# ---- design 1 ----
Figure 1. Routing congestion (design 1).
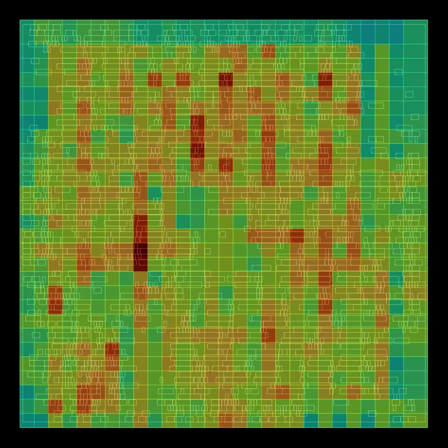

`config.mk`:
```
export PLATFORM = sky130hd
export DESIGN_NAME = bp_update_sched
export DESIGN_NICKNAME = d
export VERILOG_FILES = /design/src/rtl/bp_update_sched.sv
export SDC_FILE = /design/constraint.sdc
export NUM_CORES = 1
export LEC_CHECK = 0
export ABC_AREA = 1
export CAP_MARGIN = 5
export CORE_MARGIN = 1
export CORE_UTILIZATION = 40
export DETAILED_ROUTE_END_ITERATION = 6
export SLEW_MARGIN = 20
export SYNTH_ARGS = -nofsm -noshare
export SYNTH_HDL_FRONTEND = slang
export SYNTH_SLANG_ARGS = --single-unit
```
`constraint.sdc`:
```
create_clock -name clk -period 13.4 [get_ports clk]
set_input_delay 2.68 -clock clk [delete_from_list [all_inputs] [get_ports clk]]
set_output_delay 2.68 -clock clk [all_outputs]
set_load 0.01 [all_outputs]
```
`src/rtl/bp_update_sched.sv`:
```
// Branch-predictor update scheduler: round-robin arbitration of two branch units
// into an in-order FIFO, issuing at most one registered update per cycle to the BP.
module bp_update_sched #(
    parameter int DEPTH = 4,
    parameter int GHR_W = 5,
    localparam int PW = 68 + GHR_W,
    localparam int CW = $clog2(DEPTH + 1)
) (
    input  logic             clk,
    input  logic             rst,
    input  logic             flush,
    input  logic             hold,
    input  logic             req0_valid,
    output logic             req0_ready,
    input  logic [PW-1:0]    req0_data,
    input  logic             req1_valid,
    output logic             req1_ready,
    input  logic [PW-1:0]    req1_data,
    output logic             is_branch_out,
    output logic             is_jump_out,
    output logic             is_taken_out,
    output logic             is_miss_out,
    output logic [GHR_W-1:0] last_pht_index_out,
    output logic [31:0]      inst_pc_out,
    output logic [31:0]      target_out,
    output logic [CW-1:0]    count_out,
    output logic [15:0]      miss_cnt_out
);
    localparam int AW = (DEPTH > 1) ? $clog2(DEPTH) : 1;

    logic [PW-1:0] mem [DEPTH];
    logic [AW-1:0] rd_ptr, wr_ptr;
    logic [CW-1:0] count;
    logic          rr;
    logic [PW-1:0] out_q;
    logic [15:0]   miss_cnt;

    logic          full, gnt0, gnt1, enq, deq;
    logic [PW-1:0] enq_data, head;

    assign full     = (count == CW'(DEPTH));
    assign head     = mem[rd_ptr];
    assign enq      = gnt0 | gnt1;
    assign enq_data = gnt1 ? req1_data : req0_data;
    assign deq      = (count != '0) && !hold && !flush;

    // Grant is purely combinational; full comes from the registered count so a
    // same-cycle dequeue never opens a slot early.
    always_comb begin
        gnt0 = 1'b0;
        gnt1 = 1'b0;
        if (!rst && !flush && !full) begin
            if (req0_valid && req1_valid) begin
                gnt0 = ~rr;
                gnt1 = rr;
            end else begin
                gnt0 = req0_valid;
                gnt1 = req1_valid;
            end
        end
    end

    assign req0_ready = gnt0;
    assign req1_ready = gnt1;

    always_ff @(posedge clk) begin
        if (enq)
            mem[wr_ptr] <= enq_data;
    end

    always_ff @(posedge clk) begin
        if (rst) begin
            rd_ptr   <= '0;
            wr_ptr   <= '0;
            count    <= '0;
            rr       <= 1'b0;
            out_q    <= '0;
            miss_cnt <= '0;
        end else if (flush) begin
            rd_ptr <= '0;
            wr_ptr <= '0;
            count  <= '0;
            out_q  <= '0;
        end else begin
            if (enq)
                wr_ptr <= wr_ptr + AW'(1);
            if (deq)
                rd_ptr <= rd_ptr + AW'(1);
            if (enq && !deq)
                count <= count + CW'(1);
            else if (deq && !enq)
                count <= count - CW'(1);
            // Outputs are a one-cycle pulse; idle cycles drive zeros, never a repeat.
            out_q <= deq ? head : '0;
            if (deq && head[PW-4] && miss_cnt != 16'hFFFF)
                miss_cnt <= miss_cnt + 16'd1;
            if (req0_valid && req1_valid && enq)
                rr <= ~rr;
        end
    end

    assign is_branch_out      = out_q[PW-1];
    assign is_jump_out        = out_q[PW-2];
    assign is_taken_out       = out_q[PW-3];
    assign is_miss_out        = out_q[PW-4];
    assign last_pht_index_out = out_q[64 +: GHR_W];
    assign inst_pc_out        = out_q[63:32];
    assign target_out         = out_q[31:0];
    assign count_out          = count;
    assign miss_cnt_out       = miss_cnt;
endmodule
```
# ---- design 2 ----
--- src/rtl/stopwatch_counter_pkg.sv ---
// Shared types and helpers for the centisecond stopwatch: state encoding and prescaler sizing.
package stopwatch_counter_pkg;

    typedef enum logic [1:0] {
        S_IDLE  = 2'd0,
        S_RUN   = 2'd1,
        S_PAUSE = 2'd2,
        S_SAT   = 2'd3
    } state_t;

    // Clock cycles per count increment.
    function automatic int unsigned div_of(input int unsigned clk_freq, input int unsigned tick_freq);
        return clk_freq / tick_freq;
    endfunction

    // Prescaler register width; at least one bit even for a divide-by-one.
    function automatic int unsigned presc_width(input int unsigned div);
        return (div > 1) ? $clog2(div) : 1;
    endfunction

endpackage

--- src/rtl/stopwatch_counter_if.sv ---
// Button inputs and display outputs of the stopwatch, bundled for the board-side and core-side views.
interface stopwatch_counter_if #(
    parameter int unsigned BIT_SIZE = 20
);
    logic                start_stop;
    logic                clear;
    logic                lap;
    logic [BIT_SIZE-1:0] number;
    logic                running;
    logic                overflow;
    logic                lap_active;

    modport master (
        output start_stop, clear, lap,
        input  number, running, overflow, lap_active
    );

    modport slave (
        input  start_stop, clear, lap,
        output number, running, overflow, lap_active
    );
endinterface

--- src/rtl/stopwatch_counter_btn_edge_sync.sv ---
// Raw pushbutton -> 2-FF synchronizer -> rising-edge detect; one single-cycle pulse per press.
module btn_edge_sync (
    input  logic clk,
    input  logic rst,
    input  logic btn,
    output logic pulse_c
);
    logic [1:0] sync_q;
    logic       prev_q;

    always_ff @(posedge clk or negedge rst) begin
        if (!rst) begin
            sync_q <= 2'b00;
            prev_q <= 1'b0;
        end else begin
            sync_q <= {sync_q[0], btn};
            prev_q <= sync_q[1];
        end
    end

    assign pulse_c = sync_q[1] & ~prev_q;
endmodule

--- src/rtl/stopwatch_counter.sv ---
// Centisecond stopwatch core: start/stop, clear, saturation at MAX_COUNT.
// Optional lap freeze of the displayed value when LAP_HOLD_EN is defined.
module stopwatch_counter
    import stopwatch_counter_pkg::*;
#(
    parameter int unsigned BIT_SIZE  = 20,
    parameter int unsigned CLK_FREQ  = 50_000_000,
    parameter int unsigned TICK_FREQ = 100,
    parameter int unsigned MAX_COUNT = 999_999
) (
    input  logic              clk,
    input  logic              rst,
    stopwatch_counter_if.slave bus
);
    localparam int unsigned DIV     = div_of(CLK_FREQ, TICK_FREQ);
    localparam int unsigned PRESC_W = presc_width(DIV);

    logic ss_c;
    logic clear_c;
    logic tick_c;

    state_t               state_q, state_d;
    logic [PRESC_W-1:0]   presc_q, presc_d;
    logic [BIT_SIZE-1:0]  count_q, count_d;
    logic [BIT_SIZE-1:0]  number_q, number_d;
    logic                 running_q, overflow_q;

    btn_edge_sync u_ss_sync    (.clk(clk), .rst(rst), .btn(bus.start_stop), .pulse_c(ss_c));
    btn_edge_sync u_clear_sync (.clk(clk), .rst(rst), .btn(bus.clear),      .pulse_c(clear_c));

`ifdef LAP_HOLD_EN
    logic                lap_c;
    logic                lap_active_q, lap_active_d;
    logic [BIT_SIZE-1:0] lap_reg_q, lap_reg_d;

    btn_edge_sync u_lap_sync (.clk(clk), .rst(rst), .btn(bus.lap), .pulse_c(lap_c));
`else
    logic unused_lap;
    assign unused_lap = bus.lap;
`endif

    assign tick_c = (state_q == S_RUN) && (presc_q == PRESC_W'(DIV - 1));

    // Next-state, prescaler, count and display value; clear overrides everything.
    always_comb begin
        state_d = state_q;
        presc_d = presc_q;
        count_d = count_q;
`ifdef LAP_HOLD_EN
        lap_active_d = lap_active_q;
        lap_reg_d    = lap_reg_q;
`endif

        if (state_q == S_RUN) begin
            presc_d = tick_c ? '0 : presc_q + 1'b1;
        end
        if (tick_c) begin
            count_d = count_q + 1'b1;
        end

        case (state_q)
            S_IDLE:  if (ss_c) state_d = S_RUN;
            S_RUN: begin
                if (tick_c && (count_q == BIT_SIZE'(MAX_COUNT - 1))) state_d = S_SAT;
                else if (ss_c)                                         state_d = S_PAUSE;
            end
            S_PAUSE: if (ss_c) state_d = S_RUN;
            S_SAT:   state_d = S_SAT;
            default: state_d = S_IDLE;
        endcase

`ifdef LAP_HOLD_EN
        if (lap_c && ((state_q == S_RUN) || (state_q == S_PAUSE))) begin
            lap_active_d = ~lap_active_q;
            if (!lap_active_q) lap_reg_d = count_q;
        end
`endif

        if (clear_c) begin
            state_d = S_IDLE;
            presc_d = '0;
            count_d = '0;
`ifdef LAP_HOLD_EN
            lap_active_d = 1'b0;
`endif
        end

`ifdef LAP_HOLD_EN
        number_d = lap_active_d ? lap_reg_d : count_d;
`else
        number_d = count_d;
`endif
    end

    always_ff @(posedge clk or negedge rst) begin
        if (!rst) begin
            state_q    <= S_IDLE;
            presc_q    <= '0;
            count_q    <= '0;
            number_q   <= '0;
            running_q  <= 1'b0;
            overflow_q <= 1'b0;
        end else begin
            state_q    <= state_d;
            presc_q    <= presc_d;
            count_q    <= count_d;
            number_q   <= number_d;
            running_q  <= (state_d == S_RUN);
            overflow_q <= (state_d == S_SAT);
        end
    end

`ifdef LAP_HOLD_EN
    always_ff @(posedge clk or negedge rst) begin
        if (!rst) begin
            lap_active_q <= 1'b0;
            lap_reg_q    <= '0;
        end else begin
            lap_active_q <= lap_active_d;
            lap_reg_q    <= lap_reg_d;
        end
    end

    assign bus.lap_active = lap_active_q;
`else
    assign bus.lap_active = 1'b0;
`endif

    assign bus.number   = number_q;
    assign bus.running  = running_q;
    assign bus.overflow = overflow_q;
endmodule

--- src/flat_wrapper.sv ---
// flat-port wrapper written by rule: the top's interface ports become plain ports
module stopwatch_counter_flat import stopwatch_counter_pkg::*;
#(
    parameter int unsigned BIT_SIZE  = 20,
    parameter int unsigned CLK_FREQ  = 50_000_000,
    parameter int unsigned TICK_FREQ = 100,
    parameter int unsigned MAX_COUNT = 999_999
)
  (clk, rst, bus_start_stop, bus_clear, bus_lap, bus_number, bus_running, bus_overflow, bus_lap_active);
  stopwatch_counter_if #(.BIT_SIZE(BIT_SIZE)) bus_i ();
  input  logic clk;
  input  logic rst;
  input wire logic [$bits(bus_i.start_stop)-1:0] bus_start_stop;
  input wire logic [$bits(bus_i.clear)-1:0] bus_clear;
  input wire logic [$bits(bus_i.lap)-1:0] bus_lap;
  output wire logic [$bits(bus_i.number)-1:0] bus_number;
  output wire logic [$bits(bus_i.running)-1:0] bus_running;
  output wire logic [$bits(bus_i.overflow)-1:0] bus_overflow;
  output wire logic [$bits(bus_i.lap_active)-1:0] bus_lap_active;
  assign bus_i.start_stop = bus_start_stop;
  assign bus_i.clear = bus_clear;
  assign bus_i.lap = bus_lap;
  assign bus_number = bus_i.number;
  assign bus_running = bus_i.running;
  assign bus_overflow = bus_i.overflow;
  assign bus_lap_active = bus_i.lap_active;
  stopwatch_counter #(.BIT_SIZE(BIT_SIZE), .CLK_FREQ(CLK_FREQ), .TICK_FREQ(TICK_FREQ), .MAX_COUNT(MAX_COUNT)) u_core (.clk(clk), .rst(rst), .bus(bus_i));
endmodule
--- config.mk ---
export PLATFORM = sky130hd
export DESIGN_NAME = stopwatch_counter_flat
export DESIGN_NICKNAME = d
export VERILOG_FILES = /design/src/rtl/stopwatch_counter_pkg.sv /design/src/rtl/stopwatch_counter_if.sv /design/src/rtl/stopwatch_counter_btn_edge_sync.sv /design/src/rtl/stopwatch_counter.sv /design/src/flat_wrapper.sv
export SDC_FILE = /design/constraint.sdc
export NUM_CORES = 1
export LEC_CHECK = 0
export CORE_MARGIN = 2
export CORE_UTILIZATION = 55
export DETAILED_ROUTE_END_ITERATION = 10
export HOLD_SLACK_MARGIN = 0.03
export PLACE_DENSITY = 0.8
export SYNTH_ARGS = -nofsm -noshare
export SYNTH_HDL_FRONTEND = slang
export SYNTH_SLANG_ARGS = --single-unit
--- constraint.sdc ---
create_clock -name clk -period 2.56 [get_ports clk]
set_input_delay 0.384 -clock clk [delete_from_list [all_inputs] [get_ports clk]]
set_output_delay 0.384 -clock clk [all_outputs]
set_load 0.01 [all_outputs]
# ---- design 3 ----
--- config.mk ---
export PLATFORM = sky130hd
export DESIGN_NAME = sound_player_flat
export DESIGN_NICKNAME = d
export VERILOG_FILES = /design/src/rtl/sound_player_if.sv /design/src/rtl/sound_player.sv /design/src/flat_wrapper.sv
export SDC_FILE = /design/constraint.sdc
export NUM_CORES = 1
export LEC_CHECK = 0
export CAP_MARGIN = 30
export CORE_MARGIN = 2
export CORE_UTILIZATION = 50
export DETAILED_ROUTE_END_ITERATION = 10
export HOLD_SLACK_MARGIN = 0.05
export PLACE_DENSITY = 0.64
export SETUP_SLACK_MARGIN = 0.4
export SYNTH_ARGS = -nofsm -noshare
export SYNTH_HDL_FRONTEND = slang
export SYNTH_SLANG_ARGS = --single-unit
--- constraint.sdc ---
create_clock -name clk -period 4.2 [get_ports clk]
set_clock_uncertainty 0.1 [all_clocks]
set_input_delay 0.63 -clock clk [delete_from_list [all_inputs] [get_ports clk]]
set_output_delay 0.63 -clock clk [all_outputs]
set_load 0.02 [all_outputs]
--- src/rtl/sound_player_if.sv ---
// Event/speaker bundle between the motion block and the sound back-end.
//   mute        : 1 = silence; a falling edge starts the current code_sound
//   code_sound  : 00 ping, 01 pong, 10 go, 11 stop
//   speaker     : square-wave drive, 0 whenever silent
//   busy        : 1 while a note or inter-note gap is in progress
interface sound_player_if;
    logic       mute;
    logic [1:0] code_sound;
    logic       speaker;
    logic       busy;

    modport master (output mute, output code_sound, input speaker, input busy);
    modport slave  (input mute, input code_sound, output speaker, output busy);
endinterface

--- src/rtl/sound_player.sv ---
// Square-wave sound player for the bouncing-logo screen.
// Ping/pong play one note; go/stop play two notes separated by a silent gap.
// A new event pre-empts the sound in progress; mute silences on the next edge.
// Ports:
//   clk : system clock
//   clr : asynchronous active-low reset
//   bus : sound_player_if.slave (mute, code_sound in; speaker, busy out)
//
// state | meaning
// IDLE  | silent, waiting for an event
// NOTE1 | first (or only) note sounding
// GAP   | silence between the two notes of go/stop
// NOTE2 | second note of go/stop sounding
module sound_player #(
    parameter logic [15:0] HALF_LOW  = 16'd27272,
    parameter logic [15:0] HALF_MID  = 16'd13636,
    parameter logic [15:0] HALF_HIGH = 16'd6818,
    parameter logic [23:0] NOTE_LEN  = 24'd1200000,
    parameter logic [23:0] GAP_LEN   = 24'd240000
) (
    input  logic           clk,
    input  logic           clr,
    sound_player_if.slave  bus
);

    typedef enum logic [1:0] {IDLE, NOTE1, GAP, NOTE2} state_t;

    state_t      state, state_d;
    logic        mute_q;
    logic [1:0]  code_q;
    logic [1:0]  code_l, code_d;
    logic [15:0] tone, tone_d;
    logic [23:0] dur, dur_d;
    logic        spk, spk_d;
    logic        trig;

    // Half-period for a code's first or second note.
    function automatic logic [15:0] note_half(input logic [1:0] code, input logic second);
        logic [15:0] h;
        case (code)
            2'b00:   h = HALF_HIGH;
            2'b01:   h = HALF_MID;
            2'b10:   h = second ? HALF_HIGH : HALF_LOW;
            default: h = second ? HALF_LOW : HALF_HIGH;
        endcase
        return h;
    endfunction

    // A new event is mute falling or a code change while unmuted.
    assign trig = !bus.mute && (mute_q || (bus.code_sound != code_q));

    always_ff @(posedge clk or negedge clr) begin
        if (!clr) begin
            state  <= IDLE;
            mute_q <= 1'b1;
            code_q <= 2'b00;
            code_l <= 2'b00;
            tone   <= 16'd0;
            dur    <= 24'd0;
            spk    <= 1'b0;
        end else begin
            state  <= state_d;
            mute_q <= bus.mute;
            code_q <= bus.code_sound;
            code_l <= code_d;
            tone   <= tone_d;
            dur    <= dur_d;
            spk    <= spk_d;
        end
    end

    always_comb begin
        state_d = state;
        code_d  = code_l;
        tone_d  = tone;
        dur_d   = dur;
        spk_d   = spk;
        if (bus.mute) begin
            state_d = IDLE;
            spk_d   = 1'b0;
            tone_d  = 16'd0;
            dur_d   = 24'd0;
        end else if (trig) begin
            state_d = NOTE1;
            code_d  = bus.code_sound;
            spk_d   = 1'b1;
            tone_d  = note_half(bus.code_sound, 1'b0) - 16'd1;
            dur_d   = NOTE_LEN - 24'd1;
        end else begin
            case (state)
                NOTE1, NOTE2: begin
                    if (dur == 24'd0) begin
                        spk_d  = 1'b0;
                        tone_d = 16'd0;
                        // code bit 1 marks the two-note motifs (go/stop)
                        if (state == NOTE1 && code_l[1]) begin
                            state_d = GAP;
                            dur_d   = GAP_LEN - 24'd1;
                        end else begin
                            state_d = IDLE;
                        end
                    end else begin
                        dur_d = dur - 24'd1;
                        if (tone == 16'd0) begin
                            spk_d  = !spk;
                            tone_d = note_half(code_l, state == NOTE2) - 16'd1;
                        end else begin
                            tone_d = tone - 16'd1;
                        end
                    end
                end
                GAP: begin
                    spk_d = 1'b0;
                    if (dur == 24'd0) begin
                        state_d = NOTE2;
                        spk_d   = 1'b1;
                        tone_d  = note_half(code_l, 1'b1) - 16'd1;
                        dur_d   = NOTE_LEN - 24'd1;
                    end else begin
                        dur_d = dur - 24'd1;
                    end
                end
                default: begin
                    spk_d = 1'b0;
                end
            endcase
        end
    end

    assign bus.speaker = spk;
    assign bus.busy    = (state != IDLE);

endmodule

--- src/flat_wrapper.sv ---
// flat-port wrapper written by rule: the top's interface ports become plain ports
module sound_player_flat 
#(
    parameter logic [15:0] HALF_LOW  = 16'd27272,
    parameter logic [15:0] HALF_MID  = 16'd13636,
    parameter logic [15:0] HALF_HIGH = 16'd6818,
    parameter logic [23:0] NOTE_LEN  = 24'd1200000,
    parameter logic [23:0] GAP_LEN   = 24'd240000
)
  (clk, clr, bus_mute, bus_code_sound, bus_speaker, bus_busy);
  sound_player_if bus_i ();
  input  logic clk;
  input  logic clr;
  input wire logic [$bits(bus_i.mute)-1:0] bus_mute;
  input wire logic [$bits(bus_i.code_sound)-1:0] bus_code_sound;
  output wire logic [$bits(bus_i.speaker)-1:0] bus_speaker;
  output wire logic [$bits(bus_i.busy)-1:0] bus_busy;
  assign bus_i.mute = bus_mute;
  assign bus_i.code_sound = bus_code_sound;
  assign bus_speaker = bus_i.speaker;
  assign bus_busy = bus_i.busy;
  sound_player #(.HALF_LOW(HALF_LOW), .HALF_MID(HALF_MID), .HALF_HIGH(HALF_HIGH), .NOTE_LEN(NOTE_LEN), .GAP_LEN(GAP_LEN)) u_core (.clk(clk), .clr(clr), .bus(bus_i));
endmodule
# ---- design 4 ----
<file path="config.mk">
export PLATFORM = sky130hd
export DESIGN_NAME = x_400_mod_503_loader
export DESIGN_NICKNAME = d
export VERILOG_FILES = /design/src/rtl/x_400_mod_503_loader.sv
export SDC_FILE = /design/constraint.sdc
export NUM_CORES = 1
export LEC_CHECK = 0
export CORE_UTILIZATION = 53
export DETAILED_ROUTE_END_ITERATION = 10
export PLACE_DENSITY = 0.86
export SETUP_SLACK_MARGIN = 0.2
export SLEW_MARGIN = 20
export SYNTH_ARGS = -nofsm -noshare
export SYNTH_HDL_FRONTEND = slang
export SYNTH_SLANG_ARGS = --single-unit
</file>
<file path="constraint.sdc">
create_clock -name clk_i -period 3.89 [get_ports clk_i]
set_input_delay 1.167 -clock clk_i [delete_from_list [all_inputs] [get_ports clk_i]]
set_output_delay 1.167 -clock clk_i [all_outputs]
set_load 0.02 [all_outputs]
</file>
<file path="src/rtl/x_400_mod_503_loader.sv">
// Framing stage for the 400-bit mod-503 reducer: packs 16-bit words into X,
// captures the returned residue and offers it on a valid/ready result port.
module x_400_mod_503_loader #(
    parameter int W_IN   = 16,
    parameter int N_BITS = 400,
    parameter int MOD    = 503
) (
    input  logic              clk_i,
    input  logic              rst_n_i,
    input  logic              flush_i,
    input  logic [W_IN-1:0]   in_data_i,
    input  logic              in_valid_i,
    output logic              in_ready_o,
    output logic [N_BITS:1]   x_o,
    input  logic [8:0]        r_in_i,
    output logic [8:0]        res_data_o,
    output logic              res_valid_o,
    input  logic              res_ready_i,
    output logic              range_err_o
);
    localparam int N_WORDS = N_BITS / W_IN;
    localparam int CW      = $clog2(N_WORDS);
    localparam logic [CW-1:0] LAST  = CW'(N_WORDS - 1);
    localparam logic [8:0]    MOD_V = 9'(MOD);

    typedef enum logic [1:0] {
        S_LOAD,
        S_CALC,
        S_HOLD
    } state_t;

    state_t          state_q, state_d;
    logic [CW-1:0]   cnt_q, cnt_d;
    logic [N_BITS:1] x_q, x_d;
    logic [8:0]      res_q, res_d;
    logic            err_q, err_d;
    logic            rdy_q, rdy_d;

    always_ff @(posedge clk_i or negedge rst_n_i) begin
        if (!rst_n_i) begin
            state_q <= S_LOAD;
            cnt_q   <= '0;
            x_q     <= '0;
            res_q   <= '0;
            err_q   <= 1'b0;
            rdy_q   <= 1'b0;
        end else begin
            state_q <= state_d;
            cnt_q   <= cnt_d;
            x_q     <= x_d;
            res_q   <= res_d;
            err_q   <= err_d;
            rdy_q   <= rdy_d;
        end
    end

    always_comb begin
        state_d = state_q;
        cnt_d   = cnt_q;
        x_d     = x_q;
        res_d   = res_q;
        err_d   = err_q;
        if (flush_i) begin
            state_d = S_LOAD;
            cnt_d   = '0;
        end else begin
            unique case (state_q)
                S_LOAD: begin
                    // rdy_q gates the handshake so nothing lands in the cycle right after reset
                    if (in_valid_i && rdy_q) begin
                        x_d[W_IN * int'(cnt_q) + 1 +: W_IN] = in_data_i;
                        if (cnt_q == LAST) begin
                            cnt_d   = '0;
                            state_d = S_CALC;
                        end else begin
                            cnt_d = cnt_q + 1'b1;
                        end
                    end
                end
                S_CALC: begin
                    res_d   = r_in_i;
                    err_d   = err_q | (r_in_i >= MOD_V);
                    state_d = S_HOLD;
                end
                S_HOLD: begin
                    if (res_ready_i) state_d = S_LOAD;
                end
                default: state_d = S_LOAD;
            endcase
        end
        rdy_d = (state_d == S_LOAD);
    end

    assign in_ready_o  = rdy_q;
    assign x_o         = x_q;
    assign res_data_o  = res_q;
    assign res_valid_o = (state_q == S_HOLD);
    assign range_err_o = err_q;
endmodule

</file>
# ---- design 5 ----
==> src/rtl/alu_serial_pkg.sv <==
// ============================================================================
// Module : alu_serial_pkg
// Brief  : Shared types and helpers for the bit-serial ALU datapath blocks.
// Rev    : 1.0 - initial release
// ============================================================================
`default_nettype none

package alu_serial_pkg;

    localparam int DEFAULT_WIDTH = 16;

    typedef enum logic [1:0] {
        IDLE = 2'd0,
        RUN  = 2'd1,
        DONE = 2'd2
    } state_e;

    // Smallest counter width whose range strictly exceeds the operand width.
    function automatic int min_cnt_w(input int width);
        return $clog2(width + 1);
    endfunction

endpackage : alu_serial_pkg

`default_nettype wire

==> src/rtl/serial_bit_cell.sv <==
// ============================================================================
// Module : serial_bit_cell
// Brief  : One-bit full-adder slice with a carry flop, preset on load.
// Rev    : 1.0 - initial release
// ============================================================================
`default_nettype none

module serial_bit_cell (
    input  logic clk,
    input  logic rst_n,
    input  logic load,
    input  logic carry_preset,
    input  logic en,
    input  logic a_bit,
    input  logic b_bit,
    output logic s,
    output logic carry_next
);

    logic carry_q;
    logic carry_d;

    assign s          = a_bit ^ b_bit ^ carry_q;
    assign carry_next = (a_bit & b_bit) | (a_bit & carry_q) | (b_bit & carry_q);

    always_comb begin
        carry_d = carry_q;
        if (load) begin
            carry_d = carry_preset;
        end else if (en) begin
            carry_d = carry_next;
        end
    end

    always_ff @(posedge clk or negedge rst_n) begin
        if (!rst_n) begin
            carry_q <= 1'b0;
        end else begin
            carry_q <= carry_d;
        end
    end

endmodule : serial_bit_cell

`default_nettype wire

==> src/rtl/serial_subtractor16.sv <==
// ============================================================================
// Module : serial_subtractor16
// Brief  : Bit-serial a - b (LSB first, WIDTH cycles) with borrow/overflow/zero.
//          Define SERIAL_SUB_ADD_MODE_EN to add an add_mode port (a + b).
// Rev    : 1.0 - initial release
// ============================================================================
`default_nettype none

module serial_subtractor16
    import alu_serial_pkg::*;
#(
    parameter int WIDTH = DEFAULT_WIDTH,
    parameter int CNT_W = min_cnt_w(WIDTH)
) (
    input  logic             clk,
    input  logic             rst_n,
`ifdef SERIAL_SUB_ADD_MODE_EN
    input  logic             add_mode,
`endif
    input  logic             in_valid,
    output logic             in_ready,
    input  logic [WIDTH-1:0] a,
    input  logic [WIDTH-1:0] b,
    output logic             out_valid,
    input  logic             out_ready,
    output logic [WIDTH-1:0] diff,
    output logic             borrow,
    output logic             overflow,
    output logic             zero
);

    localparam logic [CNT_W-1:0] LAST_CNT = CNT_W'(WIDTH - 1);

    logic add_in;
`ifdef SERIAL_SUB_ADD_MODE_EN
    assign add_in = add_mode;
`else
    assign add_in = 1'b0;
`endif

    state_e             state_q, state_d;
    logic               in_ready_q, in_ready_d;
    logic               out_valid_q, out_valid_d;
    logic [WIDTH-1:0]   sh_a_q, sh_a_d;
    logic [WIDTH-1:0]   sh_b_q, sh_b_d;
    logic [WIDTH-1:0]   diff_q, diff_d;
    logic [CNT_W-1:0]   count_q, count_d;
    logic [1:0]         msb_q, msb_d;
    logic               add_q, add_d;
    logic               borrow_q, borrow_d;
    logic               overflow_q, overflow_d;
    logic               zero_q, zero_d;

    logic               cell_load;
    logic               cell_preset;
    logic               cell_en;
    logic               w_s;
    logic               w_cout;

    serial_bit_cell u_cell (
        .clk          (clk),
        .rst_n        (rst_n),
        .load         (cell_load),
        .carry_preset (cell_preset),
        .en           (cell_en),
        .a_bit        (sh_a_q[0]),
        .b_bit        (sh_b_q[0]),
        .s            (w_s),
        .carry_next   (w_cout)
    );

    always_comb begin
        state_d     = state_q;
        in_ready_d  = in_ready_q;
        out_valid_d = out_valid_q;
        sh_a_d      = sh_a_q;
        sh_b_d      = sh_b_q;
        diff_d      = diff_q;
        count_d     = count_q;
        msb_d       = msb_q;
        add_d       = add_q;
        borrow_d    = borrow_q;
        overflow_d  = overflow_q;
        zero_d      = zero_q;
        cell_load   = 1'b0;
        cell_preset = 1'b1;
        cell_en     = 1'b0;

        case (state_q)
            IDLE: begin
                if (in_valid) begin
                    state_d     = RUN;
                    in_ready_d  = 1'b0;
                    sh_a_d      = a;
                    // Subtract is a + ~b + 1; add leaves b as-is with carry-in 0.
                    sh_b_d      = add_in ? b : ~b;
                    count_d     = '0;
                    msb_d       = {a[WIDTH-1], b[WIDTH-1]};
                    add_d       = add_in;
                    zero_d      = 1'b1;
                    cell_load   = 1'b1;
                    cell_preset = ~add_in;
                end
            end
            RUN: begin
                cell_en = 1'b1;
                diff_d  = {w_s, diff_q[WIDTH-1:1]};
                sh_a_d  = {1'b0, sh_a_q[WIDTH-1:1]};
                sh_b_d  = {1'b0, sh_b_q[WIDTH-1:1]};
                count_d = count_q + CNT_W'(1);
                zero_d  = zero_q & ~w_s;
                if (count_q == LAST_CNT) begin
                    state_d     = DONE;
                    out_valid_d = 1'b1;
                    borrow_d    = ~(w_cout ^ add_q);
                    overflow_d  = (msb_q[1] ^ msb_q[0] ^ add_q) & (w_s ^ msb_q[1]);
                end
            end
            DONE: begin
                if (out_ready) begin
                    state_d     = IDLE;
                    out_valid_d = 1'b0;
                    in_ready_d  = 1'b1;
                end
            end
            default: begin
                state_d     = IDLE;
                in_ready_d  = 1'b1;
                out_valid_d = 1'b0;
            end
        endcase
    end

    always_ff @(posedge clk or negedge rst_n) begin
        if (!rst_n) begin
            state_q     <= IDLE;
            in_ready_q  <= 1'b1;
            out_valid_q <= 1'b0;
            sh_a_q      <= '0;
            sh_b_q      <= '0;
            diff_q      <= '0;
            count_q     <= '0;
            msb_q       <= '0;
            add_q       <= 1'b0;
            borrow_q    <= 1'b0;
            overflow_q  <= 1'b0;
            zero_q      <= 1'b0;
        end else begin
            state_q     <= state_d;
            in_ready_q  <= in_ready_d;
            out_valid_q <= out_valid_d;
            sh_a_q      <= sh_a_d;
            sh_b_q      <= sh_b_d;
            diff_q      <= diff_d;
            count_q     <= count_d;
            msb_q       <= msb_d;
            add_q       <= add_d;
            borrow_q    <= borrow_d;
            overflow_q  <= overflow_d;
            zero_q      <= zero_d;
        end
    end

    assign in_ready  = in_ready_q;
    assign out_valid = out_valid_q;
    assign diff      = diff_q;
    assign borrow    = borrow_q;
    assign overflow  = overflow_q;
    assign zero      = zero_q;

endmodule : serial_subtractor16

`default_nettype wire

==> config.mk <==
export PLATFORM = sky130hd
export DESIGN_NAME = serial_subtractor16
export DESIGN_NICKNAME = d
export VERILOG_FILES = /design/src/rtl/alu_serial_pkg.sv /design/src/rtl/serial_bit_cell.sv /design/src/rtl/serial_subtractor16.sv
export SDC_FILE = /design/constraint.sdc
export NUM_CORES = 1
export LEC_CHECK = 0
export CAP_MARGIN = 10
export CORE_AREA = 5 5 88 90
export DETAILED_ROUTE_END_ITERATION = 7
export DIE_AREA = 0 0 93 95
export PLACE_DENSITY = 0.61
export SYNTH_ARGS = -nofsm -noshare
export SYNTH_HDL_FRONTEND = slang
export SYNTH_SLANG_ARGS = --single-unit
==> constraint.sdc <==
create_clock -name clk -period 4.8 [get_ports clk]
set_input_delay 0.72 -clock clk [delete_from_list [all_inputs] [get_ports clk]]
set_output_delay 0.72 -clock clk [all_outputs]
set_load 0.01 [all_outputs]
Figure 2. Routed clock nets over the placement (design 1).
Scale: 2 px per um.
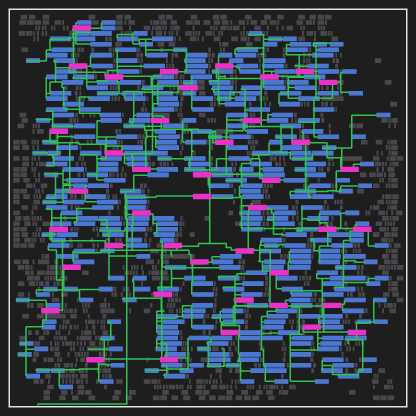
Key: cells driving clock nets = magenta [count 42]; flip-flops = blue [count 391]; clock wires = green [length 4450 um]
Position of the flops: all over the die. There are 43 routed clock nets.
clock skew: 0.0139 ns
Latency at later pin: 0.52 ns

Notes on Figure 1 above:
GRT met2 Usage: 0.294
Util after Layout: 0.516
drt wl/cell: 16.0 um
aggregate global-route resource usage: 0.177
Top Usage Layer GRT: met2

==> results.toml, design 1 <==
# physical design summary
[layout]
nClkBuffers = 58
drive_gt1_frac = 0.0641
seq_area_um2 = 10800
nonClkBufAreaFrac = 0.129
nets = 1793
final_layout_top_logic_cells = "nor2_1 (324), edfxtp_1 (292), nand2_1 (286), clkdlybuf4s50_1 (245), o21ai_0 (149)"
seq_area_frac = 0.552
final-comb-area_um2 = 4060

[synth]
synthTopLogicFamily = "simple AND/OR/NAND/NOR gates"
edf_count = 292
yosys.area_share.aoi = 0.0808
ys_sh_simple = 0.170
synthAdderAreaFrac = 0.00619
ff_type = "edfxtp_1"
ys_chip_area_um2 = 15400
ys_seq_frac = 0.700
synth_nets = 1568
yosys.area.top_type_share = 0.571
synthTopCellsByArea = "edfxtp_1 (57%), dfxtp_1 (13%), nor2_1 (8.0%)"

[setup_path]
crit_type = "input port to output port"
cp-endpoint = "req1_ready"
crit_family = "buffers and inverters"
end_kind = "output port"
startpoint = "rst"
cp_max_fo = 75
path_depth = 8
crit_chain = "clkdlybuf4s50_1, inv_4, nand2_4, a21oi_4, nand2_4, inv_2, buf_4, clkdlybuf4s50_1"
arrival_ns = 5.82

[hold_path]
min_from = "rd_ptr[1]"
hold_depth = 2

[sta]
hold_violations = 0
setup_slack_ns = 4.90
tightest_slew_ns = 1.08
fin_crit_sh = 0.635
setup_viol = 0
min_period_ns = 8.51

[placed_design]
post_dp_cell_area_um2 = 18100
dp_slack_ns = 4.79

[floorplan]
fp.coreArea_um2 = 37800
die_w_um = 198

[status]
status = "finished clean"

[detailed_routing]
dr.first_iter.drc_count = 522
firstDrtPassIters = 5

[cts]
cts_tree = "yes"
htree_levels = 2
postCtsResizedCells = 0
root_buffer = "clkbuf_16"

[grt]
met1_usage = 0.239
first_global_vias = 9889
overflow = 0

[pwr]
peakVddDrop_uv = 67.3
power_w = 0.00263
design 1: where the power goes:
part | switching, W | leakage [nW] | total (W) | internal [W]
combinational | 0.0000796 | 2.92 | 0.000147 | 0.0000671
clock | 0.000448 | 0.674 | 0.00115 | 0.000699
sequential | 0.00000771 | 3.45 | 0.00134 | 0.00133
design 1: state kept, by name (all words and copies together), names as in the netlist, named ones only:
| signal | count |
|---|---|
| rd_ptr | 2 |
| count_out | 3 |
| mem | 292 |
| out_q | 73 |
| rr | 1 |
| miss_cnt_out | 16 |
| wr_ptr | 2 |
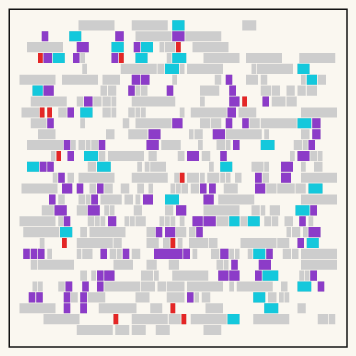
Figure 3: design 3, gate families picked out.
Scale: 4 px per um.
Key: inverting AOI/OAI gates = purple [cells 95, where all over the die]; AND-OR and OR-AND gates = cyan [cells 31, where all over the die]; inverters = red [cells 13]

==> results.toml, design 3 <==
# physical design summary
[detailed_routing]
viasPerCell = 6.46
ant_nets = 0
dr.first_iter.drc_count = 216
vias = 3032

[sta]
tightest_slew_ns = 0.745
hold_violations = 0
setup_slack_ns = 0.886
setup-tns-final_ns = 0
relSlewSlack = 0.499

[setup_path]
regToRegEndpoint = "u_core.tone[14]"
path_depth = 11
r2r_slack_ns = 0.89
cp-endpoint = "u_core.tone[14]"
cp_num_buf_inv = 0
arrival_ns = 3.41
cp_max_fo = 7
crit_chain = "or3_1, or4_1, nor2_1, a21oi_1, ha_1, nor3b_1, nand2_1, a21oi_1, nand4_1, xor2_1, a221o_1"
cp_slowest_cell = "or4_1"
startpoint = "u_core.tone[7]"

[layout]
final_layout_top_logic_cells = "dfrtp_1 (47), nor2_1 (44), nand2_1 (31), a21oi_1 (28), nor3_1 (24)"
diodes = 0
largest_reg_flops = 24
top_regs = "u_core.dur (24), u_core.tone (16)"
design_area_um2 = 3490
drive_gt1_frac = 0.0765
utilization = 0.555
nFillCells = 587

[floorplan]
die_w_um = 84.1
rows = 29
io_pins = 7

[synth]
ys_sh_xor = 0.0164
synthTopCellsByArea = "dfrtp_1 (37%), nor2_1 (5.2%), a21oi_1 (4.4%)"
synth_top_cell_by_count = "dfrtp_1"
ys_sh_simple = 0.264
yosys.area.top_type_share = 0.367
edf_count = 0
synthAdderAreaFrac = 0.0273
yosys.area_share.aoi = 0.272

[pwr]
clkPwrFrac = 0.294
swShare = 0.329
comb-power_w = 0.000274
combPwrFrac = 0.234
power.internal_w = 0.000785
p_seq_frac = 0.472
power_w = 0.00117

[placed_design]
gp_congestion = 0.929
dpl.cell_count = 461
dp_hpwl_um = 6120

[grt]
grt_use_total = 0.255
antenna_found_initial = 0
grt_max_degree = 49

[status]
status = "finished clean"

[hold_path]
worstHoldPathType = "input port to asynchronous set/reset pin"

[cts]
htree_levels = 2
root_buffer = "clkbuf_8"
cts_hold_buf = 0

[run]
maxCapViolCount = 0
-- design 3: per-layer routing --
metal,vias to the layer above,share of wire,GRT usage
li1,1465,-,-
met1,1476,0.45,0.333
met2,73,0.49,0.437
met3,18,0.033,0.0346
met4,0,0.019,0.0850
met5,-,0,0
-- design 3: final cells by class --
class | instances | area, um^2 | area share
Clock buffer | 6 | 72.6 | 0.0208
Multi-Input combinational cell | 307 | 1900 | 0.545
Tap cell | 77 | 96.3 | 0.0276
Clock inverter | 2 | 35.0 | 0.0101
Timing Repair Buffer | 16 | 130 | 0.0373
Inverter | 13 | 48.8 | 0.0140
Sequential cell | 48 | 1200 | 0.345
Figure 4. Gate families picked out (design 5).
Scale: 4 px per um.
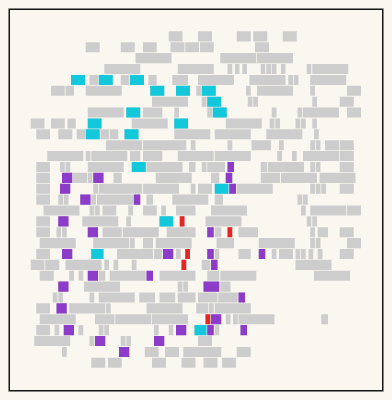
Key: inverting AOI/OAI gates = purple [cells 30]; inverters = red [cells 5]; AND-OR and OR-AND gates = cyan [cells 18]

==> results.toml, design 5 <==
# physical design summary
[status]
status = "finished clean"

[pwr]
combPwrFrac = 0.334
maxPowerGroup = "sequential cells"
p_leak_nw = 1.63
clock_net_power_w = 0.000507
seq-power_w = 0.000892

[grt]
met2_usage = 0.203
grt_pass1_wl_um = 9360
gr-usage-met3 = 0.0462

[cts]
cts_setup_buffers = 0
cts_buffer_depth = 2
clock_latency_ns = 0.33
htree_levels = 3
clk_pin_slew_ns = 0.07
postCtsResizedCells = 0

[detailed_routing]
wl_per_cell_um = 13.7
met2WireLength_um = 2540
vias = 1992
viasPerCell = 5.03
wl_met1_um = 2500
wl_met3_um = 348

[synth]
ff_type = "dfrtp_1"
avgSynthCellArea_um2 = 10.4
ys_sh_simple = 0.190
ys_cells = 257
mux_area_frac = 0.0122
synthTopLogicFamily = "simple AND/OR/NAND/NOR gates"
ys_chip_area_um2 = 2670
edf_count = 0
synth_nets = 296
ys_seq_frac = 0.591

[setup_path]
crit_type = "input port to flop"
cp-start-kind = "input port"
arrival_ns = 2.45
r2r_slack_ns = 2.61

[layout]
nFillCells = 668
diodes = 0
final-comb-area_um2 = 968
layout_top_cell = "nand2_1"
final_layout_top_logic_cells = "nand2_1 (90), dfrtp_1 (62), clkdlybuf4s50_1 (55), a22oi_1 (15), a221o_1 (15)"
design_area_um2 = 3460

[placed_design]
post_dp_cell_area_um2 = 3240

[sta]
fin_crit_sh = 0.466
relSlewSlack = 0.267
setup_viol = 0
fmax_mhz = 447
setup_slack_ns = 2.56

[run]
warnings = 26

[floorplan]
io_pins = 57

[hold_path]
worstHoldPathType = "input port to asynchronous set/reset pin"
-- design 5: critical path: stages --
cell and delay [ns]:
clkdlybuf4s50_1 0.46, or3b_1 0.88, nor2_1 0.07, a221o_1 0.30
-- design 5: layout make-up --
type / count / area share
multi-input cells: 172 / 0.280
well taps: 82 / 0.0297
clock inverters: 7 / 0.0275
inverters: 5 / 0.00543
repair buffers: 58 / 0.165
clock buffers: 9 / 0.0358
flip-flops and latches: 63 / 0.456
-- design 5: flip-flops by register name, indices dropped and copies added (netlist names), 2 cells and up --
signal and flops:
msb_q 2, count_q 5, diff 16, sh_a_q 16
state_q 2, sh_b_q 16
Figure 5. Routing congestion (design 4).
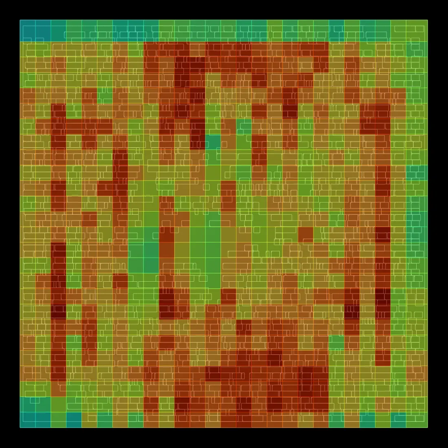
GRT met2 Usage: 0.542
Top Usage Layer GRT: met2
met1 Usage GRT: 0.392

Figure 6. Routed clock nets over the placement (design 4).
Scale: 2 px per um.
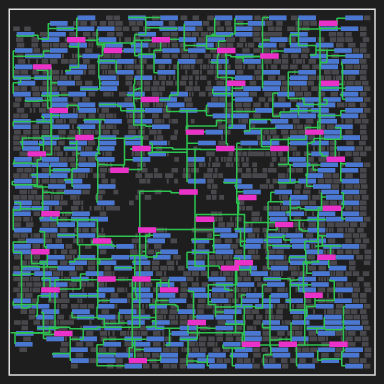
Key: cells driving clock nets = magenta [count 43]; clock wires = green [length 4740 um]; flip-flops = blue [count 418]
Position of the flops: all over the die. There are 44 routed clock nets.
Clk. pwr: 0.00400 W
clock skew: 0.0118 ns
Clk pwr share: 0.432

==> results.toml, design 4 <==
# physical design summary
[layout]
nFillCells = 2068
comb_area_share = 0.272
drive_gt1_frac = 0.301
design_area_um2 = 23400
nNonClkBuffers = 469
diodes = 1
largest_class = "sequential cells"
nonClockInverterCount = 6
nClkBuffers = 64

[synth]
yosys.area.top_type_share = 0.608
ys_chip_area_um2 = 17200
mux_area_frac = 0.268
edf_count = 0
yosysTopAreaCell = "dfrtp_1"
ys_types = 37
synth_top_cell_by_count = "dfrtp_1"
ys_cells = 1280
synthArstFlopShare = 1.00

[cts]
postCtsResizedCells = 0
cts_setup_buffers = 0
cts_hold_buf = 0
cts_tree = "yes"
root_buffer = "clkbuf_16"

[sta]
hold_violations = 0
rsz0062_at_grt = "false"
setup-tns-final_ns = 0
fin_crit_sh = 0.829
relSlewSlack = 0.388
setup_slack_ns = 0.665

[placed_design]
dp_slack_ns = 0.147
io_buffers = 441

[grt]
grt_use_total = 0.323
first_global_vias = 12844

[setup_path]
crit_type = "input port to flop"
rr_worst_depth = 3
end_kind = "flop"
cp-endpoint = "x_o[215]"
startpoint = "flush_i"

[detailed_routing]
wl_met3_um = 4520
firstDrtPassIters = 5
maxUsedRoutingLayer = "met5"
ant_nets = 0

[floorplan]
fp_util = 0.542
fp.dieH_um = 182
die_w_um = 182

[status]
status = "finished clean"
[design 4: report_power, final]
group | internal (W) | leakage, nW | total, W | switching, W
clock | 0.00233 | 0.658 | 0.00400 | 0.00167
sequential | 0.00444 | 5.80 | 0.00450 | 0.0000562
combinational | 0.000291 | 4.65 | 0.000767 | 0.000476
[design 4: through the flow]
step | utilization | std cells
2_1_floorplan | - | 1280
3_3_place_gp | 0.695 | 2065
3_5_place_dp | 0.695 | 2065
4_1_cts | 0.737 | 2141
5_1_grt | 0.737 | 2142
6_report | 0.737 | 2142
Figure 7. Gate families picked out (design 2).
Scale: 4 px per um.
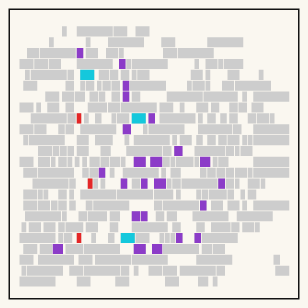
Key: AND-OR and OR-AND gates = cyan [cells 3]; inverting AOI/OAI gates = purple [cells 23]; inverters = red [cells 3]

==> results.toml, design 2 <==
# physical design summary
[grt]
met2_usage = 0.356
grt-busiest-layer = "met2"
gr-usage-met3 = 0.0486
first_global_vias = 1950
met1_usage = 0.298

[synth]
synthTopLogicFamily = "simple AND/OR/NAND/NOR gates"
synthCells = 264
synth_area_um2 = 2540
synth_nets = 272
synthArstFlopShare = 1.00
mux_area_frac = 0.00394
edf_count = 0
ys_sh_simple = 0.312
ff_type = "dfrtp_1"
ys_cells = 264
yosys.area_share.aoi = 0.0675
avgSynthCellArea_um2 = 9.63

[sta]
setup-tns-final_ns = 0
hold_violations = 0
min_period_ns = 2.29
relSlewSlack = 0.594
setup_viol = 0
fin_crit_sh = 0.893
tightest_slew_ns = 0.604

[setup_path]
cp_max_fo = 14
arrival_ns = 2.53
timing.rr.start = "u_core.presc_q[0]"
critical_path_required_ns = 2.81
rr_worst_depth = 8
crit_chain = "ha_1, and4_1, nand4_4, buf_4, nor4_2, buf_4, nand3b_1, a21oi_1"
crit_family = "simple AND/OR/NAND/NOR gates"
r2r_slack_ns = 0.27
cp_slowest_cell = "nor4_2"

[cts]
htree_levels = 2
clock_latency_ns = 0.32

[pwr]
p_leak_nw = 1.23
p_seq_frac = 0.588
clkPwrFrac = 0.332
swShare = 0.265

[detailed_routing]
firstDrtPassIters = 4

[placed_design]
io_buffers = 25

[status]
status = "finished clean"

[layout]
largest_reg_flops = 20

[hold_path]
hold_depth = 0

[floorplan]
io_pins = 28
-- design 2: area by class of cell --
class	count	area, um^2	share of cell area
Clock buffer	5	68.8	0.0233
Clock inverter	3	22.5	0.00762
Inverter	3	11.3	0.00381
Multi-Input combinational cell	200	1250	0.424
Sequential cell	49	1230	0.415
Tap cell	52	65.1	0.0220
Timing Repair Buffer	33	308	0.104
-- design 2: metal layers --
| layer | vias up | share of wire |
|---|---|---|
| met4 | 0 | 0.014 |
| li1 | 1001 | - |
| met5 | - | 0 |
| met3 | 7 | 0.039 |
| met1 | 1002 | 0.46 |
| met2 | 51 | 0.49 |

==> screenshots <==
Signal metal coverage by tile.
image #1
Scale: 2 px per um. The die is cut into 40 by 40 equal tiles; white is low, dark blue is high, scaled to the fullest tile. Values are wire area over tile area, all layers added.
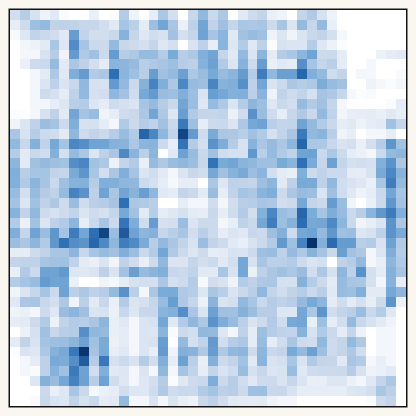
image #2
Scale: 4 px per um. The die is cut into 19 by 19 equal tiles; white is low, dark blue is high, scaled to the fullest tile. Values are wire area over tile area, all layers added.
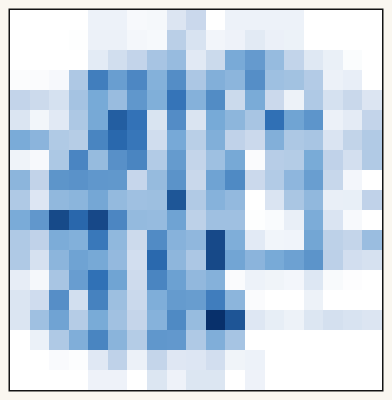
image #3
Scale: 2 px per um. The die is cut into 36 by 36 equal tiles; white is low, dark blue is high, scaled to the fullest tile. Values are wire area over tile area, all layers added.
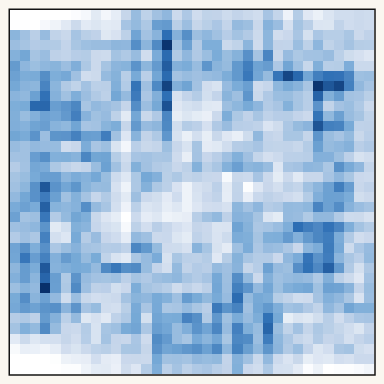
image #4
Scale: 4 px per um. The die is cut into 14 by 14 equal tiles; white is low, dark blue is high, scaled to the fullest tile. Values are wire area over tile area, all layers added.
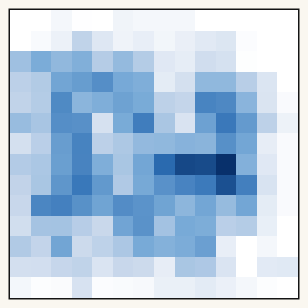
image #5
Scale: 4 px per um. The die is cut into 17 by 17 equal tiles; white is low, dark blue is high, scaled to the fullest tile. Values are wire area over tile area, all layers added.
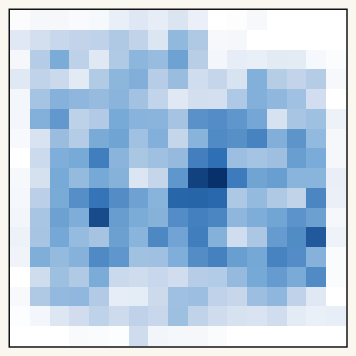
| from | picture |
|---|---|
| design 4 | image #3 |
| design 1 | image #1 |
| design 3 | image #5 |
| design 5 | image #2 |
| design 2 | image #4 |

Key to image #1:
The emptiest ninth of the die: upper right. 11% of the tiles are over half the peak. 6.9% of the tiles are nearly empty.


# ---- design 6 ----
Figure 8. Wires at chosen ports, followed through buffers (design 6).
Scale: 2 px per um.
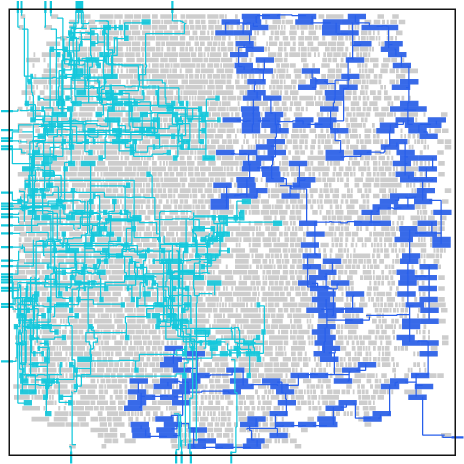

--- config.mk ---
export PLATFORM = sky130hd
export DESIGN_NAME = hidden_layer_mac_array
export DESIGN_NICKNAME = d
export VERILOG_FILES = /design/src/rtl/hidden_layer_pkg.sv /design/src/rtl/hidden_layer_neuron_mac.sv /design/src/rtl/hidden_layer_mac_array.sv
export SDC_FILE = /design/constraint.sdc
export NUM_CORES = 1
export LEC_CHECK = 0
export CORE_MARGIN = 1
export CORE_UTILIZATION = 57
export DETAILED_ROUTE_END_ITERATION = 12
export PLACE_DENSITY_LB_ADDON = 0.25
export SYNTH_ARGS = -nofsm -noshare
export SYNTH_HDL_FRONTEND = slang
export SYNTH_SLANG_ARGS = --single-unit
--- constraint.sdc ---
create_clock -name Clock -period 4.3 [get_ports Clock]
set_clock_uncertainty 0.05 [all_clocks]
set_input_delay 1.075 -clock Clock [delete_from_list [all_inputs] [get_ports Clock]]
set_output_delay 1.075 -clock Clock [all_outputs]
set_load 0.01 [all_outputs]
--- src/rtl/hidden_layer_pkg.sv ---
// Shared types, default widths and saturation helpers for the hidden-layer neuron bank.
package hidden_layer_pkg;

  localparam int unsigned DEF_DATA_W      = 10;
  localparam int unsigned DEF_WGT_W       = 10;
  localparam int unsigned DEF_ACC_W       = 24;
  localparam int unsigned DEF_NUM_NEURONS = 4;
  localparam int unsigned DEF_NUM_INPUTS  = 16;
  localparam int unsigned DEF_FRAC_BITS   = 6;

  // Saturation math is done at a fixed wide width, then narrowed by the caller.
  localparam int unsigned WIDE_W = 64;
  typedef logic signed [WIDE_W-1:0] wide_t;

  typedef enum logic [1:0] {
    ACCUM  = 2'd0,
    DRAIN  = 2'd1,
    OUTPUT = 2'd2
  } state_t;

  typedef struct packed {
    logic valid;
    logic last;
  } pipe_ctl_t;

  // Clamp x to the signed range of a w-bit two's complement value.
  function automatic wide_t sat_acc(input wide_t x, input int unsigned w);
    wide_t hi;
    wide_t lo;
    hi = (wide_t'(1) <<< (w - 1)) - wide_t'(1);
    lo = -hi - wide_t'(1);
    if (x > hi) begin
      return hi;
    end else if (x < lo) begin
      return lo;
    end
    return x;
  endfunction

  // Output clamp; with relu set, negative values collapse to zero first.
  function automatic wide_t sat_out(input wide_t x, input int unsigned w, input bit relu);
    if (relu && (x < wide_t'(0))) begin
      return wide_t'(0);
    end
    return sat_acc(x, w);
  endfunction

endpackage

--- src/rtl/hidden_layer_neuron_mac.sv ---
// One neuron: registered product, saturating accumulator and scaled/saturated output register.
// Build option: define HIDDEN_LAYER_RELU_EN to clip negative results to zero at the output load.
module hidden_layer_neuron_mac
  import hidden_layer_pkg::*;
#(
  parameter int unsigned DATA_W    = DEF_DATA_W,
  parameter int unsigned WGT_W     = DEF_WGT_W,
  parameter int unsigned ACC_W     = DEF_ACC_W,
  parameter int unsigned FRAC_BITS = DEF_FRAC_BITS
) (
  input  logic              Clock,
  input  logic              Clear,
  input  logic              beat,
  input  logic [DATA_W-1:0] in_data,
  input  logic [WGT_W-1:0]  weight,
  input  logic              p_valid,
  input  logic              acc_clear,
  input  logic              out_load,
  output logic [DATA_W-1:0] out_data
);

`ifdef HIDDEN_LAYER_RELU_EN
  localparam bit RELU = 1'b1;
`else
  localparam bit RELU = 1'b0;
`endif

  logic signed [ACC_W-1:0]  prod_c;
  logic signed [ACC_W-1:0]  prod_q;
  logic signed [ACC_W-1:0]  acc_q;
  logic signed [ACC_W-1:0]  acc_next_c;
  logic signed [DATA_W-1:0] scaled_c;

  // Sample is unsigned: a zero MSB keeps it positive in the signed multiply.
  always_comb begin
    prod_c     = ACC_W'($signed({1'b0, in_data})) * ACC_W'($signed(weight));
    acc_next_c = ACC_W'(sat_acc(wide_t'(acc_q) + wide_t'(prod_q), ACC_W));
    scaled_c   = DATA_W'(sat_out(wide_t'(acc_q >>> FRAC_BITS), DATA_W, RELU));
  end

  always_ff @(posedge Clock or negedge Clear) begin
    if (!Clear) begin
      prod_q   <= '0;
      acc_q    <= '0;
      out_data <= '0;
    end else begin
      if (beat) begin
        prod_q <= prod_c;
      end
      if (acc_clear) begin
        acc_q <= '0;
      end else if (p_valid) begin
        acc_q <= acc_next_c;
      end
      if (out_load) begin
        out_data <= scaled_c;
      end
    end
  end

endmodule

--- src/rtl/hidden_layer_mac_array.sv ---
// Hidden-layer neuron bank: NUM_NEURONS parallel MACs over a NUM_INPUTS-sample vector,
// with a valid/ready result port. Build option HIDDEN_LAYER_RELU_EN enables output ReLU.
module hidden_layer_mac_array
  import hidden_layer_pkg::*;
#(
  parameter int unsigned DATA_W      = DEF_DATA_W,
  parameter int unsigned WGT_W       = DEF_WGT_W,
  parameter int unsigned ACC_W       = DEF_ACC_W,
  parameter int unsigned NUM_NEURONS = DEF_NUM_NEURONS,
  parameter int unsigned NUM_INPUTS  = DEF_NUM_INPUTS,
  parameter int unsigned FRAC_BITS   = DEF_FRAC_BITS
) (
  input  logic                          Clock,
  input  logic                          Clear,
  input  logic                          in_valid,
  output logic                          in_ready,
  input  logic [DATA_W-1:0]             in_data,
  input  logic [NUM_NEURONS*WGT_W-1:0]  in_weight,
  output logic                          out_valid,
  input  logic                          out_ready,
  output logic [NUM_NEURONS*DATA_W-1:0] out_data,
  output logic                          busy
);

  localparam int unsigned CNT_W = (NUM_INPUTS > 1) ? $clog2(NUM_INPUTS) : 1;

  state_t             state_q;
  state_t             state_d;
  logic [CNT_W-1:0]   count_q;
  pipe_ctl_t          pipe_q;
  logic               accept_c;
  logic               last_c;
  logic               hs_c;
  logic               load_c;

  always_comb begin
    accept_c = in_valid && in_ready;
    last_c   = (count_q == CNT_W'(NUM_INPUTS - 1));
    hs_c     = out_valid && out_ready;
  end

  // Next-state: DRAIN holds while the last product is still being added.
  always_comb begin
    state_d = state_q;
    load_c  = 1'b0;
    case (state_q)
      ACCUM: begin
        if (accept_c && last_c) begin
          state_d = DRAIN;
        end
      end
      DRAIN: begin
        if (!(pipe_q.valid && pipe_q.last)) begin
          state_d = OUTPUT;
          load_c  = 1'b1;
        end
      end
      OUTPUT: begin
        if (hs_c) begin
          state_d = ACCUM;
        end
      end
      default: begin
        state_d = ACCUM;
      end
    endcase
  end

  always_ff @(posedge Clock or negedge Clear) begin
    if (!Clear) begin
      state_q   <= ACCUM;
      count_q   <= '0;
      pipe_q    <= '0;
      out_valid <= 1'b0;
      busy      <= 1'b0;
      in_ready  <= 1'b1;
    end else begin
      state_q      <= state_d;
      pipe_q.valid <= accept_c;
      pipe_q.last  <= accept_c && last_c;
      in_ready     <= (state_d == ACCUM);
      if (accept_c) begin
        count_q <= last_c ? '0 : count_q + CNT_W'(1);
      end
      if (load_c) begin
        out_valid <= 1'b1;
      end else if (hs_c) begin
        out_valid <= 1'b0;
      end
      if (accept_c) begin
        busy <= 1'b1;
      end else if (hs_c) begin
        busy <= 1'b0;
      end
    end
  end

  for (genvar n = 0; n < NUM_NEURONS; n++) begin : g_neuron
    hidden_layer_neuron_mac #(
      .DATA_W    (DATA_W),
      .WGT_W     (WGT_W),
      .ACC_W     (ACC_W),
      .FRAC_BITS (FRAC_BITS)
    ) u_neuron (
      .Clock     (Clock),
      .Clear     (Clear),
      .beat      (accept_c),
      .in_data   (in_data),
      .weight    (in_weight[n*WGT_W +: WGT_W]),
      .p_valid   (pipe_q.valid),
      .acc_clear (hs_c),
      .out_load  (load_c),
      .out_data  (out_data[n*DATA_W +: DATA_W])
    );
  end

endmodule

# ---- design 7 ----
## src/rtl/dsdmnist_argmax.sv

```systemverilog
// Argmax over NCLASS signed class scores: capture on i_START, scan one score per cycle,
// then present the winning index and score with a one-cycle o_VALID pulse.
module dsdmnist_argmax #(
   parameter int NCLASS = 10,
   parameter int DW     = 32
) (
   input  logic                 i_CLK,
   input  logic                 i_RST,
   input  logic                 i_START,
   input  logic signed [DW-1:0] i_DIN [0:NCLASS-1],
   output logic                 o_BUSY,
   output logic                 o_VALID,
   output logic [3:0]           o_CLASS,
   output logic signed [DW-1:0] o_MAX
);

   localparam int IW = $clog2(NCLASS);
   localparam int CW = $clog2(NCLASS + 1);
   localparam logic [CW-1:0] LAST = CW'(NCLASS);

   typedef enum logic [1:0] {IDLE, SCAN, DONE} state_t;

   state_t                state, state_nxt;
   logic [CW-1:0]         cnt;
   logic [IW-1:0]         idx;
   logic signed [DW-1:0]  bank [0:NCLASS-1];
   logic signed [DW-1:0]  best;
   logic [3:0]            bestidx;

   assign idx = cnt[IW-1:0];

   always_ff @(posedge i_CLK) begin
      if (i_RST) state <= IDLE;
      else       state <= state_nxt;
   end

   // The cnt == NCLASS cycle performs no compare; it only lets the final
   // comparison settle in best before the result is published.
   always_comb begin
      state_nxt = state;
      o_BUSY    = 1'b0;
      o_VALID   = 1'b0;
      case (state)
         IDLE: if (i_START) state_nxt = SCAN;
         SCAN: begin
            o_BUSY = 1'b1;
            if (i_START)          state_nxt = SCAN;
            else if (cnt == LAST) state_nxt = DONE;
         end
         DONE: begin
            o_VALID   = 1'b1;
            state_nxt = i_START ? SCAN : IDLE;
         end
         default: state_nxt = IDLE;
      endcase
   end

   always_ff @(posedge i_CLK) begin
      if (i_START) bank <= i_DIN;
   end

   always_ff @(posedge i_CLK) begin
      if (i_RST) begin
         cnt     <= '0;
         best    <= '0;
         bestidx <= '0;
         o_CLASS <= '0;
         o_MAX   <= '0;
      end else if (i_START) begin
         best    <= i_DIN[0];
         bestidx <= '0;
         cnt     <= CW'(1);
      end else if (state == SCAN) begin
         if (cnt == LAST) begin
            o_CLASS <= bestidx;
            o_MAX   <= best;
         end else begin
            if (bank[idx] > best) begin
               best    <= bank[idx];
               bestidx <= 4'(idx);
            end
            cnt <= cnt + CW'(1);
         end
      end
   end

endmodule

```

## config.mk

```make
export PLATFORM = sky130hd
export DESIGN_NAME = dsdmnist_argmax
export DESIGN_NICKNAME = d
export VERILOG_FILES = /design/src/rtl/dsdmnist_argmax.sv
export SDC_FILE = /design/constraint.sdc
export NUM_CORES = 1
export LEC_CHECK = 0
export ABC_AREA = 1
export CAP_MARGIN = 20
export CORE_AREA = 2 2 206 208
export CTS_BUF_LIST = sky130_fd_sc_hd__clkbuf_16
export DETAILED_ROUTE_END_ITERATION = 12
export DIE_AREA = 0 0 208 210
export PLACE_DENSITY = 0.74
export SKIP_CTS_REPAIR_TIMING = 1
export SYNTH_ARGS = -nofsm -noshare
export SYNTH_HDL_FRONTEND = slang
export SYNTH_SLANG_ARGS = --single-unit
```

## constraint.sdc

```tcl
create_clock -name i_CLK -period 4.6 [get_ports i_CLK]
set_input_delay 0.46 -clock i_CLK [delete_from_list [all_inputs] [get_ports i_CLK]]
set_output_delay 0.46 -clock i_CLK [all_outputs]
set_load 0.1 [all_outputs]
```

# ---- design 8 ----
===== src/rtl/serial_adder_if.sv =====
// Operand/result bundle for the bit-serial adder.
// The master drives the operands and start; the slave returns status and result.
interface serial_adder_if #(
  parameter int unsigned WIDTH = 8
);
  logic             start;
  logic [WIDTH-1:0] a;
  logic [WIDTH-1:0] b;
  logic             busy;
  logic             done;
  logic [WIDTH-1:0] sum;
  logic             cout;
  logic             ovf;

  modport master (
    output start, a, b,
    input  busy, done, sum, cout, ovf
  );

  modport slave (
    input  start, a, b,
    output busy, done, sum, cout, ovf
  );
endinterface


===== src/rtl/serial_adder.sv =====
// Bit-serial two's-complement adder: one full-adder stage plus a carry flop,
// LSB first, with sum/carry-out/signed-overflow held until the next completion.
module serial_adder #(
  parameter int unsigned WIDTH = 8
) (
  input  logic          clk,
  input  logic          rst,
  serial_adder_if.slave bus
);

  localparam int unsigned CW = $clog2(WIDTH + 1);

  typedef enum logic [1:0] {
    IDLE = 2'd0,
    RUN  = 2'd1,
    DONE = 2'd2
  } state_t;

  state_t           state;
  state_t           state_nxt;
  logic [WIDTH-1:0] a_sh;
  logic [WIDTH-1:0] b_sh;
  logic [WIDTH-1:0] psum;
  logic             carry;
  logic [CW-1:0]    cnt;

  logic             s_bit;
  logic             carry_nxt;
  logic             last_bit;

  // Single full-adder stage on the current LSBs
  always_comb begin
    s_bit     = a_sh[0] ^ b_sh[0] ^ carry;
    carry_nxt = (a_sh[0] & b_sh[0]) | (a_sh[0] & carry) | (b_sh[0] & carry);
    last_bit  = (cnt == CW'(WIDTH - 1));
  end

  always_ff @(posedge clk or posedge rst) begin
    if (rst) state <= IDLE;
    else     state <= state_nxt;
  end

  always_comb begin
    state_nxt = state;
    case (state)
      IDLE:    if (bus.start) state_nxt = RUN;
      RUN:     if (last_bit)  state_nxt = DONE;
      DONE:    state_nxt = IDLE;
      default: state_nxt = IDLE;
    endcase
  end

  // Status flags registered from the next state so they align with the state register
  always_ff @(posedge clk or posedge rst) begin
    if (rst) begin
      bus.busy <= 1'b0;
      bus.done <= 1'b0;
    end else begin
      bus.busy <= (state_nxt == RUN);
      bus.done <= (state_nxt == DONE);
    end
  end

  always_ff @(posedge clk or posedge rst) begin
    if (rst) begin
      a_sh     <= '0;
      b_sh     <= '0;
      psum     <= '0;
      carry    <= 1'b0;
      cnt      <= '0;
      bus.sum  <= '0;
      bus.cout <= 1'b0;
      bus.ovf  <= 1'b0;
    end else begin
      case (state)
        IDLE: begin
          if (bus.start) begin
            a_sh  <= bus.a;
            b_sh  <= bus.b;
            carry <= 1'b0;
            cnt   <= '0;
          end
        end
        RUN: begin
          a_sh  <= a_sh >> 1;
          b_sh  <= b_sh >> 1;
          psum  <= {s_bit, psum[WIDTH-1:1]};
          carry <= carry_nxt;
          cnt   <= cnt + CW'(1);
          // Current carry is the carry into the MSB on the final bit
          if (last_bit) begin
            bus.sum  <= {s_bit, psum[WIDTH-1:1]};
            bus.cout <= carry_nxt;
            bus.ovf  <= carry ^ carry_nxt;
          end
        end
        default: ;
      endcase
    end
  end

endmodule


===== src/flat_wrapper.sv =====
// flat-port wrapper written by rule: the top's interface ports become plain ports
module serial_adder_flat 
#(
  parameter int unsigned WIDTH = 8
)
  (clk, rst, bus_start, bus_a, bus_b, bus_busy, bus_done, bus_sum, bus_cout, bus_ovf);
  serial_adder_if #(.WIDTH(WIDTH)) bus_i ();
  input  logic clk;
  input  logic rst;
  input wire logic [$bits(bus_i.start)-1:0] bus_start;
  input wire logic [$bits(bus_i.a)-1:0] bus_a;
  input wire logic [$bits(bus_i.b)-1:0] bus_b;
  output wire logic [$bits(bus_i.busy)-1:0] bus_busy;
  output wire logic [$bits(bus_i.done)-1:0] bus_done;
  output wire logic [$bits(bus_i.sum)-1:0] bus_sum;
  output wire logic [$bits(bus_i.cout)-1:0] bus_cout;
  output wire logic [$bits(bus_i.ovf)-1:0] bus_ovf;
  assign bus_i.start = bus_start;
  assign bus_i.a = bus_a;
  assign bus_i.b = bus_b;
  assign bus_busy = bus_i.busy;
  assign bus_done = bus_i.done;
  assign bus_sum = bus_i.sum;
  assign bus_cout = bus_i.cout;
  assign bus_ovf = bus_i.ovf;
  serial_adder #(.WIDTH(WIDTH)) u_core (.clk(clk), .rst(rst), .bus(bus_i));
endmodule

===== config.mk =====
export PLATFORM = sky130hd
export DESIGN_NAME = serial_adder_flat
export DESIGN_NICKNAME = d
export VERILOG_FILES = /design/src/rtl/serial_adder_if.sv /design/src/rtl/serial_adder.sv /design/src/flat_wrapper.sv
export SDC_FILE = /design/constraint.sdc
export NUM_CORES = 1
export LEC_CHECK = 0
export CAP_MARGIN = 20
export CORE_AREA = 2 2 60 62
export CTS_CLUSTER_DIAMETER = 80
export DETAILED_ROUTE_END_ITERATION = 10
export DIE_AREA = 0 0 62 64
export GPL_TIMING_DRIVEN = 0
export PLACE_DENSITY = 0.92
export SYNTH_ARGS = -nofsm -noshare
export SYNTH_HDL_FRONTEND = slang
export SYNTH_SLANG_ARGS = --single-unit

===== constraint.sdc =====
create_clock -name clk -period 2.45 [get_ports clk]
set_input_delay 0.3675 -clock clk [delete_from_list [all_inputs] [get_ports clk]]
set_output_delay 0.3675 -clock clk [all_outputs]
set_load 0.01 [all_outputs]

# ---- design 9 ----
## src/rtl/pair_det_sched.sv

```systemverilog
// Round-robin scheduler that time-shares one serial pair-of-ones detector among N_REQ requesters.
// Each granted frame is cleared, primed, shifted LSB-first into the detector and its pulses counted.
module pair_det_sched #(
    parameter int unsigned N_REQ   = 4,
    parameter int unsigned FRAME_W = 8,
    parameter int unsigned CNT_W   = $clog2(FRAME_W / 2 + 1),
    localparam int unsigned ID_W   = (N_REQ > 1) ? $clog2(N_REQ) : 1
) (
    input  logic                       clk,
    input  logic                       rst,
    input  logic [N_REQ-1:0]           req_valid,
    input  logic [N_REQ*FRAME_W-1:0]   req_data,
    output logic [N_REQ-1:0]           req_ready,
    output logic                       det_rst,
    output logic                       det_din,
    input  logic                       det_dout,
    output logic                       rsp_valid,
    input  logic                       rsp_ready,
    output logic [ID_W-1:0]            rsp_id,
    output logic [CNT_W-1:0]           rsp_count,
    output logic                       err
);

    localparam int unsigned BIT_W = (FRAME_W > 1) ? $clog2(FRAME_W) : 1;
    localparam logic [BIT_W-1:0] LAST_BIT = BIT_W'(FRAME_W - 1);
    localparam logic [CNT_W-1:0] CNT_MAX  = {CNT_W{1'b1}};
    localparam logic [ID_W-1:0]  LAST_RST = ID_W'(N_REQ - 1);

    localparam logic [2:0] StIdle  = 3'd0;
    localparam logic [2:0] StClr   = 3'd1;
    localparam logic [2:0] StPrime = 3'd2;
    localparam logic [2:0] StShift = 3'd3;
    localparam logic [2:0] StResp  = 3'd4;

    logic [2:0]         st_q, st_d;
    logic [ID_W-1:0]    last_q, last_d;
    logic [FRAME_W-1:0] sh_q, sh_d;
    logic [BIT_W-1:0]   bit_q, bit_d;
    logic               det_rst_q, det_rst_d;
    logic               det_din_q, det_din_d;
    logic               rsp_valid_q, rsp_valid_d;
    logic [ID_W-1:0]    rsp_id_q, rsp_id_d;
    logic [CNT_W-1:0]   rsp_count_q, rsp_count_d;
    logic               err_q, err_d;

    logic               grant_found;
    logic [ID_W-1:0]    grant_idx;
    logic [ID_W-1:0]    cand;
    logic               hs;
    logic [FRAME_W-1:0] sel_data;

    // Search starts one past the last grant so every requester gets a turn.
    always_comb begin
        grant_found = 1'b0;
        grant_idx   = '0;
        cand        = '0;
        for (int unsigned i = 1; i <= N_REQ; i++) begin
            cand = ID_W'((32'(last_q) + i) % N_REQ);
            if (!grant_found && req_valid[cand]) begin
                grant_found = 1'b1;
                grant_idx   = cand;
            end
        end
    end

    // Grant is gated by rst so req_ready reads 0 while reset is held.
    assign hs = (st_q == StIdle) && grant_found && !rst;

    always_comb begin
        req_ready = '0;
        if (hs) begin
            req_ready[grant_idx] = 1'b1;
        end
    end

    assign sel_data = req_data[32'(grant_idx) * FRAME_W +: FRAME_W];

    always_comb begin
        st_d        = st_q;
        last_d      = last_q;
        sh_d        = sh_q;
        bit_d       = bit_q;
        det_rst_d   = det_rst_q;
        det_din_d   = det_din_q;
        rsp_valid_d = rsp_valid_q;
        rsp_id_d    = rsp_id_q;
        rsp_count_d = rsp_count_q;

        unique case (st_q)
            StIdle: begin
                if (hs) begin
                    st_d        = StClr;
                    sh_d        = sel_data;
                    rsp_id_d    = grant_idx;
                    last_d      = grant_idx;
                    rsp_count_d = '0;
                    det_rst_d   = 1'b1;
                    det_din_d   = 1'b0;
                end
            end
            StClr: begin
                st_d      = StPrime;
                det_rst_d = 1'b0;
                det_din_d = 1'b0;
            end
            StPrime: begin
                // Present bit 0 for the first SHIFT cycle.
                st_d      = StShift;
                det_din_d = sh_q[0];
                sh_d      = sh_q >> 1;
                bit_d     = '0;
            end
            StShift: begin
                if (det_dout && (rsp_count_q != CNT_MAX)) begin
                    rsp_count_d = rsp_count_q + 1'b1;
                end
                if (bit_q == LAST_BIT) begin
                    st_d        = StResp;
                    det_din_d   = 1'b0;
                    rsp_valid_d = 1'b1;
                end else begin
                    bit_d     = bit_q + 1'b1;
                    det_din_d = sh_q[0];
                    sh_d      = sh_q >> 1;
                end
            end
            StResp: begin
                if (rsp_ready) begin
                    st_d        = StIdle;
                    rsp_valid_d = 1'b0;
                end
            end
            default: begin
                st_d = StIdle;
            end
        endcase
    end

    // A detector pulse is only legitimate while a frame bit is being presented.
    assign err_d = err_q | (det_dout & (st_q != StShift));

    always_ff @(posedge clk or posedge rst) begin
        if (rst) begin
            st_q        <= StIdle;
            last_q      <= LAST_RST;
            sh_q        <= '0;
            bit_q       <= '0;
            det_rst_q   <= 1'b1;
            det_din_q   <= 1'b0;
            rsp_valid_q <= 1'b0;
            rsp_id_q    <= '0;
            rsp_count_q <= '0;
            err_q       <= 1'b0;
        end else begin
            st_q        <= st_d;
            last_q      <= last_d;
            sh_q        <= sh_d;
            bit_q       <= bit_d;
            det_rst_q   <= det_rst_d;
            det_din_q   <= det_din_d;
            rsp_valid_q <= rsp_valid_d;
            rsp_id_q    <= rsp_id_d;
            rsp_count_q <= rsp_count_d;
            err_q       <= err_d;
        end
    end

    assign det_rst   = det_rst_q;
    assign det_din   = det_din_q;
    assign rsp_valid = rsp_valid_q;
    assign rsp_id    = rsp_id_q;
    assign rsp_count = rsp_count_q;
    assign err       = err_q;

endmodule

```

## config.mk

```make
export PLATFORM = sky130hd
export DESIGN_NAME = pair_det_sched
export DESIGN_NICKNAME = d
export VERILOG_FILES = /design/src/rtl/pair_det_sched.sv
export SDC_FILE = /design/constraint.sdc
export NUM_CORES = 1
export LEC_CHECK = 0
export ABC_AREA = 0
export CORE_AREA = 2 2 73 54
export CTS_CLUSTER_DIAMETER = 60
export DETAILED_ROUTE_END_ITERATION = 10
export DIE_AREA = 0 0 75 56
export GPL_ROUTABILITY_DRIVEN = 1
export PLACE_DENSITY = 0.88
export SYNTH_ARGS = -nofsm -noshare
export SYNTH_HDL_FRONTEND = slang
export SYNTH_SLANG_ARGS = --single-unit
export TNS_END_PERCENT = 5
```

## constraint.sdc

```tcl
create_clock -name clk -period 3.8 [get_ports clk]
set_input_delay 0.57 -clock clk [delete_from_list [all_inputs] [get_ports clk]]
set_output_delay 0.57 -clock clk [all_outputs]
set_load 0.03 [all_outputs]
```

# ---- design 10 ----
==> src/rtl/vga_timing_gen.sv <==
// vga_timing_gen
//
// Raster timing for the text-mode VGA display. Produces the pixel-rate
// strobe, the horizontal/vertical position counters consumed by the
// character-address stage, and active-low sync plus blanking. Sync and
// bright are delayed by PIPE_DELAY pixel periods so they stay aligned
// with pixel data leaving the character-RAM/glyph-ROM pipeline.
//
// Ports:
//   clk            system clock
//   reset          asynchronous, active-high reset
//   pix_en         one-clk pixel strobe (every CLK_DIV clocks)
//   pixel_counter  horizontal position, 0..H_TOTAL-1
//   line_counter   vertical position, 0..V_TOTAL-1
//   hsync          active-low horizontal sync, delayed
//   vsync          active-low vertical sync, delayed
//   bright         high in the visible region, delayed
//   frame_start    one-clk pulse on the frame wrap, undelayed

module vga_timing_gen #(
    parameter int CLK_DIV    = 2,
    parameter int H_VISIBLE  = 640,
    parameter int H_FP       = 16,
    parameter int H_SYNC     = 96,
    parameter int H_BP       = 48,
    parameter int V_VISIBLE  = 480,
    parameter int V_FP       = 10,
    parameter int V_SYNC     = 2,
    parameter int V_BP       = 33,
    parameter int PIPE_DELAY = 2
) (
    input  logic       clk,
    input  logic       reset,
    output logic       pix_en,
    output logic [9:0] pixel_counter,
    output logic [9:0] line_counter,
    output logic       hsync,
    output logic       vsync,
    output logic       bright,
    output logic       frame_start
);

    localparam int H_TOTAL = H_VISIBLE + H_FP + H_SYNC + H_BP;
    localparam int V_TOTAL = V_VISIBLE + V_FP + V_SYNC + V_BP;

    localparam int DIV_W = (CLK_DIV > 1) ? $clog2(CLK_DIV) : 1;
    localparam logic [DIV_W-1:0] DIV_LAST = DIV_W'(CLK_DIV - 1);

    localparam logic [9:0] H_LAST = 10'(H_TOTAL - 1);
    localparam logic [9:0] V_LAST = 10'(V_TOTAL - 1);

    // Decode bounds are 11 bits wide so an end bound of 1024 still fits.
    localparam logic [10:0] HS_START = 11'(H_VISIBLE + H_FP);
    localparam logic [10:0] HS_END   = 11'(H_VISIBLE + H_FP + H_SYNC);
    localparam logic [10:0] VS_START = 11'(V_VISIBLE + V_FP);
    localparam logic [10:0] VS_END   = 11'(V_VISIBLE + V_FP + V_SYNC);
    localparam logic [10:0] H_VIS    = 11'(H_VISIBLE);
    localparam logic [10:0] V_VIS    = 11'(V_VISIBLE);

    logic [DIV_W-1:0] div;
    logic [10:0]      pc_x;
    logic [10:0]      lc_x;
    logic             hs_raw;
    logic             vs_raw;
    logic             bright_raw;

    // Pixel-rate divider. With CLK_DIV=1 div is stuck at 0, so pix_en
    // is permanently high, including while reset is asserted.
    always_ff @(posedge clk or posedge reset) begin
        if (reset) begin
            div <= '0;
        end else if (div == DIV_LAST) begin
            div <= '0;
        end else begin
            div <= div + DIV_W'(1);
        end
    end

    assign pix_en = (div == DIV_LAST);

    // Position counters, advancing once per pixel.
    always_ff @(posedge clk or posedge reset) begin
        if (reset) begin
            pixel_counter <= '0;
            line_counter  <= '0;
        end else if (pix_en) begin
            if (pixel_counter == H_LAST) begin
                pixel_counter <= '0;
                if (line_counter == V_LAST) begin
                    line_counter <= '0;
                end else begin
                    line_counter <= line_counter + 10'd1;
                end
            end else begin
                pixel_counter <= pixel_counter + 10'd1;
            end
        end
    end

    // Raw decode from the counter registers.
    assign pc_x       = {1'b0, pixel_counter};
    assign lc_x       = {1'b0, line_counter};
    assign hs_raw     = !((pc_x >= HS_START) && (pc_x < HS_END));
    assign vs_raw     = !((lc_x >= VS_START) && (lc_x < VS_END));
    assign bright_raw = (pc_x < H_VIS) && (lc_x < V_VIS);

    assign frame_start = pix_en && (pixel_counter == H_LAST) && (line_counter == V_LAST);

    generate
        if (PIPE_DELAY == 0) begin : g_no_delay
            assign hsync  = hs_raw;
            assign vsync  = vs_raw;
            assign bright = bright_raw;
        end else begin : g_delay
            logic [PIPE_DELAY-1:0] hs_dly_p;
            logic [PIPE_DELAY-1:0] vs_dly_p;
            logic [PIPE_DELAY-1:0] br_dly_p;
            logic [PIPE_DELAY:0]   hs_shift;
            logic [PIPE_DELAY:0]   vs_shift;
            logic [PIPE_DELAY:0]   br_shift;

            // Bit 0 of each shift vector is the raw decode; the register
            // takes the low PIPE_DELAY bits, so the oldest stage sits at
            // the top and is the output.
            assign hs_shift = {hs_dly_p, hs_raw};
            assign vs_shift = {vs_dly_p, vs_raw};
            assign br_shift = {br_dly_p, bright_raw};

            // Delay stages: one shift per pixel period.
            always_ff @(posedge clk or posedge reset) begin
                if (reset) begin
                    hs_dly_p <= '1;
                    vs_dly_p <= '1;
                    br_dly_p <= '0;
                end else if (pix_en) begin
                    hs_dly_p <= hs_shift[PIPE_DELAY-1:0];
                    vs_dly_p <= vs_shift[PIPE_DELAY-1:0];
                    br_dly_p <= br_shift[PIPE_DELAY-1:0];
                end
            end

            assign hsync  = hs_dly_p[PIPE_DELAY-1];
            assign vsync  = vs_dly_p[PIPE_DELAY-1];
            assign bright = br_dly_p[PIPE_DELAY-1];
        end
    endgenerate

endmodule
==> config.mk <==
export PLATFORM = sky130hd
export DESIGN_NAME = vga_timing_gen
export DESIGN_NICKNAME = d
export VERILOG_FILES = /design/src/rtl/vga_timing_gen.sv
export SDC_FILE = /design/constraint.sdc
export NUM_CORES = 1
export LEC_CHECK = 0
export ABC_AREA = 1
export ABC_CLOCK_PERIOD_IN_PS = 1420
export CORE_UTILIZATION = 54
export CTS_BUF_LIST = sky130_fd_sc_hd__clkbuf_8
export CTS_CLUSTER_SIZE = 40
export DETAILED_ROUTE_END_ITERATION = 8
export GPL_ROUTABILITY_DRIVEN = 0
export HOLD_SLACK_MARGIN = 0.15
export PLACE_DENSITY = 0.81
export SLEW_MARGIN = 20
export SYNTH_ARGS = -nofsm -noshare
export SYNTH_HDL_FRONTEND = slang
export SYNTH_SLANG_ARGS = --single-unit
==> constraint.sdc <==
create_clock -name clk -period 1.42 [get_ports clk]
set_input_delay 0.284 -clock clk [delete_from_list [all_inputs] [get_ports clk]]
set_output_delay 0.284 -clock clk [all_outputs]
set_load 0.02 [all_outputs]

==> notes/layouts.md <==
Pictures saved along the way, in no particular order.

Routed clock nets over the placement.
picture 1
Scale: 8 px per um.
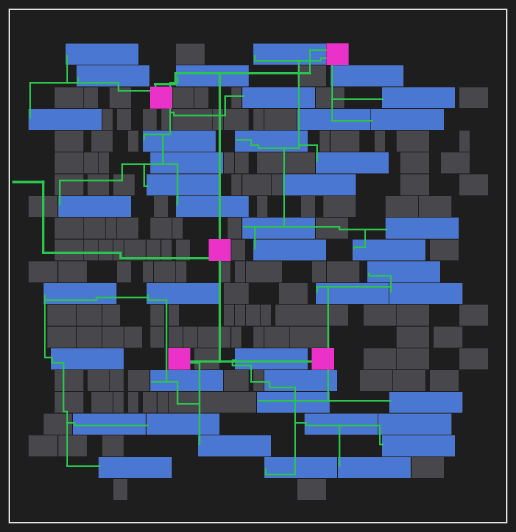
picture 2
Scale: 8 px per um.
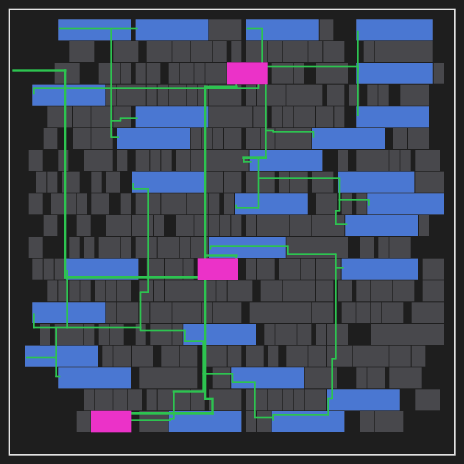
picture 3
Scale: 2 px per um.
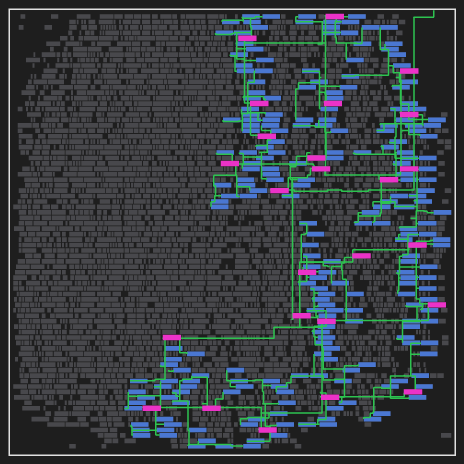
picture 4
Scale: 6 px per um.
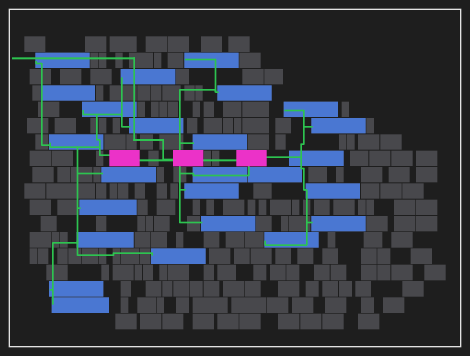
picture 5
Scale: 2 px per um.
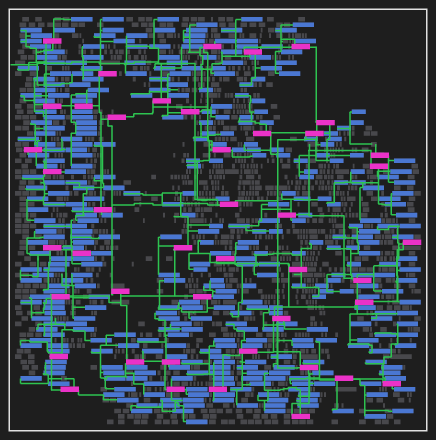
- picture 2 = design 10
- picture 1 = design 8
- picture 4 = design 9
- picture 5 = design 7
- picture 3 = design 6

Figure 9. Routing congestion (design 8).
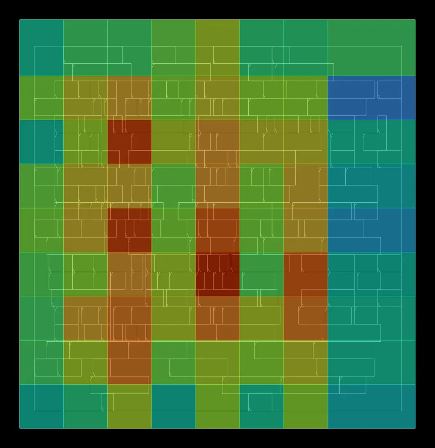
grt met3 use: 0.0567
drt wl/cell: 14.4 um
GRT met2 Usage: 0.310
met1 Usage GRT: 0.233
aggregate global-route resource usage: 0.190

Figure 10. Wires at chosen ports, followed through buffers (design 8).
Scale: 8 px per um.
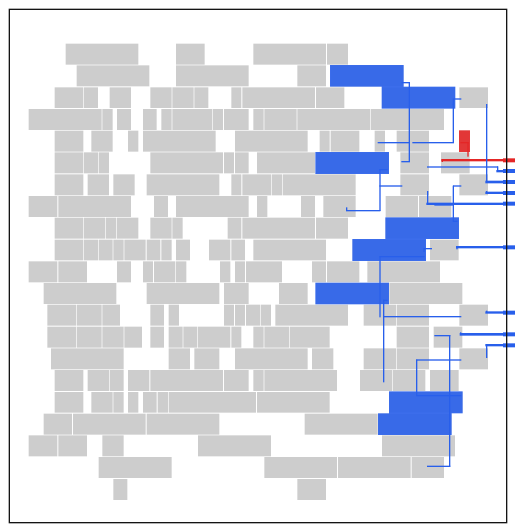
Key: bus_sum = blue [bits 8, direction output, end cells 8, buffers 8, wire 171 um]; rst = red [bits 1, direction input, end cells 1, buffers 1, wire 10.3 um]

==> results.toml, design 8 <==
# physical design summary
[status]
status = "finished clean"

[pwr]
combPwrFrac = 0.379
maxPowerGroup = "sequential cells"

[setup_path]
path_depth = 4
timing.rr.start = "u_core.state[1]"
startpoint = "u_core.state[1]"

[cts]
cts_buffer_depth = 2
clock_latency_ns = 0.34
postCtsResizedCells = 0
cts_hold_buf = 0

[layout]
utilization = 0.669
diodes = 0
final_layout_top_logic_cells = "dfrtp_1 (42), clkdlybuf4s50_1 (30), nand2_1 (19), o21ai_0 (18), mux2_2 (15)"

[synth]
ys_sh_xor = 0.00498
ff_type = "dfrtp_1"
synthTopCellsByArea = "dfrtp_1 (60%), mux2_2 (9.6%), a22oi_1 (6.0%)"
ys_seq_elements = 42

[placed_design]
post_dp_cell_area_um2 = 2120
dp_slack_ns = 0.579
dpl.cell_count = 221

[floorplan]
fp_util = 0.536
==> design 8: registers in the layout (all words and copies together) (netlist names) <==
name / flops
u_core.b_sh: 8
u_core.bus.done: 1
u_core.state: 2
u_core.bus.sum: 8
u_core.cnt: 4
u_core.bus.ovf: 1
u_core.bus.busy: 1
u_core.a_sh: 8
u_core.carry: 1
u_core.bus.cout: 1
u_core.psum: 7
==> design 8: layer usage <==
metal | vias up | share of wire | global-route usage
li1 | 583 | - | -
met1 | 618 | 0.43 | 0.233
met2 | 44 | 0.49 | 0.310
met3 | 7 | 0.060 | 0.0567
met4 | 0 | 0.016 | 0.0691
met5 | - | 0 | 0
Figure 11. Wires at chosen ports, followed through buffers (design 7).
Scale: 2 px per um.
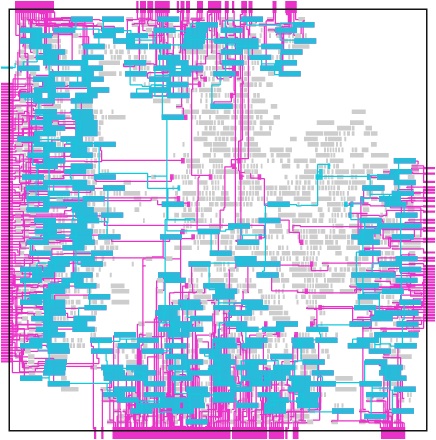
Key: i_DIN = magenta [bits 320, direction input, end cells 352, buffers 320, wire 12600 um]; i_START = cyan [bits 1, direction input, end cells 329, buffers 3, wire 3140 um]

==> results.toml, design 7 <==
# physical design summary
[setup_path]
crit_type = "flop to flop"
crit_chain = "buf_6, o21ai_0, o211ai_1, nand3_1, nand2_1, ha_1, a21oi_1, o21ai_0, nand2_1, nand2_1, a21oi_1, nand2_1, nand2_1, nand3_2, nand2_2, buf_12, nand2_1, nand2_1, nor2_1"
rr_worst_depth = 19
crit_top_cell = "nand2_1"

[sta]
skew_ns = 0.0284

[cts]
clock-sinks = 398
htree_levels = 2
cts_buffer_depth = 3
clk_pin_slew_ns = 0.06

[pwr]
p_per_area_nw_per_um2 = 407
power.internal_w = 0.00683

[run]
maxCapViolCount = 0

[grt]
antenna_found_initial = 10

[layout]
largest_reg_flops = 320

[status]
status = "finished clean"

[floorplan]
fp_util = 0.396

[detailed_routing]
wl_met3_um = 3690
viasPerCell = 5.18
wl_per_cell_um = 20.5

[synth]
ys_seq_frac = 0.679
synthCells = 1505
ys_chip_area_um2 = 16400
==> design 7: through the flow <==
| stage | cell area (um^2) | setup slack [ns] | total power [W] | utilization | hold slack [ns] |
|---|---|---|---|---|---|
| CTS | 22000 | 0.328 | 0.00906 | 0.531 | 0.402 |
| detailed placement | 20500 | 0.346 | 0.00545 | 0.495 | 0.448 |
| global route | 22100 | 0.00726 | 0.00933 | 0.532 | 0.413 |
| floorplan | 16400 | 1.82 | 0.00487 | - | 0.410 |
| global placement | 20500 | 0.398 | 0.00542 | 0.495 | 0.428 |
| finish | 22100 | 0.345 | 0.00898 | 0.532 | 0.430 |
Figure 12. Routing congestion (design 6).
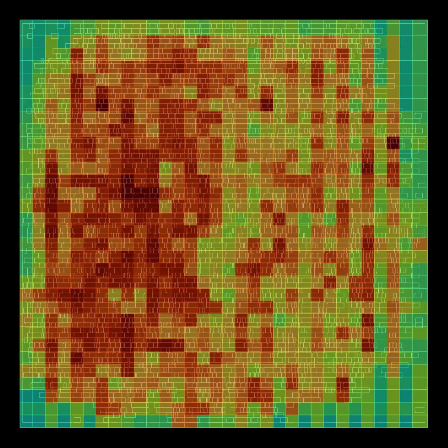
aggregate global-route resource usage: 0.319
drt wl/cell: 20.4 um
met1 Usage GRT: 0.426
grt met3 use: 0.0428

About Figure 8:
Key: in_weight = cyan [bits 40, direction input, end cells 408, buffers 135, wire 7980 um]; Clear = blue [bits 1, direction input, end cells 231, buffers 5, wire 1600 um]
Port Buf Inserts: 96
num ports: 97

==> results.toml, design 6 <==
# physical design summary
[pwr]
clock_net_power_w = 0.00217
power_w = 0.0333
p_leak_nw = 17.8
peakVddDrop_uv = 570
seq-power_w = 0.00434
maxPowerGroup = "combinational cells"

[placed_design]
dpl.cell_count = 4036

[floorplan]
fp.coreArea_um2 = 47700

[detailed_routing]
wl_met1_um = 34100
wl_met3_um = 6710

[setup_path]
critical_path_required_ns = 4.71
crit_family = "adder cells"
rr_worst_depth = 12
cp_slowest_cell = "fa_1"

[status]
violations = "setup timing"
status = "finished, violations left"

[grt]
overflow = 0
grt-busiest-layer = "met2"

[synth]
synth_nets = 3799
yosysTopAreaCell = "dfrtp_1"
edf_count = 0
yosys.area.top_type_share = 0.208
ys_sh_simple = 0.165
mux_area_frac = 0.00154
synthTopCellsByCount = "nand2_1 (428), inv_1 (371), ha_1 (361), fa_1 (256), dfrtp_1 (230)"

[sta]
setup_slack_ns = -1.38
setup_viol = 59
hold_violations = 0
min_period_ns = 5.68
relSlewSlack = 0.175

[run]
maxCapViolCount = 0

[layout]
syn2layout_area_growth_pct = 31.1
regMostFlops = "g_neuron.u_neuron.acc_q"
largest_reg_flops = 96
design 6: timing repair:
| item | CTS | global route |
|---|---|---|
| buffers inserted | 99 | 38 |
| cloned | 8 | 1 |
| resized | 423 | 252 |
| setup endpoints to repair | 64 | 61 |
| pin swaps | 238 | 213 |
design 6: final cells by class:
type	count	area, um^2	area share
antenna	2	5.00	0.000138
timing repair buffer	545	5190	0.143
inverter	371	1400	0.0386
sequential	231	5790	0.160
clock inverter	12	129	0.00356
multi-input combinational	2392	22300	0.614
clock buffer	31	688	0.0190
tap	615	769	0.0212
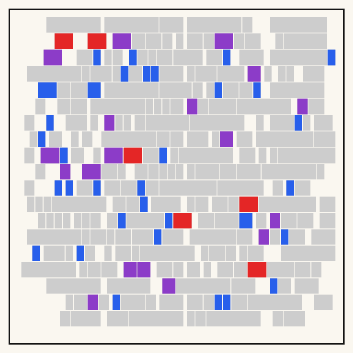
Figure 13: design 10, gate families picked out.
Scale: 6 px per um.
Key: inverting AOI/OAI gates = purple [cells 18, where all over the die]; inverters = blue [cells 33, where all over the die]; XOR/XNOR gates = red [cells 6]
logic share of the area: 0.372
Non-Filler Instances: 297
most frequent logic cell in the layout: buf_4

==> results.toml, design 10 <==
# physical design summary
[status]
status = "finished, violations left"
violations = "setup timing"

[cts]
clk_pin_slew_ns = 0.10
cts_buffer_depth = 2

[detailed_routing]
wirelength_um = 5150
drc_errors = 0
wl_per_cell_um = 17.3

[grt]
grt_max_degree = 28

[sta]
setup_viol = 14
rsz0062_at_grt = "true"
hold_violations = 0
setup_slack_ns = -0.384

[synth]
ys_types = 28
synthCells = 194
yosysTopAreaCell = "dfrtp_1"

[setup_path]
end_kind = "output port"
cp-endpoint = "frame_start"
path_depth = 7
cp_slowest_cell = "dfrtp_1"
timing.rr.start = "pixel_counter[1]"

[layout]
multiInputCombCellCount = 133
diodes = 0

[placed_design]
dp_slack_ns = -0.509
io_buffers = 26

[pwr]
p_per_area_nw_per_um2 = 556

[floorplan]
taps = 31
design 10: power groups by stage:
stage	Sequential [W]	Clock [W]	Combinational [W]
finish	0.000769	0.000484	0.0000248
global route	0.000769	0.000496	0.0000286
CTS	0.000769	0.000470	0.0000257
detailed placement	0.000784	0	0.0000256
global placement	0.000784	0	0.0000247
floorplan	0.000784	0	0.0000113
design 10: layer usage:
metal	global-route usage	up-vias	part of all wire
met5	0	-	0
met4	0.161	0	0.058
met3	0.0539	35	0.082
met2	0.484	121	0.49
met1	0.392	811	0.37
li1	-	769	-
Figure 14. Gate families picked out (design 9).
Scale: 4 px per um.
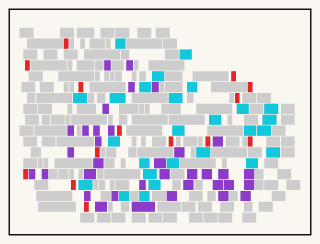
Key: inverters = red [cells 14]; inverting AOI/OAI gates = purple [cells 35]; AND-OR and OR-AND gates = cyan [cells 26]

==> results.toml, design 9 <==
# physical design summary
[status]
status = "finished clean"

[layout]
nets = 280
largest_class = "combinational gates"
multiInputCombCellCount = 137
clockNetworkAreaShare = 0.0198
drive_gt1_frac = 0.0723
final-comb-area_um2 = 945
instances_no_fill = 285
seq_area_frac = 0.277
seq_area_um2 = 629

[sta]
hold_violations = 0
setup_slack_ns = 0.345
skew_ns = 0.00488
setup_viol = 0
fmax_mhz = 289
min_period_ns = 3.46
fin_crit_sh = 0.909

[cts]
cts_tree = "yes"

[setup_path]
cp-endpoint = "req_ready[2]"
critical_path_required_ns = 3.23
rr_worst_depth = 5
cp-start-kind = "input port"
crit_top_cell = "clkdlybuf4s50_1"
startpoint = "req_valid[1]"
r2r_slack_ns = 1.46

[synth]
ys_chip_area_um2 = 1700
synthArstFlopShare = 1.00
yosys.area.top_type_share = 0.324
ys_types = 44
synth_area_um2 = 1700
yosys_warnings = 0
synthTopCellsByArea = "dfrtp_1 (32%), mux2i_1 (4.7%), dfstp_2 (4.6%)"
yosysTopAreaCell = "dfrtp_1"
ys_cells = 189

[floorplan]
taps = 50
fp_util = 0.493

[grt]
gr-usage-met3 = 0.0453
met1_usage = 0.295
first_global_vias = 1609
met2_usage = 0.341

[detailed_routing]
drc_errors = 0
firstDrtPassIters = 4
met2WireLength_um = 1980

[pwr]
swShare = 0.427
combPwrFrac = 0.586
seq-power_w = 0.000492

[placed_design]
dp_slack_ns = 0.359

[hold_path]
min_to = "err"

[run]
warnings = 26
design 9: cell families (layout without fill, tap and decap cells):
group,after synthesis,count (layout)
and+or+nand+nor,62,62
AOI/OAI and AO/OA,61,61
buffers and inverters,27,73
DFF,25,25
muxes,10,10
adders and majority gates,4,4
design 9: cell usage in the layout (no fill, tap or decap), types with 4 or more instances in the layout:
cell,n
a21boi_0,6
buf_4,4
a221o_1,6
clkdlybuf4s50_1,51
nor2_1,21
nand2_1,14
a21oi_1,7
ha_1,4
mux2i_1,8
nor3_1,4
a22o_1,4
nand4_1,7
o31ai_1,8
o21ai_0,7
inv_1,14
dfrtp_1,22
o31a_1,7

# ---- design 11 ----
Figure 15. Routing congestion (design 11).
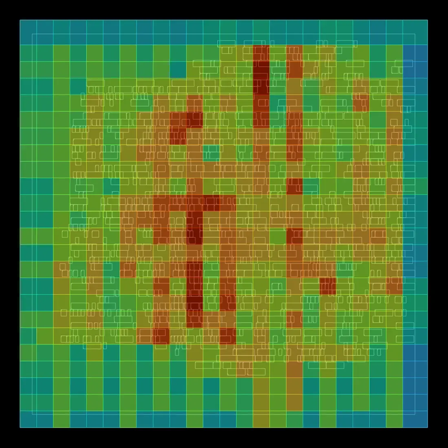

`config.mk`:
```
export PLATFORM = sky130hd
export DESIGN_NAME = divider_sequencer
export DESIGN_NICKNAME = d
export VERILOG_FILES = /design/src/rtl/divider_sequencer.sv
export SDC_FILE = /design/constraint.sdc
export NUM_CORES = 1
export LEC_CHECK = 0
export CAP_MARGIN = 10
export CORE_MARGIN = 5
export CORE_UTILIZATION = 35
export CTS_BUF_LIST = sky130_fd_sc_hd__clkbuf_4 sky130_fd_sc_hd__clkbuf_8 sky130_fd_sc_hd__clkbuf_16
export DETAILED_ROUTE_END_ITERATION = 10
export DONT_BUFFER_PORTS = 1
export HOLD_SLACK_MARGIN = 0.05
export SLEW_MARGIN = 20
export SYNTH_ARGS = -nofsm -noshare
export SYNTH_HDL_FRONTEND = slang
export SYNTH_SLANG_ARGS = --single-unit
```
`constraint.sdc`:
```
create_clock -name clk -period 3.35 [get_ports clk]
set_clock_uncertainty 0.15 [all_clocks]
set_input_delay 0.8375 -clock clk [delete_from_list [all_inputs] [get_ports clk]]
set_output_delay 0.8375 -clock clk [all_outputs]
set_load 0.1 [all_outputs]
```
`src/rtl/divider_sequencer.sv`:
```
// rtl/divider_sequencer.sv - restoring divider controller sequencing one adder_subtractor; optional signed mode via DIVIDER_SIGNED_EN

// Ripple-style adder/subtractor; with sub=1 computes a - b and c_out=1 means no borrow.
module adder_subtractor #(
  parameter int WIDTH = 32
) (
  input  logic [WIDTH-1:0] a,
  input  logic [WIDTH-1:0] b,
  input  logic             sub,
  output logic [WIDTH-1:0] sum,
  output logic             c_out
);

  logic [WIDTH-1:0] b_eff;

  // Invert b and inject a carry-in of 1 to form two's-complement subtraction.
  always_comb begin
    b_eff        = sub ? ~b : b;
    {c_out, sum} = {1'b0, a} + {1'b0, b_eff} + {{WIDTH{1'b0}}, sub};
  end

endmodule

module divider_sequencer #(
  parameter int WIDTH = 32,
  parameter int CNT_W = 6
) (
  input  logic             clk,
  input  logic             rst,
  input  logic             start,
  input  logic [WIDTH-1:0] dividend,
  input  logic [WIDTH-1:0] divisor,
  output logic [WIDTH-1:0] quotient,
  output logic [WIDTH-1:0] remainder,
  output logic             busy,
  output logic             done,
  output logic             div_zero
);

  localparam logic [CNT_W-1:0] LAST_CNT = CNT_W'(WIDTH - 1);

`ifdef DIVIDER_SIGNED_EN
  typedef enum logic [1:0] {IDLE, ITER, DONE, SIGNFIX} state_t;
`else
  typedef enum logic [1:0] {IDLE, ITER, DONE} state_t;
`endif

  state_t           state;
  logic [WIDTH-1:0] part_rem;
  logic [WIDTH-1:0] part_quo;
  logic [WIDTH-1:0] div_reg;
  logic [CNT_W-1:0] cnt;

  logic [WIDTH-1:0] rem_shift;
  logic [WIDTH-1:0] diff;
  logic             rem_msb;
  logic             no_borrow;
  logic             take;
  logic [WIDTH-1:0] rem_next;
  logic [WIDTH-1:0] quo_next;
  logic [WIDTH-1:0] dvd_mag;
  logic [WIDTH-1:0] dsr_mag;

`ifdef DIVIDER_SIGNED_EN
  logic neg_q;
  logic neg_r;
`endif

  adder_subtractor #(.WIDTH(WIDTH)) u_addsub (
    .a     (rem_shift),
    .b     (div_reg),
    .sub   (1'b1),
    .sum   (diff),
    .c_out (no_borrow)
  );

  // One restoring step: shift {R,Q} left, trial-subtract the divisor, keep or restore.
  always_comb begin
    rem_shift = {part_rem[WIDTH-2:0], part_quo[WIDTH-1]};
    rem_msb   = part_rem[WIDTH-1];
    take      = rem_msb | no_borrow;
    rem_next  = take ? diff : rem_shift;
    quo_next  = {part_quo[WIDTH-2:0], take};
  end

  // Operand magnitudes fed to the iteration; most-negative value stays as its unsigned pattern.
  always_comb begin
`ifdef DIVIDER_SIGNED_EN
    dvd_mag = dividend[WIDTH-1] ? -dividend : dividend;
    dsr_mag = divisor[WIDTH-1]  ? -divisor  : divisor;
`else
    dvd_mag = dividend;
    dsr_mag = divisor;
`endif
  end

  // Control FSM with registered handshake and result outputs.
  always_ff @(posedge clk) begin
    if (rst) begin
      state     <= IDLE;
      part_rem  <= '0;
      part_quo  <= '0;
      div_reg   <= '0;
      cnt       <= '0;
      quotient  <= '0;
      remainder <= '0;
      busy      <= 1'b0;
      done      <= 1'b0;
      div_zero  <= 1'b0;
`ifdef DIVIDER_SIGNED_EN
      neg_q     <= 1'b0;
      neg_r     <= 1'b0;
`endif
    end else begin
      done <= 1'b0;
      case (state)
        IDLE, DONE: begin
          if (start) begin
            part_rem <= '0;
            part_quo <= dvd_mag;
            div_reg  <= dsr_mag;
            cnt      <= '0;
`ifdef DIVIDER_SIGNED_EN
            neg_q    <= dividend[WIDTH-1] ^ divisor[WIDTH-1];
            neg_r    <= dividend[WIDTH-1];
`endif
            if (divisor == '0) begin
              // Divide by zero completes immediately with the conventional all-ones quotient.
              state     <= DONE;
              quotient  <= '1;
              remainder <= dividend;
              div_zero  <= 1'b1;
              done      <= 1'b1;
              busy      <= 1'b0;
            end else begin
              state    <= ITER;
              busy     <= 1'b1;
              div_zero <= 1'b0;
            end
          end else begin
            state <= IDLE;
          end
        end
        ITER: begin
          part_rem <= rem_next;
          part_quo <= quo_next;
          cnt      <= cnt + CNT_W'(1);
          if (cnt == LAST_CNT) begin
`ifdef DIVIDER_SIGNED_EN
            state <= SIGNFIX;
`else
            state     <= DONE;
            quotient  <= quo_next;
            remainder <= rem_next;
            busy      <= 1'b0;
            done      <= 1'b1;
`endif
          end
        end
`ifdef DIVIDER_SIGNED_EN
        SIGNFIX: begin
          // Quotient sign follows the operand sign mismatch; remainder follows the dividend.
          state     <= DONE;
          quotient  <= neg_q ? -part_quo : part_quo;
          remainder <= neg_r ? -part_rem : part_rem;
          busy      <= 1'b0;
          done      <= 1'b1;
        end
`endif
        default: state <= IDLE;
      endcase
    end
  end

endmodule

```
# ---- design 12 ----
File: src/rtl/skid_buffer.sv
// skid_buffer: two-entry elastic pipeline register with valid/ready handshakes.
//   Upstream sees a registered ready and downstream sees registered valid/data,
//   so there is no combinational path from outp_ready to inp_ready. Sustains one
//   word per cycle while downstream keeps outp_ready high.
//
// Optional feature macro: SKID_BUFFER_COUNT_EN (adds occupancy port count).
//
// Ports:
//   clk        rising-edge clock
//   rst_n      asynchronous active-low reset
//   inp_valid  upstream word valid
//   inp_ready  buffer can accept (registered)
//   inp        upstream data [WIDTH-1:0]
//   outp_valid downstream word valid (registered)
//   outp_ready downstream accepts
//   outp       downstream data [WIDTH-1:0] (registered)
//   count      occupancy 0..2 (only with SKID_BUFFER_COUNT_EN)
module skid_buffer #(
  parameter int WIDTH = 1
) (
  input  logic             clk,
  input  logic             rst_n,
  input  logic             inp_valid,
  output logic             inp_ready,
  input  logic [WIDTH-1:0] inp,
  output logic             outp_valid,
  input  logic             outp_ready,
  output logic [WIDTH-1:0] outp
`ifdef SKID_BUFFER_COUNT_EN
  ,
  output logic [1:0]       count
`endif
);

  typedef enum logic [1:0] {
    EMPTY = 2'd0,
    BUSY  = 2'd1,
    FULL  = 2'd2
  } state_t;

  state_t           r_state;
  logic [WIDTH-1:0] r_main;
  logic [WIDTH-1:0] r_skid;
  logic             r_outp_valid;
  logic             r_inp_ready;

  logic w_in_fire;
  logic w_out_fire;

  assign w_in_fire  = inp_valid & r_inp_ready;
  assign w_out_fire = r_outp_valid & outp_ready;

  assign inp_ready  = r_inp_ready;
  assign outp_valid = r_outp_valid;
  assign outp       = r_main;

`ifdef SKID_BUFFER_COUNT_EN
  logic [1:0] r_count;
  assign count = r_count;
`endif

  // inp_ready is the registered image of (next state != FULL). It comes up
  // low in reset and rises on the first edge after release, from EMPTY.
  always_ff @(posedge clk or negedge rst_n) begin
    if (!rst_n) begin
      r_state      <= EMPTY;
      r_main       <= '0;
      r_skid       <= '0;
      r_outp_valid <= 1'b0;
      r_inp_ready  <= 1'b0;
`ifdef SKID_BUFFER_COUNT_EN
      r_count      <= 2'd0;
`endif
    end else begin
      case (r_state)
        EMPTY: begin
          r_inp_ready <= 1'b1;
          if (w_in_fire) begin
            r_main       <= inp;
            r_outp_valid <= 1'b1;
            r_state      <= BUSY;
`ifdef SKID_BUFFER_COUNT_EN
            r_count      <= 2'd1;
`endif
          end
        end
        BUSY: begin
          if (w_in_fire && w_out_fire) begin
            r_main <= inp;
          end else if (w_in_fire) begin
            // Downstream stalled: park the new word behind main.
            r_skid      <= inp;
            r_inp_ready <= 1'b0;
            r_state     <= FULL;
`ifdef SKID_BUFFER_COUNT_EN
            r_count     <= 2'd2;
`endif
          end else if (w_out_fire) begin
            r_outp_valid <= 1'b0;
            r_state      <= EMPTY;
`ifdef SKID_BUFFER_COUNT_EN
            r_count      <= 2'd0;
`endif
          end
        end
        FULL: begin
          // inp_ready is low here, so only the drain side can move.
          if (w_out_fire) begin
            r_main      <= r_skid;
            r_inp_ready <= 1'b1;
            r_state     <= BUSY;
`ifdef SKID_BUFFER_COUNT_EN
            r_count     <= 2'd1;
`endif
          end
        end
        default: begin
          r_state      <= EMPTY;
          r_outp_valid <= 1'b0;
          r_inp_ready  <= 1'b0;
`ifdef SKID_BUFFER_COUNT_EN
          r_count      <= 2'd0;
`endif
        end
      endcase
    end
  end

endmodule
File: config.mk
export PLATFORM = sky130hd
export DESIGN_NAME = skid_buffer
export DESIGN_NICKNAME = d
export VERILOG_FILES = /design/src/rtl/skid_buffer.sv
export SDC_FILE = /design/constraint.sdc
export NUM_CORES = 1
export LEC_CHECK = 0
export ABC_AREA = 1
export CAP_MARGIN = 20
export CORE_AREA = 2 2 39 41
export CTS_BUF_LIST = sky130_fd_sc_hd__clkbuf_16
export CTS_CLUSTER_DIAMETER = 50
export DETAILED_ROUTE_END_ITERATION = 8
export DIE_AREA = 0 0 41 43
export MAX_ROUTING_LAYER = met4
export PLACE_DENSITY = 0.45
export SYNTH_ARGS = -nofsm -noshare
export SYNTH_HDL_FRONTEND = slang
export SYNTH_SLANG_ARGS = --single-unit
export TNS_END_PERCENT = 30
File: constraint.sdc
create_clock -name clk -period 2.61 [get_ports clk]
set_input_delay 0.522 -clock clk [delete_from_list [all_inputs] [get_ports clk]]
set_output_delay 0.522 -clock clk [all_outputs]
set_load 0.03 [all_outputs]
# ---- design 13 ----
### src/rtl/wb_apb_bridge.sv
// wb_apb_bridge: Wishbone classic responder that re-issues each access as one APB4 transfer.
// Latency: stb sampled at edge 0 -> SETUP, ACCESS, ack/err visible after edge 2 (+1 per pready=0 cycle).
// Backpressure: one outstanding transfer, Wishbone held until APB completes; WBAPB_TIMEOUT_EN bounds ACCESS.
module wb_apb_bridge #(
  parameter int                ADDR_W         = 32,
  parameter int                DATA_W         = 32,
  parameter int                TIMEOUT_CYCLES = 255,
  parameter logic [DATA_W-1:0] TO_RDATA       = 32'hDEAD_BEEF
) (
  input  logic                clk,
  input  logic                RESET_N,
  input  logic                wb_cyc,
  input  logic                wb_stb,
  input  logic                wb_we,
  input  logic [ADDR_W-1:0]   wb_adr,
  input  logic [DATA_W-1:0]   wb_wdata,
  input  logic [DATA_W/8-1:0] wb_sel,
  output logic [DATA_W-1:0]   wb_rdata,
  output logic                wb_ack,
  output logic                wb_err,
  output logic [ADDR_W-1:0]   paddr,
  output logic                psel,
  output logic                penable,
  output logic                pwrite,
  output logic [DATA_W-1:0]   pwdata,
  output logic [DATA_W/8-1:0] pstrb,
  input  logic [DATA_W-1:0]   prdata,
  input  logic                pready,
  input  logic                pslverr
);

  typedef enum logic [1:0] {
    S_IDLE   = 2'd0,
    S_SETUP  = 2'd1,
    S_ACCESS = 2'd2,
    S_RESP   = 2'd3
  } state_t;

  state_t state_q, state_d;
  logic   abort_q, abort_d;   // master dropped wb_cyc while the APB transfer was in flight
  logic   err_q;              // termination kind for the RESP cycle
  logic   req_take;           // IDLE accepts a new request this cycle
  logic   done;               // ACCESS completes with pready this cycle

`ifdef WBAPB_TIMEOUT_EN
  // Counter is at least 8 bits and at most 16 bits wide.
  localparam int TO_RAW = $clog2(TIMEOUT_CYCLES + 1);
  localparam int TO_W   = (TO_RAW < 8) ? 8 : ((TO_RAW > 16) ? 16 : TO_RAW);
  // Counter holds k during the k-th ACCESS cycle (from 0); firing when the next
  // increment would reach TIMEOUT_CYCLES gives exactly TIMEOUT_CYCLES ACCESS cycles.
  localparam logic [TO_W-1:0] TO_LIMIT = TO_W'(TIMEOUT_CYCLES - 1);

  logic [TO_W-1:0] to_cnt;
  logic            to_hit;
`else
  // Timeout parameters only matter when the timeout feature is built in.
  logic unused_params;
  assign unused_params = ^{TO_RDATA, TIMEOUT_CYCLES};
`endif

  // Next-state logic: IDLE -> SETUP -> ACCESS (wait on pready) -> RESP -> IDLE.
  always_comb begin
    state_d  = state_q;
    abort_d  = abort_q;
    req_take = 1'b0;
    done     = 1'b0;
`ifdef WBAPB_TIMEOUT_EN
    to_hit   = 1'b0;
`endif
    case (state_q)
      S_IDLE: begin
        if (wb_cyc && wb_stb) begin
          req_take = 1'b1;
          abort_d  = 1'b0;
          state_d  = S_SETUP;
        end
      end
      S_SETUP: begin
        if (!wb_cyc) abort_d = 1'b1;
        state_d = S_ACCESS;
      end
      S_ACCESS: begin
        if (!wb_cyc) abort_d = 1'b1;
        if (pready) begin
          done    = 1'b1;
          state_d = S_RESP;
        end
`ifdef WBAPB_TIMEOUT_EN
        else if (to_cnt == TO_LIMIT) begin
          to_hit  = 1'b1;
          state_d = S_RESP;
        end
`endif
      end
      S_RESP:  state_d = S_IDLE;
      default: state_d = S_IDLE;
    endcase
  end

  // State, abort flag and termination kind registers.
  always_ff @(posedge clk or negedge RESET_N) begin
    if (!RESET_N) begin
      state_q <= S_IDLE;
      abort_q <= 1'b0;
      err_q   <= 1'b0;
    end else begin
      state_q <= state_d;
      abort_q <= abort_d;
      if (done) err_q <= pslverr;
`ifdef WBAPB_TIMEOUT_EN
      if (to_hit) err_q <= 1'b1;
`endif
    end
  end

  // Request latch: APB address/data/strobes hold their values until the next request.
  always_ff @(posedge clk or negedge RESET_N) begin
    if (!RESET_N) begin
      paddr  <= '0;
      pwrite <= 1'b0;
      pwdata <= '0;
      pstrb  <= '0;
    end else if (req_take) begin
      paddr  <= wb_adr;
      pwrite <= wb_we;
      pwdata <= wb_wdata;
      pstrb  <= wb_we ? wb_sel : '0;
    end
  end

  // Read data register: captured only on a read that terminates towards the master.
  always_ff @(posedge clk or negedge RESET_N) begin
    if (!RESET_N) begin
      wb_rdata <= '0;
    end else if (done && !pwrite && !abort_d) begin
      wb_rdata <= prdata;
    end
`ifdef WBAPB_TIMEOUT_EN
    else if (to_hit && !pwrite && !abort_d) begin
      wb_rdata <= TO_RDATA;
    end
`endif
  end

`ifdef WBAPB_TIMEOUT_EN
  // Wait-state counter: zero outside ACCESS, counts pready=0 cycles inside it.
  always_ff @(posedge clk or negedge RESET_N) begin
    if (!RESET_N) begin
      to_cnt <= '0;
    end else if (state_q != S_ACCESS) begin
      to_cnt <= '0;
    end else if (!pready) begin
      to_cnt <= to_cnt + 1'b1;
    end
  end
`endif

  // Phase decode straight from the state register so reset clears it without a clock.
  assign psel    = (state_q == S_SETUP) || (state_q == S_ACCESS);
  assign penable = (state_q == S_ACCESS);
  assign wb_ack  = (state_q == S_RESP) && !abort_q && !err_q;
  assign wb_err  = (state_q == S_RESP) && !abort_q && err_q;

endmodule

### config.mk
export PLATFORM = sky130hd
export DESIGN_NAME = wb_apb_bridge
export DESIGN_NICKNAME = d
export VERILOG_FILES = /design/src/rtl/wb_apb_bridge.sv
export SDC_FILE = /design/constraint.sdc
export NUM_CORES = 1
export LEC_CHECK = 0
export CAP_MARGIN = 20
export CORE_ASPECT_RATIO = 0.8
export CORE_MARGIN = 5
export CORE_UTILIZATION = 37
export CTS_BUF_LIST = sky130_fd_sc_hd__clkbuf_2
export CTS_CLUSTER_DIAMETER = 100
export CTS_CLUSTER_SIZE = 40
export DETAILED_ROUTE_END_ITERATION = 12
export PLACE_DENSITY = 0.78
export RECOVER_POWER = 25
export SKIP_CTS_REPAIR_TIMING = 1
export SYNTH_ARGS = -nofsm -noshare
export SYNTH_HDL_FRONTEND = slang
export SYNTH_SLANG_ARGS = --single-unit
### constraint.sdc
create_clock -name clk -period 2.15 [get_ports clk]
set_input_delay 0.43 -clock clk [delete_from_list [all_inputs] [get_ports clk]]
set_output_delay 0.43 -clock clk [all_outputs]
set_load 0.02 [all_outputs]

==> layout pictures side by side <==
Gate families picked out.
Plate I
Scale: 3 px per um.
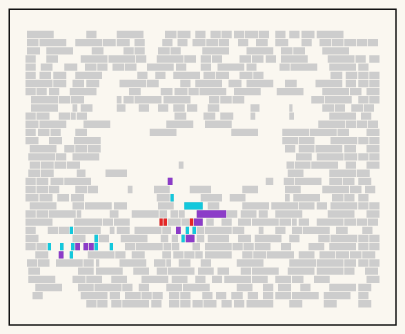
Plate II
Scale: 2 px per um.
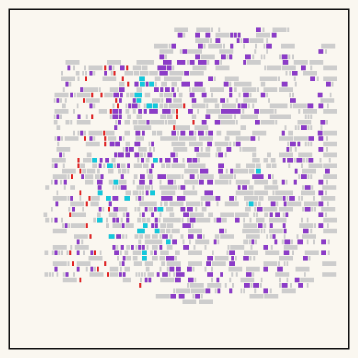
Plate III
Scale: 8 px per um.
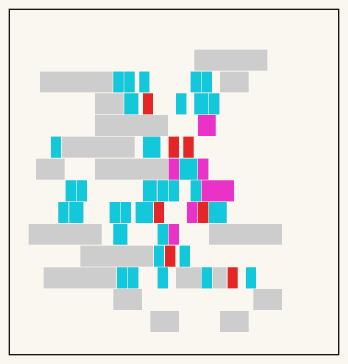
For design 13, see Plate I.
For design 12, see Plate III.
For design 11, see Plate II.
The one with the smallest die is Plate III.

Key to Plate II:
Key: inverters = red [cells 41]; AND-OR and OR-AND gates = cyan [cells 26]; inverting AOI/OAI gates = purple [cells 319]

Figure 16. Routed clock nets over the placement (design 13).
Scale: 4 px per um.
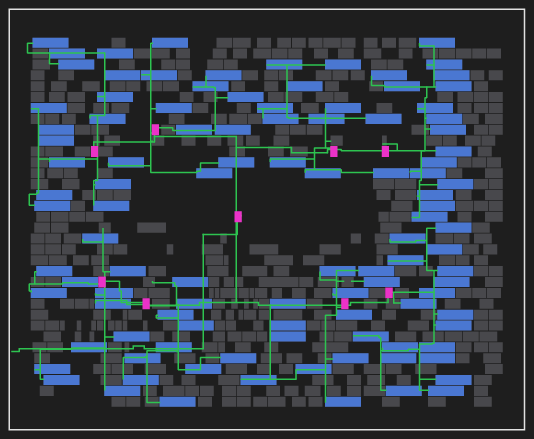
Key: clock wires = green [length 1170 um]; flip-flops = blue [count 105]; cells driving clock nets = magenta [count 9]
Position of the flops: all over the die. There are 10 routed clock nets.

==> results.toml, design 13 <==
# physical design summary
[status]
status = "finished clean"

[setup_path]
r2r_slack_ns = 0.05
cp_slowest_cell = "dfrtp_1"
critical_path_required_ns = 2.63
crit_type = "flop to flop"
arrival_ns = 2.58
cp_max_fo = 5
path_depth = 8
cp-endpoint = "wb_rdata[20]"
cp-start-kind = "flop"
cp_num_buf_inv = 3
startpoint = "state_q[0]"
crit_chain = "inv_1, ha_2, nor2_2, o21ai_2, a2111oi_4, buf_6, clkbuf_4, mux2_4"

[cts]
cts_tree = "yes"
clock_latency_ns = 0.57
cts_buffer_depth = 2
root_buffer = "clkbuf_2"
htree_levels = 3

[sta]
tightest_slew_ns = 1.35
final-max-slew-violation-count = 0
rsz0062_at_grt = "true"
fmax_mhz = 477
setup-tns-final_ns = 0
relSlewSlack = 0.100
min_period_ns = 2.10
fin_crit_sh = 0.976

[grt]
grt_max_degree = 46
first_global_vias = 3148
grt-busiest-layer = "met2"
met2_usage = 0.257
grt_use_total = 0.157

[synth]
yosys.area_share.aoi = 0.0220
avgSynthCellArea_um2 = 16.7
ys_sh_xor = 0
synthAdderAreaFrac = 0.0121
synthTopCellsByArea = "dfrtp_1 (63%), mux2_2 (18%), mux2_4 (11%)"
synthTopCellsByCount = "dfrtp_1 (105), mux2_2 (68), mux2_4 (30), nand2_1 (12), buf_2 (6)"
ys_types = 22

[detailed_routing]
wl_met1_um = 4190
ant_nets = 0
met2WireLength_um = 5490
wl_per_cell_um = 17.5
dr.first_iter.drc_count = 56
drc_errors = 0

[pwr]
peakVddDrop_uv = 746
comb-power_w = 0.00531

[floorplan]
rows = 34
fp.coreArea_um2 = 10900

[layout]
nonClkBufAreaFrac = 0.359
layout_top_cell = "clkdlybuf4s50_1"
largest_class = "sequential cells"
diodes = 0
comb_area_share = 0.214
syn2layout_area_growth_pct = 64.7
design_area_um2 = 6830
final-comb-area_um2 = 1460
nClkBuffers = 9
instances_no_fill = 628
nNonClkBuffers = 229
nonClockInverterCount = 3
nets = 590

[hold_path]
hold_depth = 3
-- design 13: state kept, by name, indices dropped and copies added, names as in the netlist --
| register | cells |
|---|---|
| paddr | 32 |
| pwdata | 32 |
| wb_rdata | 32 |
| pstrb | 4 |
| state_q | 2 |
| abort_q | 1 |
| err_q | 1 |
| pwrite | 1 |
-- design 13: stage by stage --
step	total power, W	utilization	hold slack [ns]
detailed placement	0.00902	0.598	0.353
global route	0.0102	0.625	0.306
CTS	0.00987	0.607	-0.347
finish	0.00962	0.625	0.382
global placement	0.00888	0.598	0.345
floorplan	0.00627	-	0.134
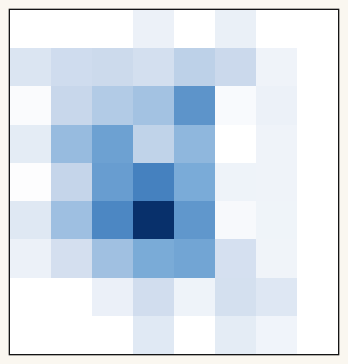
Figure 17: design 12, signal metal coverage by tile.
Scale: 8 px per um. The die is cut into 8 by 9 equal tiles; white is low, dark blue is high, scaled to the fullest tile. Values are wire area over tile area, all layers added.
31% of the tiles are nearly empty. The emptiest ninth of the die: middle right. The fullest tile reaches 0.38. 11% of the tiles are over half the peak. The mean over all tiles is 0.069. The densest ninth of the die: center.

==> results.toml, design 12 <==
# physical design summary
[status]
status = "finished clean"

[sta]
fin_crit_sh = 0.681
setup_viol = 0
tightest_slew_ns = 0.314
final-max-slew-violation-count = 0
min_period_ns = 1.78
skew_ns = 0.000461
fmax_mhz = 563

[cts]
htree_levels = 1
clock-sinks = 6
postCtsResizedCells = 0
cts_setup_buffers = 0
clock_latency_ns = 0.23
clk_pin_slew_ns = 0.03

[synth]
ys_chip_area_um2 = 363
ys_types = 12
yosys.area_share.aoi = 0.0379
synthTopCellsByArea = "dfrtp_1 (41%), nand2_1 (25%), nand3_1 (6.9%)"
avgSynthCellArea_um2 = 6.72
ff_type = "dfrtp_1"
ys_sh_xor = 0
yosysTopAreaCell = "dfrtp_1"
synthCells = 54
edf_count = 0
synth_area_um2 = 363
synth_top_cell_by_count = "nand2_1"
ys_seq_frac = 0.414
ys_seq_elements = 6
synthTopCellsByCount = "nand2_1 (24), dfrtp_1 (6), inv_1 (5), nand3_1 (5), nor2_1 (4)"
ys_sh_simple = 0.476
synthArstFlopShare = 1.00

[layout]
utilization = 0.382
seq_area_um2 = 150
nets = 71
regMostFlops = "r_state"
largest_reg_flops = 2
syn2layout_area_growth_pct = 45.5
layout_top_cell = "nand2_1"
nFillCells = 144

[grt]
first_global_vias = 301
antenna_found_initial = 0
met1_usage = 0.160
grt-busiest-layer = "met1"
grt_max_degree = 8
gr-usage-met3 = 0.0314
overflow = 0

[detailed_routing]
maxUsedRoutingLayer = "met4"
wl_met3_um = 29
firstDrtPassIters = 4
wirelength_um = 754

[run]
warnings = 26

[setup_path]
crit_family = "buffers and inverters"
end_kind = "output port"
cp_max_fo = 3
path_depth = 1
cp-endpoint = "inp_ready"
regToRegEndpoint = "outp"
cp-start-kind = "flop"
critical_path_required_ns = 2.09
timing.rr.start = "outp_valid"
cp_slowest_stage_delay_ns = 0.68

[pwr]
p_per_area_nw_per_um2 = 1400

[placed_design]
post_dp_cell_area_um2 = 453
io_buffers = 7
dpl.cell_count = 77

[hold_path]
min_from = "outp"
worstHoldPathType = "flop to flop"
hold_depth = 2

[floorplan]
fp.coreArea_um2 = 1380
die_w_um = 41
## design 12: report_power, final
part,internal [W],total (W),switching [W]
combinational,0.000121,0.000319,0.000197
clock,0.000197,0.000247,0.0000509
sequential,0.000137,0.000173,0.0000359
total,0.000455,0.000739,0.000284
## design 12: logic make-up after synthesis
family                 Yosys count
AOI/OAI and AO/OA                2
buffers and inverters            7
DFF                              6
and+or+nand+nor                 39
## design 12: cell type report
cell class              instances  area share
multi-input cells              41       0.353
flip-flops and latches          6       0.284
clock buffers                   3       0.142
repair buffers                  7       0.133
inverters                       7      0.0498
well taps                      16      0.0379
Figure 18. Wires at chosen ports, followed through buffers (design 11).
Scale: 3 px per um.
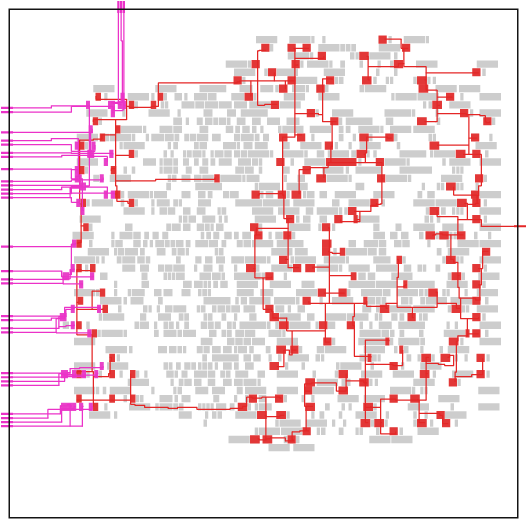
Key: rst = red [bits 1, direction input, end cells 171, buffers 0, wire 1560 um]; divisor = magenta [bits 32, direction input, end cells 40, buffers 0, wire 1050 um]

Notes on Figure 15 above:
Util after Layout: 0.389
drt wl/cell: 18.5 um
grt met3 use: 0.0495
Top Usage Layer GRT: met1

==> results.toml, design 11 <==
# physical design summary
[status]
status = "finished clean"

[hold_path]
hold_depth = 2

[layout]
final_layout_top_logic_cells = "dfxtp_1 (171), nor2_1 (169), nand2_1 (165), a21oi_1 (100), a211oi_1 (84)"
nClkBuffers = 19
comb_area_share = 0.498
clockNetworkAreaShare = 0.0590
nonClkBufAreaFrac = 0.0332
nNonClkBuffers = 34
nonClockInverterCount = 41

[setup_path]
cp-start-kind = "flop"
startpoint = "part_quo[31]"
r2r_slack_ns = 0.27
rr_worst_depth = 13
crit_type = "flop to flop"
path_depth = 13
cp_num_buf_inv = 3

[pwr]
clock_net_power_w = 0.00195
p_sw_w = 0.00193
peakVddDrop_uv = 350

[synth]
ys_seq_elements = 171
synthTopCellsByCount = "dfxtp_1 (171), nor2_1 (169), nand2_1 (166), a21oi_1 (100), a211oi_1 (84)"
synthTopCellsByArea = "dfxtp_1 (39%), nor2_1 (7.2%), a211oi_1 (7.1%)"
avgSynthCellArea_um2 = 8.04
ys_types = 69

[floorplan]
fp_util = 0.353
taps = 330

[grt]
overflow = 0
met2_usage = 0.246

[detailed_routing]
dr.first_iter.drc_count = 679

[placed_design]
gp_congestion = 0.909
post_dp_cell_area_um2 = 9130

[sta]
rsz0062_at_grt = "false"

[cts]
cts_tree = "yes"
==> design 11: per-stage QoR <==
stage                     utilization  hold slack (ns)  total power [W]  setup WS (ns)  cells
after floorplan                     -            0.286          0.00351          0.546   1100
after global placement          0.365            0.291          0.00382          0.285   1383
after detailed placement        0.365            0.293          0.00383          0.238   1383
after CTS                       0.388            0.302          0.00578          0.245   1415
after global routing            0.389            0.309          0.00608         0.0332   1416
final                           0.389            0.305          0.00577          0.271   1416
==> design 11: what timing repair did <==
action                                  in CTS  in global routing
gates resized                                0                  1
endpoints found under the setup margin       0                  1
hold buffers                                 0                  0
endpoints found under the hold margin        0                  0


==> layout pictures side by side <==
Routed clock nets over the placement.
panel A
Scale: 4 px per um.
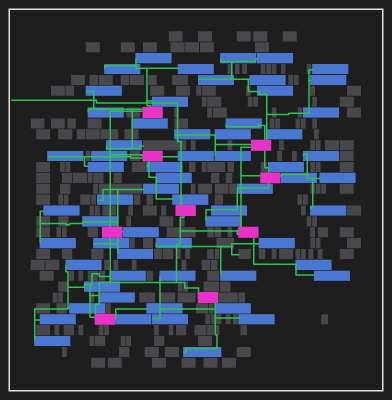
panel B
Scale: 6 px per um.
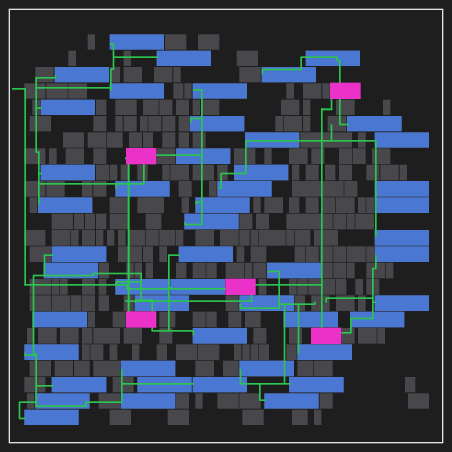
panel C
Scale: 12 px per um.
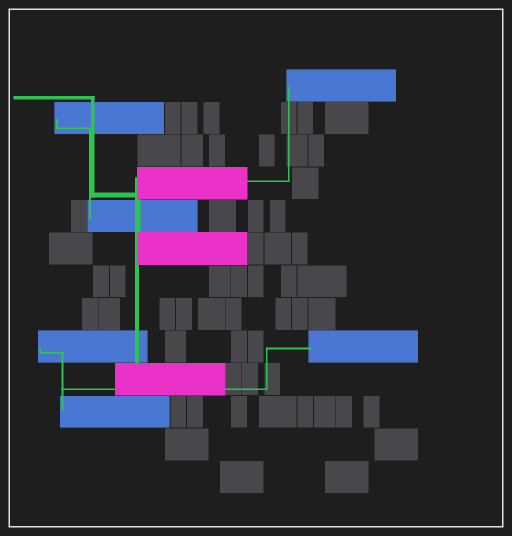
panel D
Scale: 6 px per um.
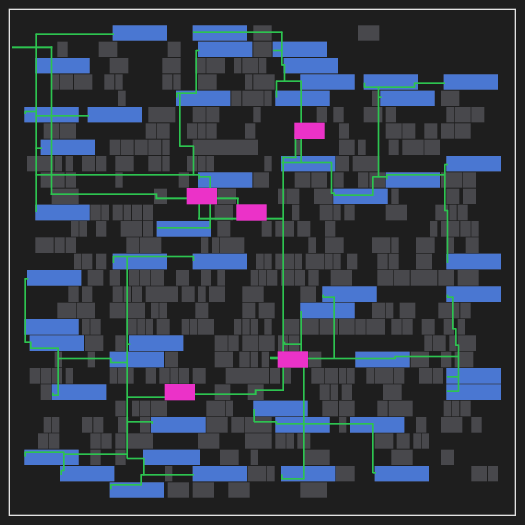
panel E
Scale: 3 px per um.
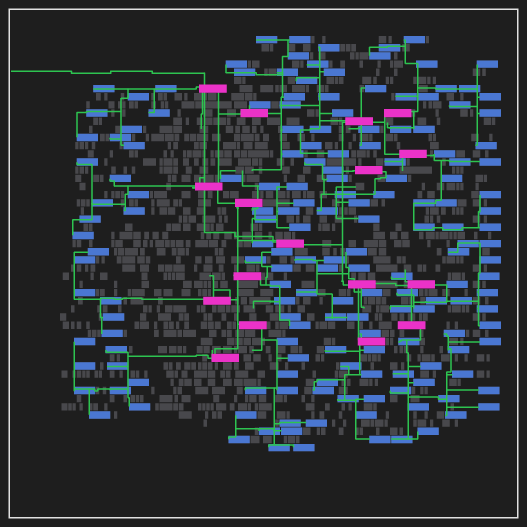
- smallest die: panel C
- fewest sequential cells: panel C
Panel E comes from design 11.
Panel B comes from design 2.
Panel A comes from design 5.
Panel C comes from design 12.
Panel D comes from design 3.

Key to panel D:
Key: clock wires = green [length 689 um]; cells driving clock nets = magenta [count 5]; flip-flops = blue [count 48]
There are 6 routed clock nets. Position of the flops: all over the die.


==> gallery <==
Routing congestion.
shot_01.png
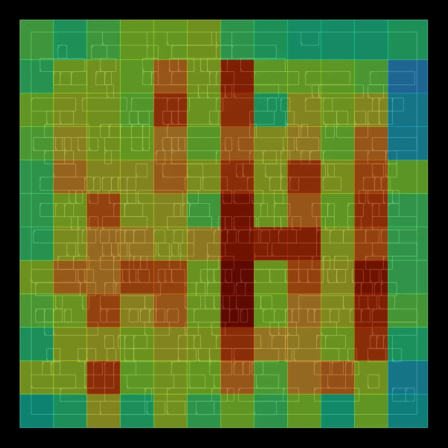
shot_02.png
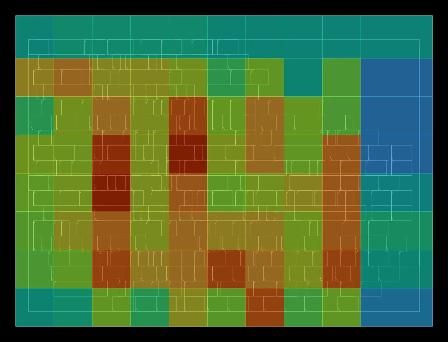
shot_03.png
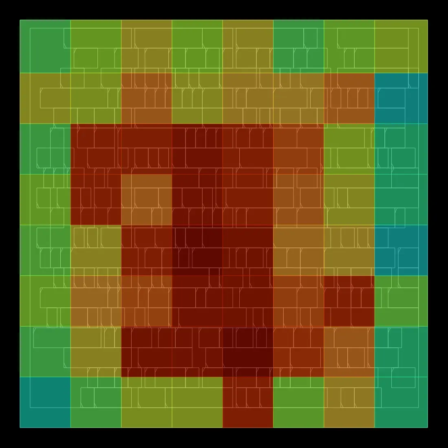
shot_04.png
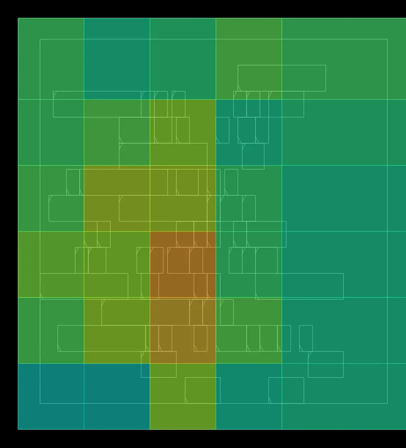
shot_05.png
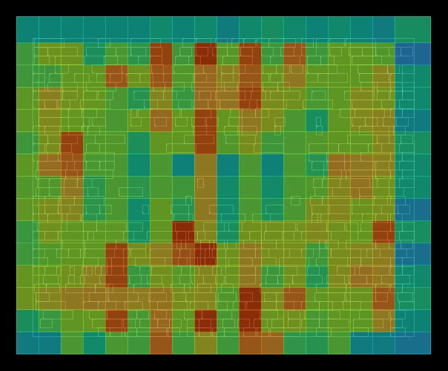
shot_06.png
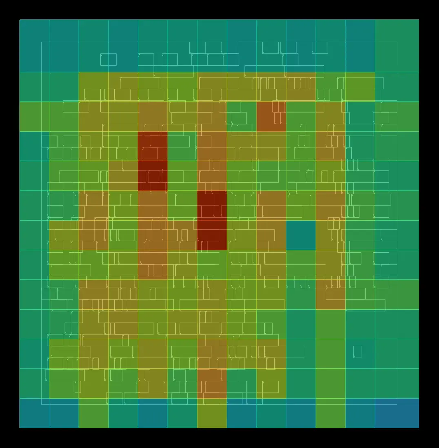
The one with the lowest utilization is shot_04.png.
shot_05.png: design 13
shot_06.png: design 5
shot_04.png: design 12
shot_02.png: design 9
shot_03.png: design 10
shot_01.png: design 3

Power is estimated from default activity; no workload was simulated.
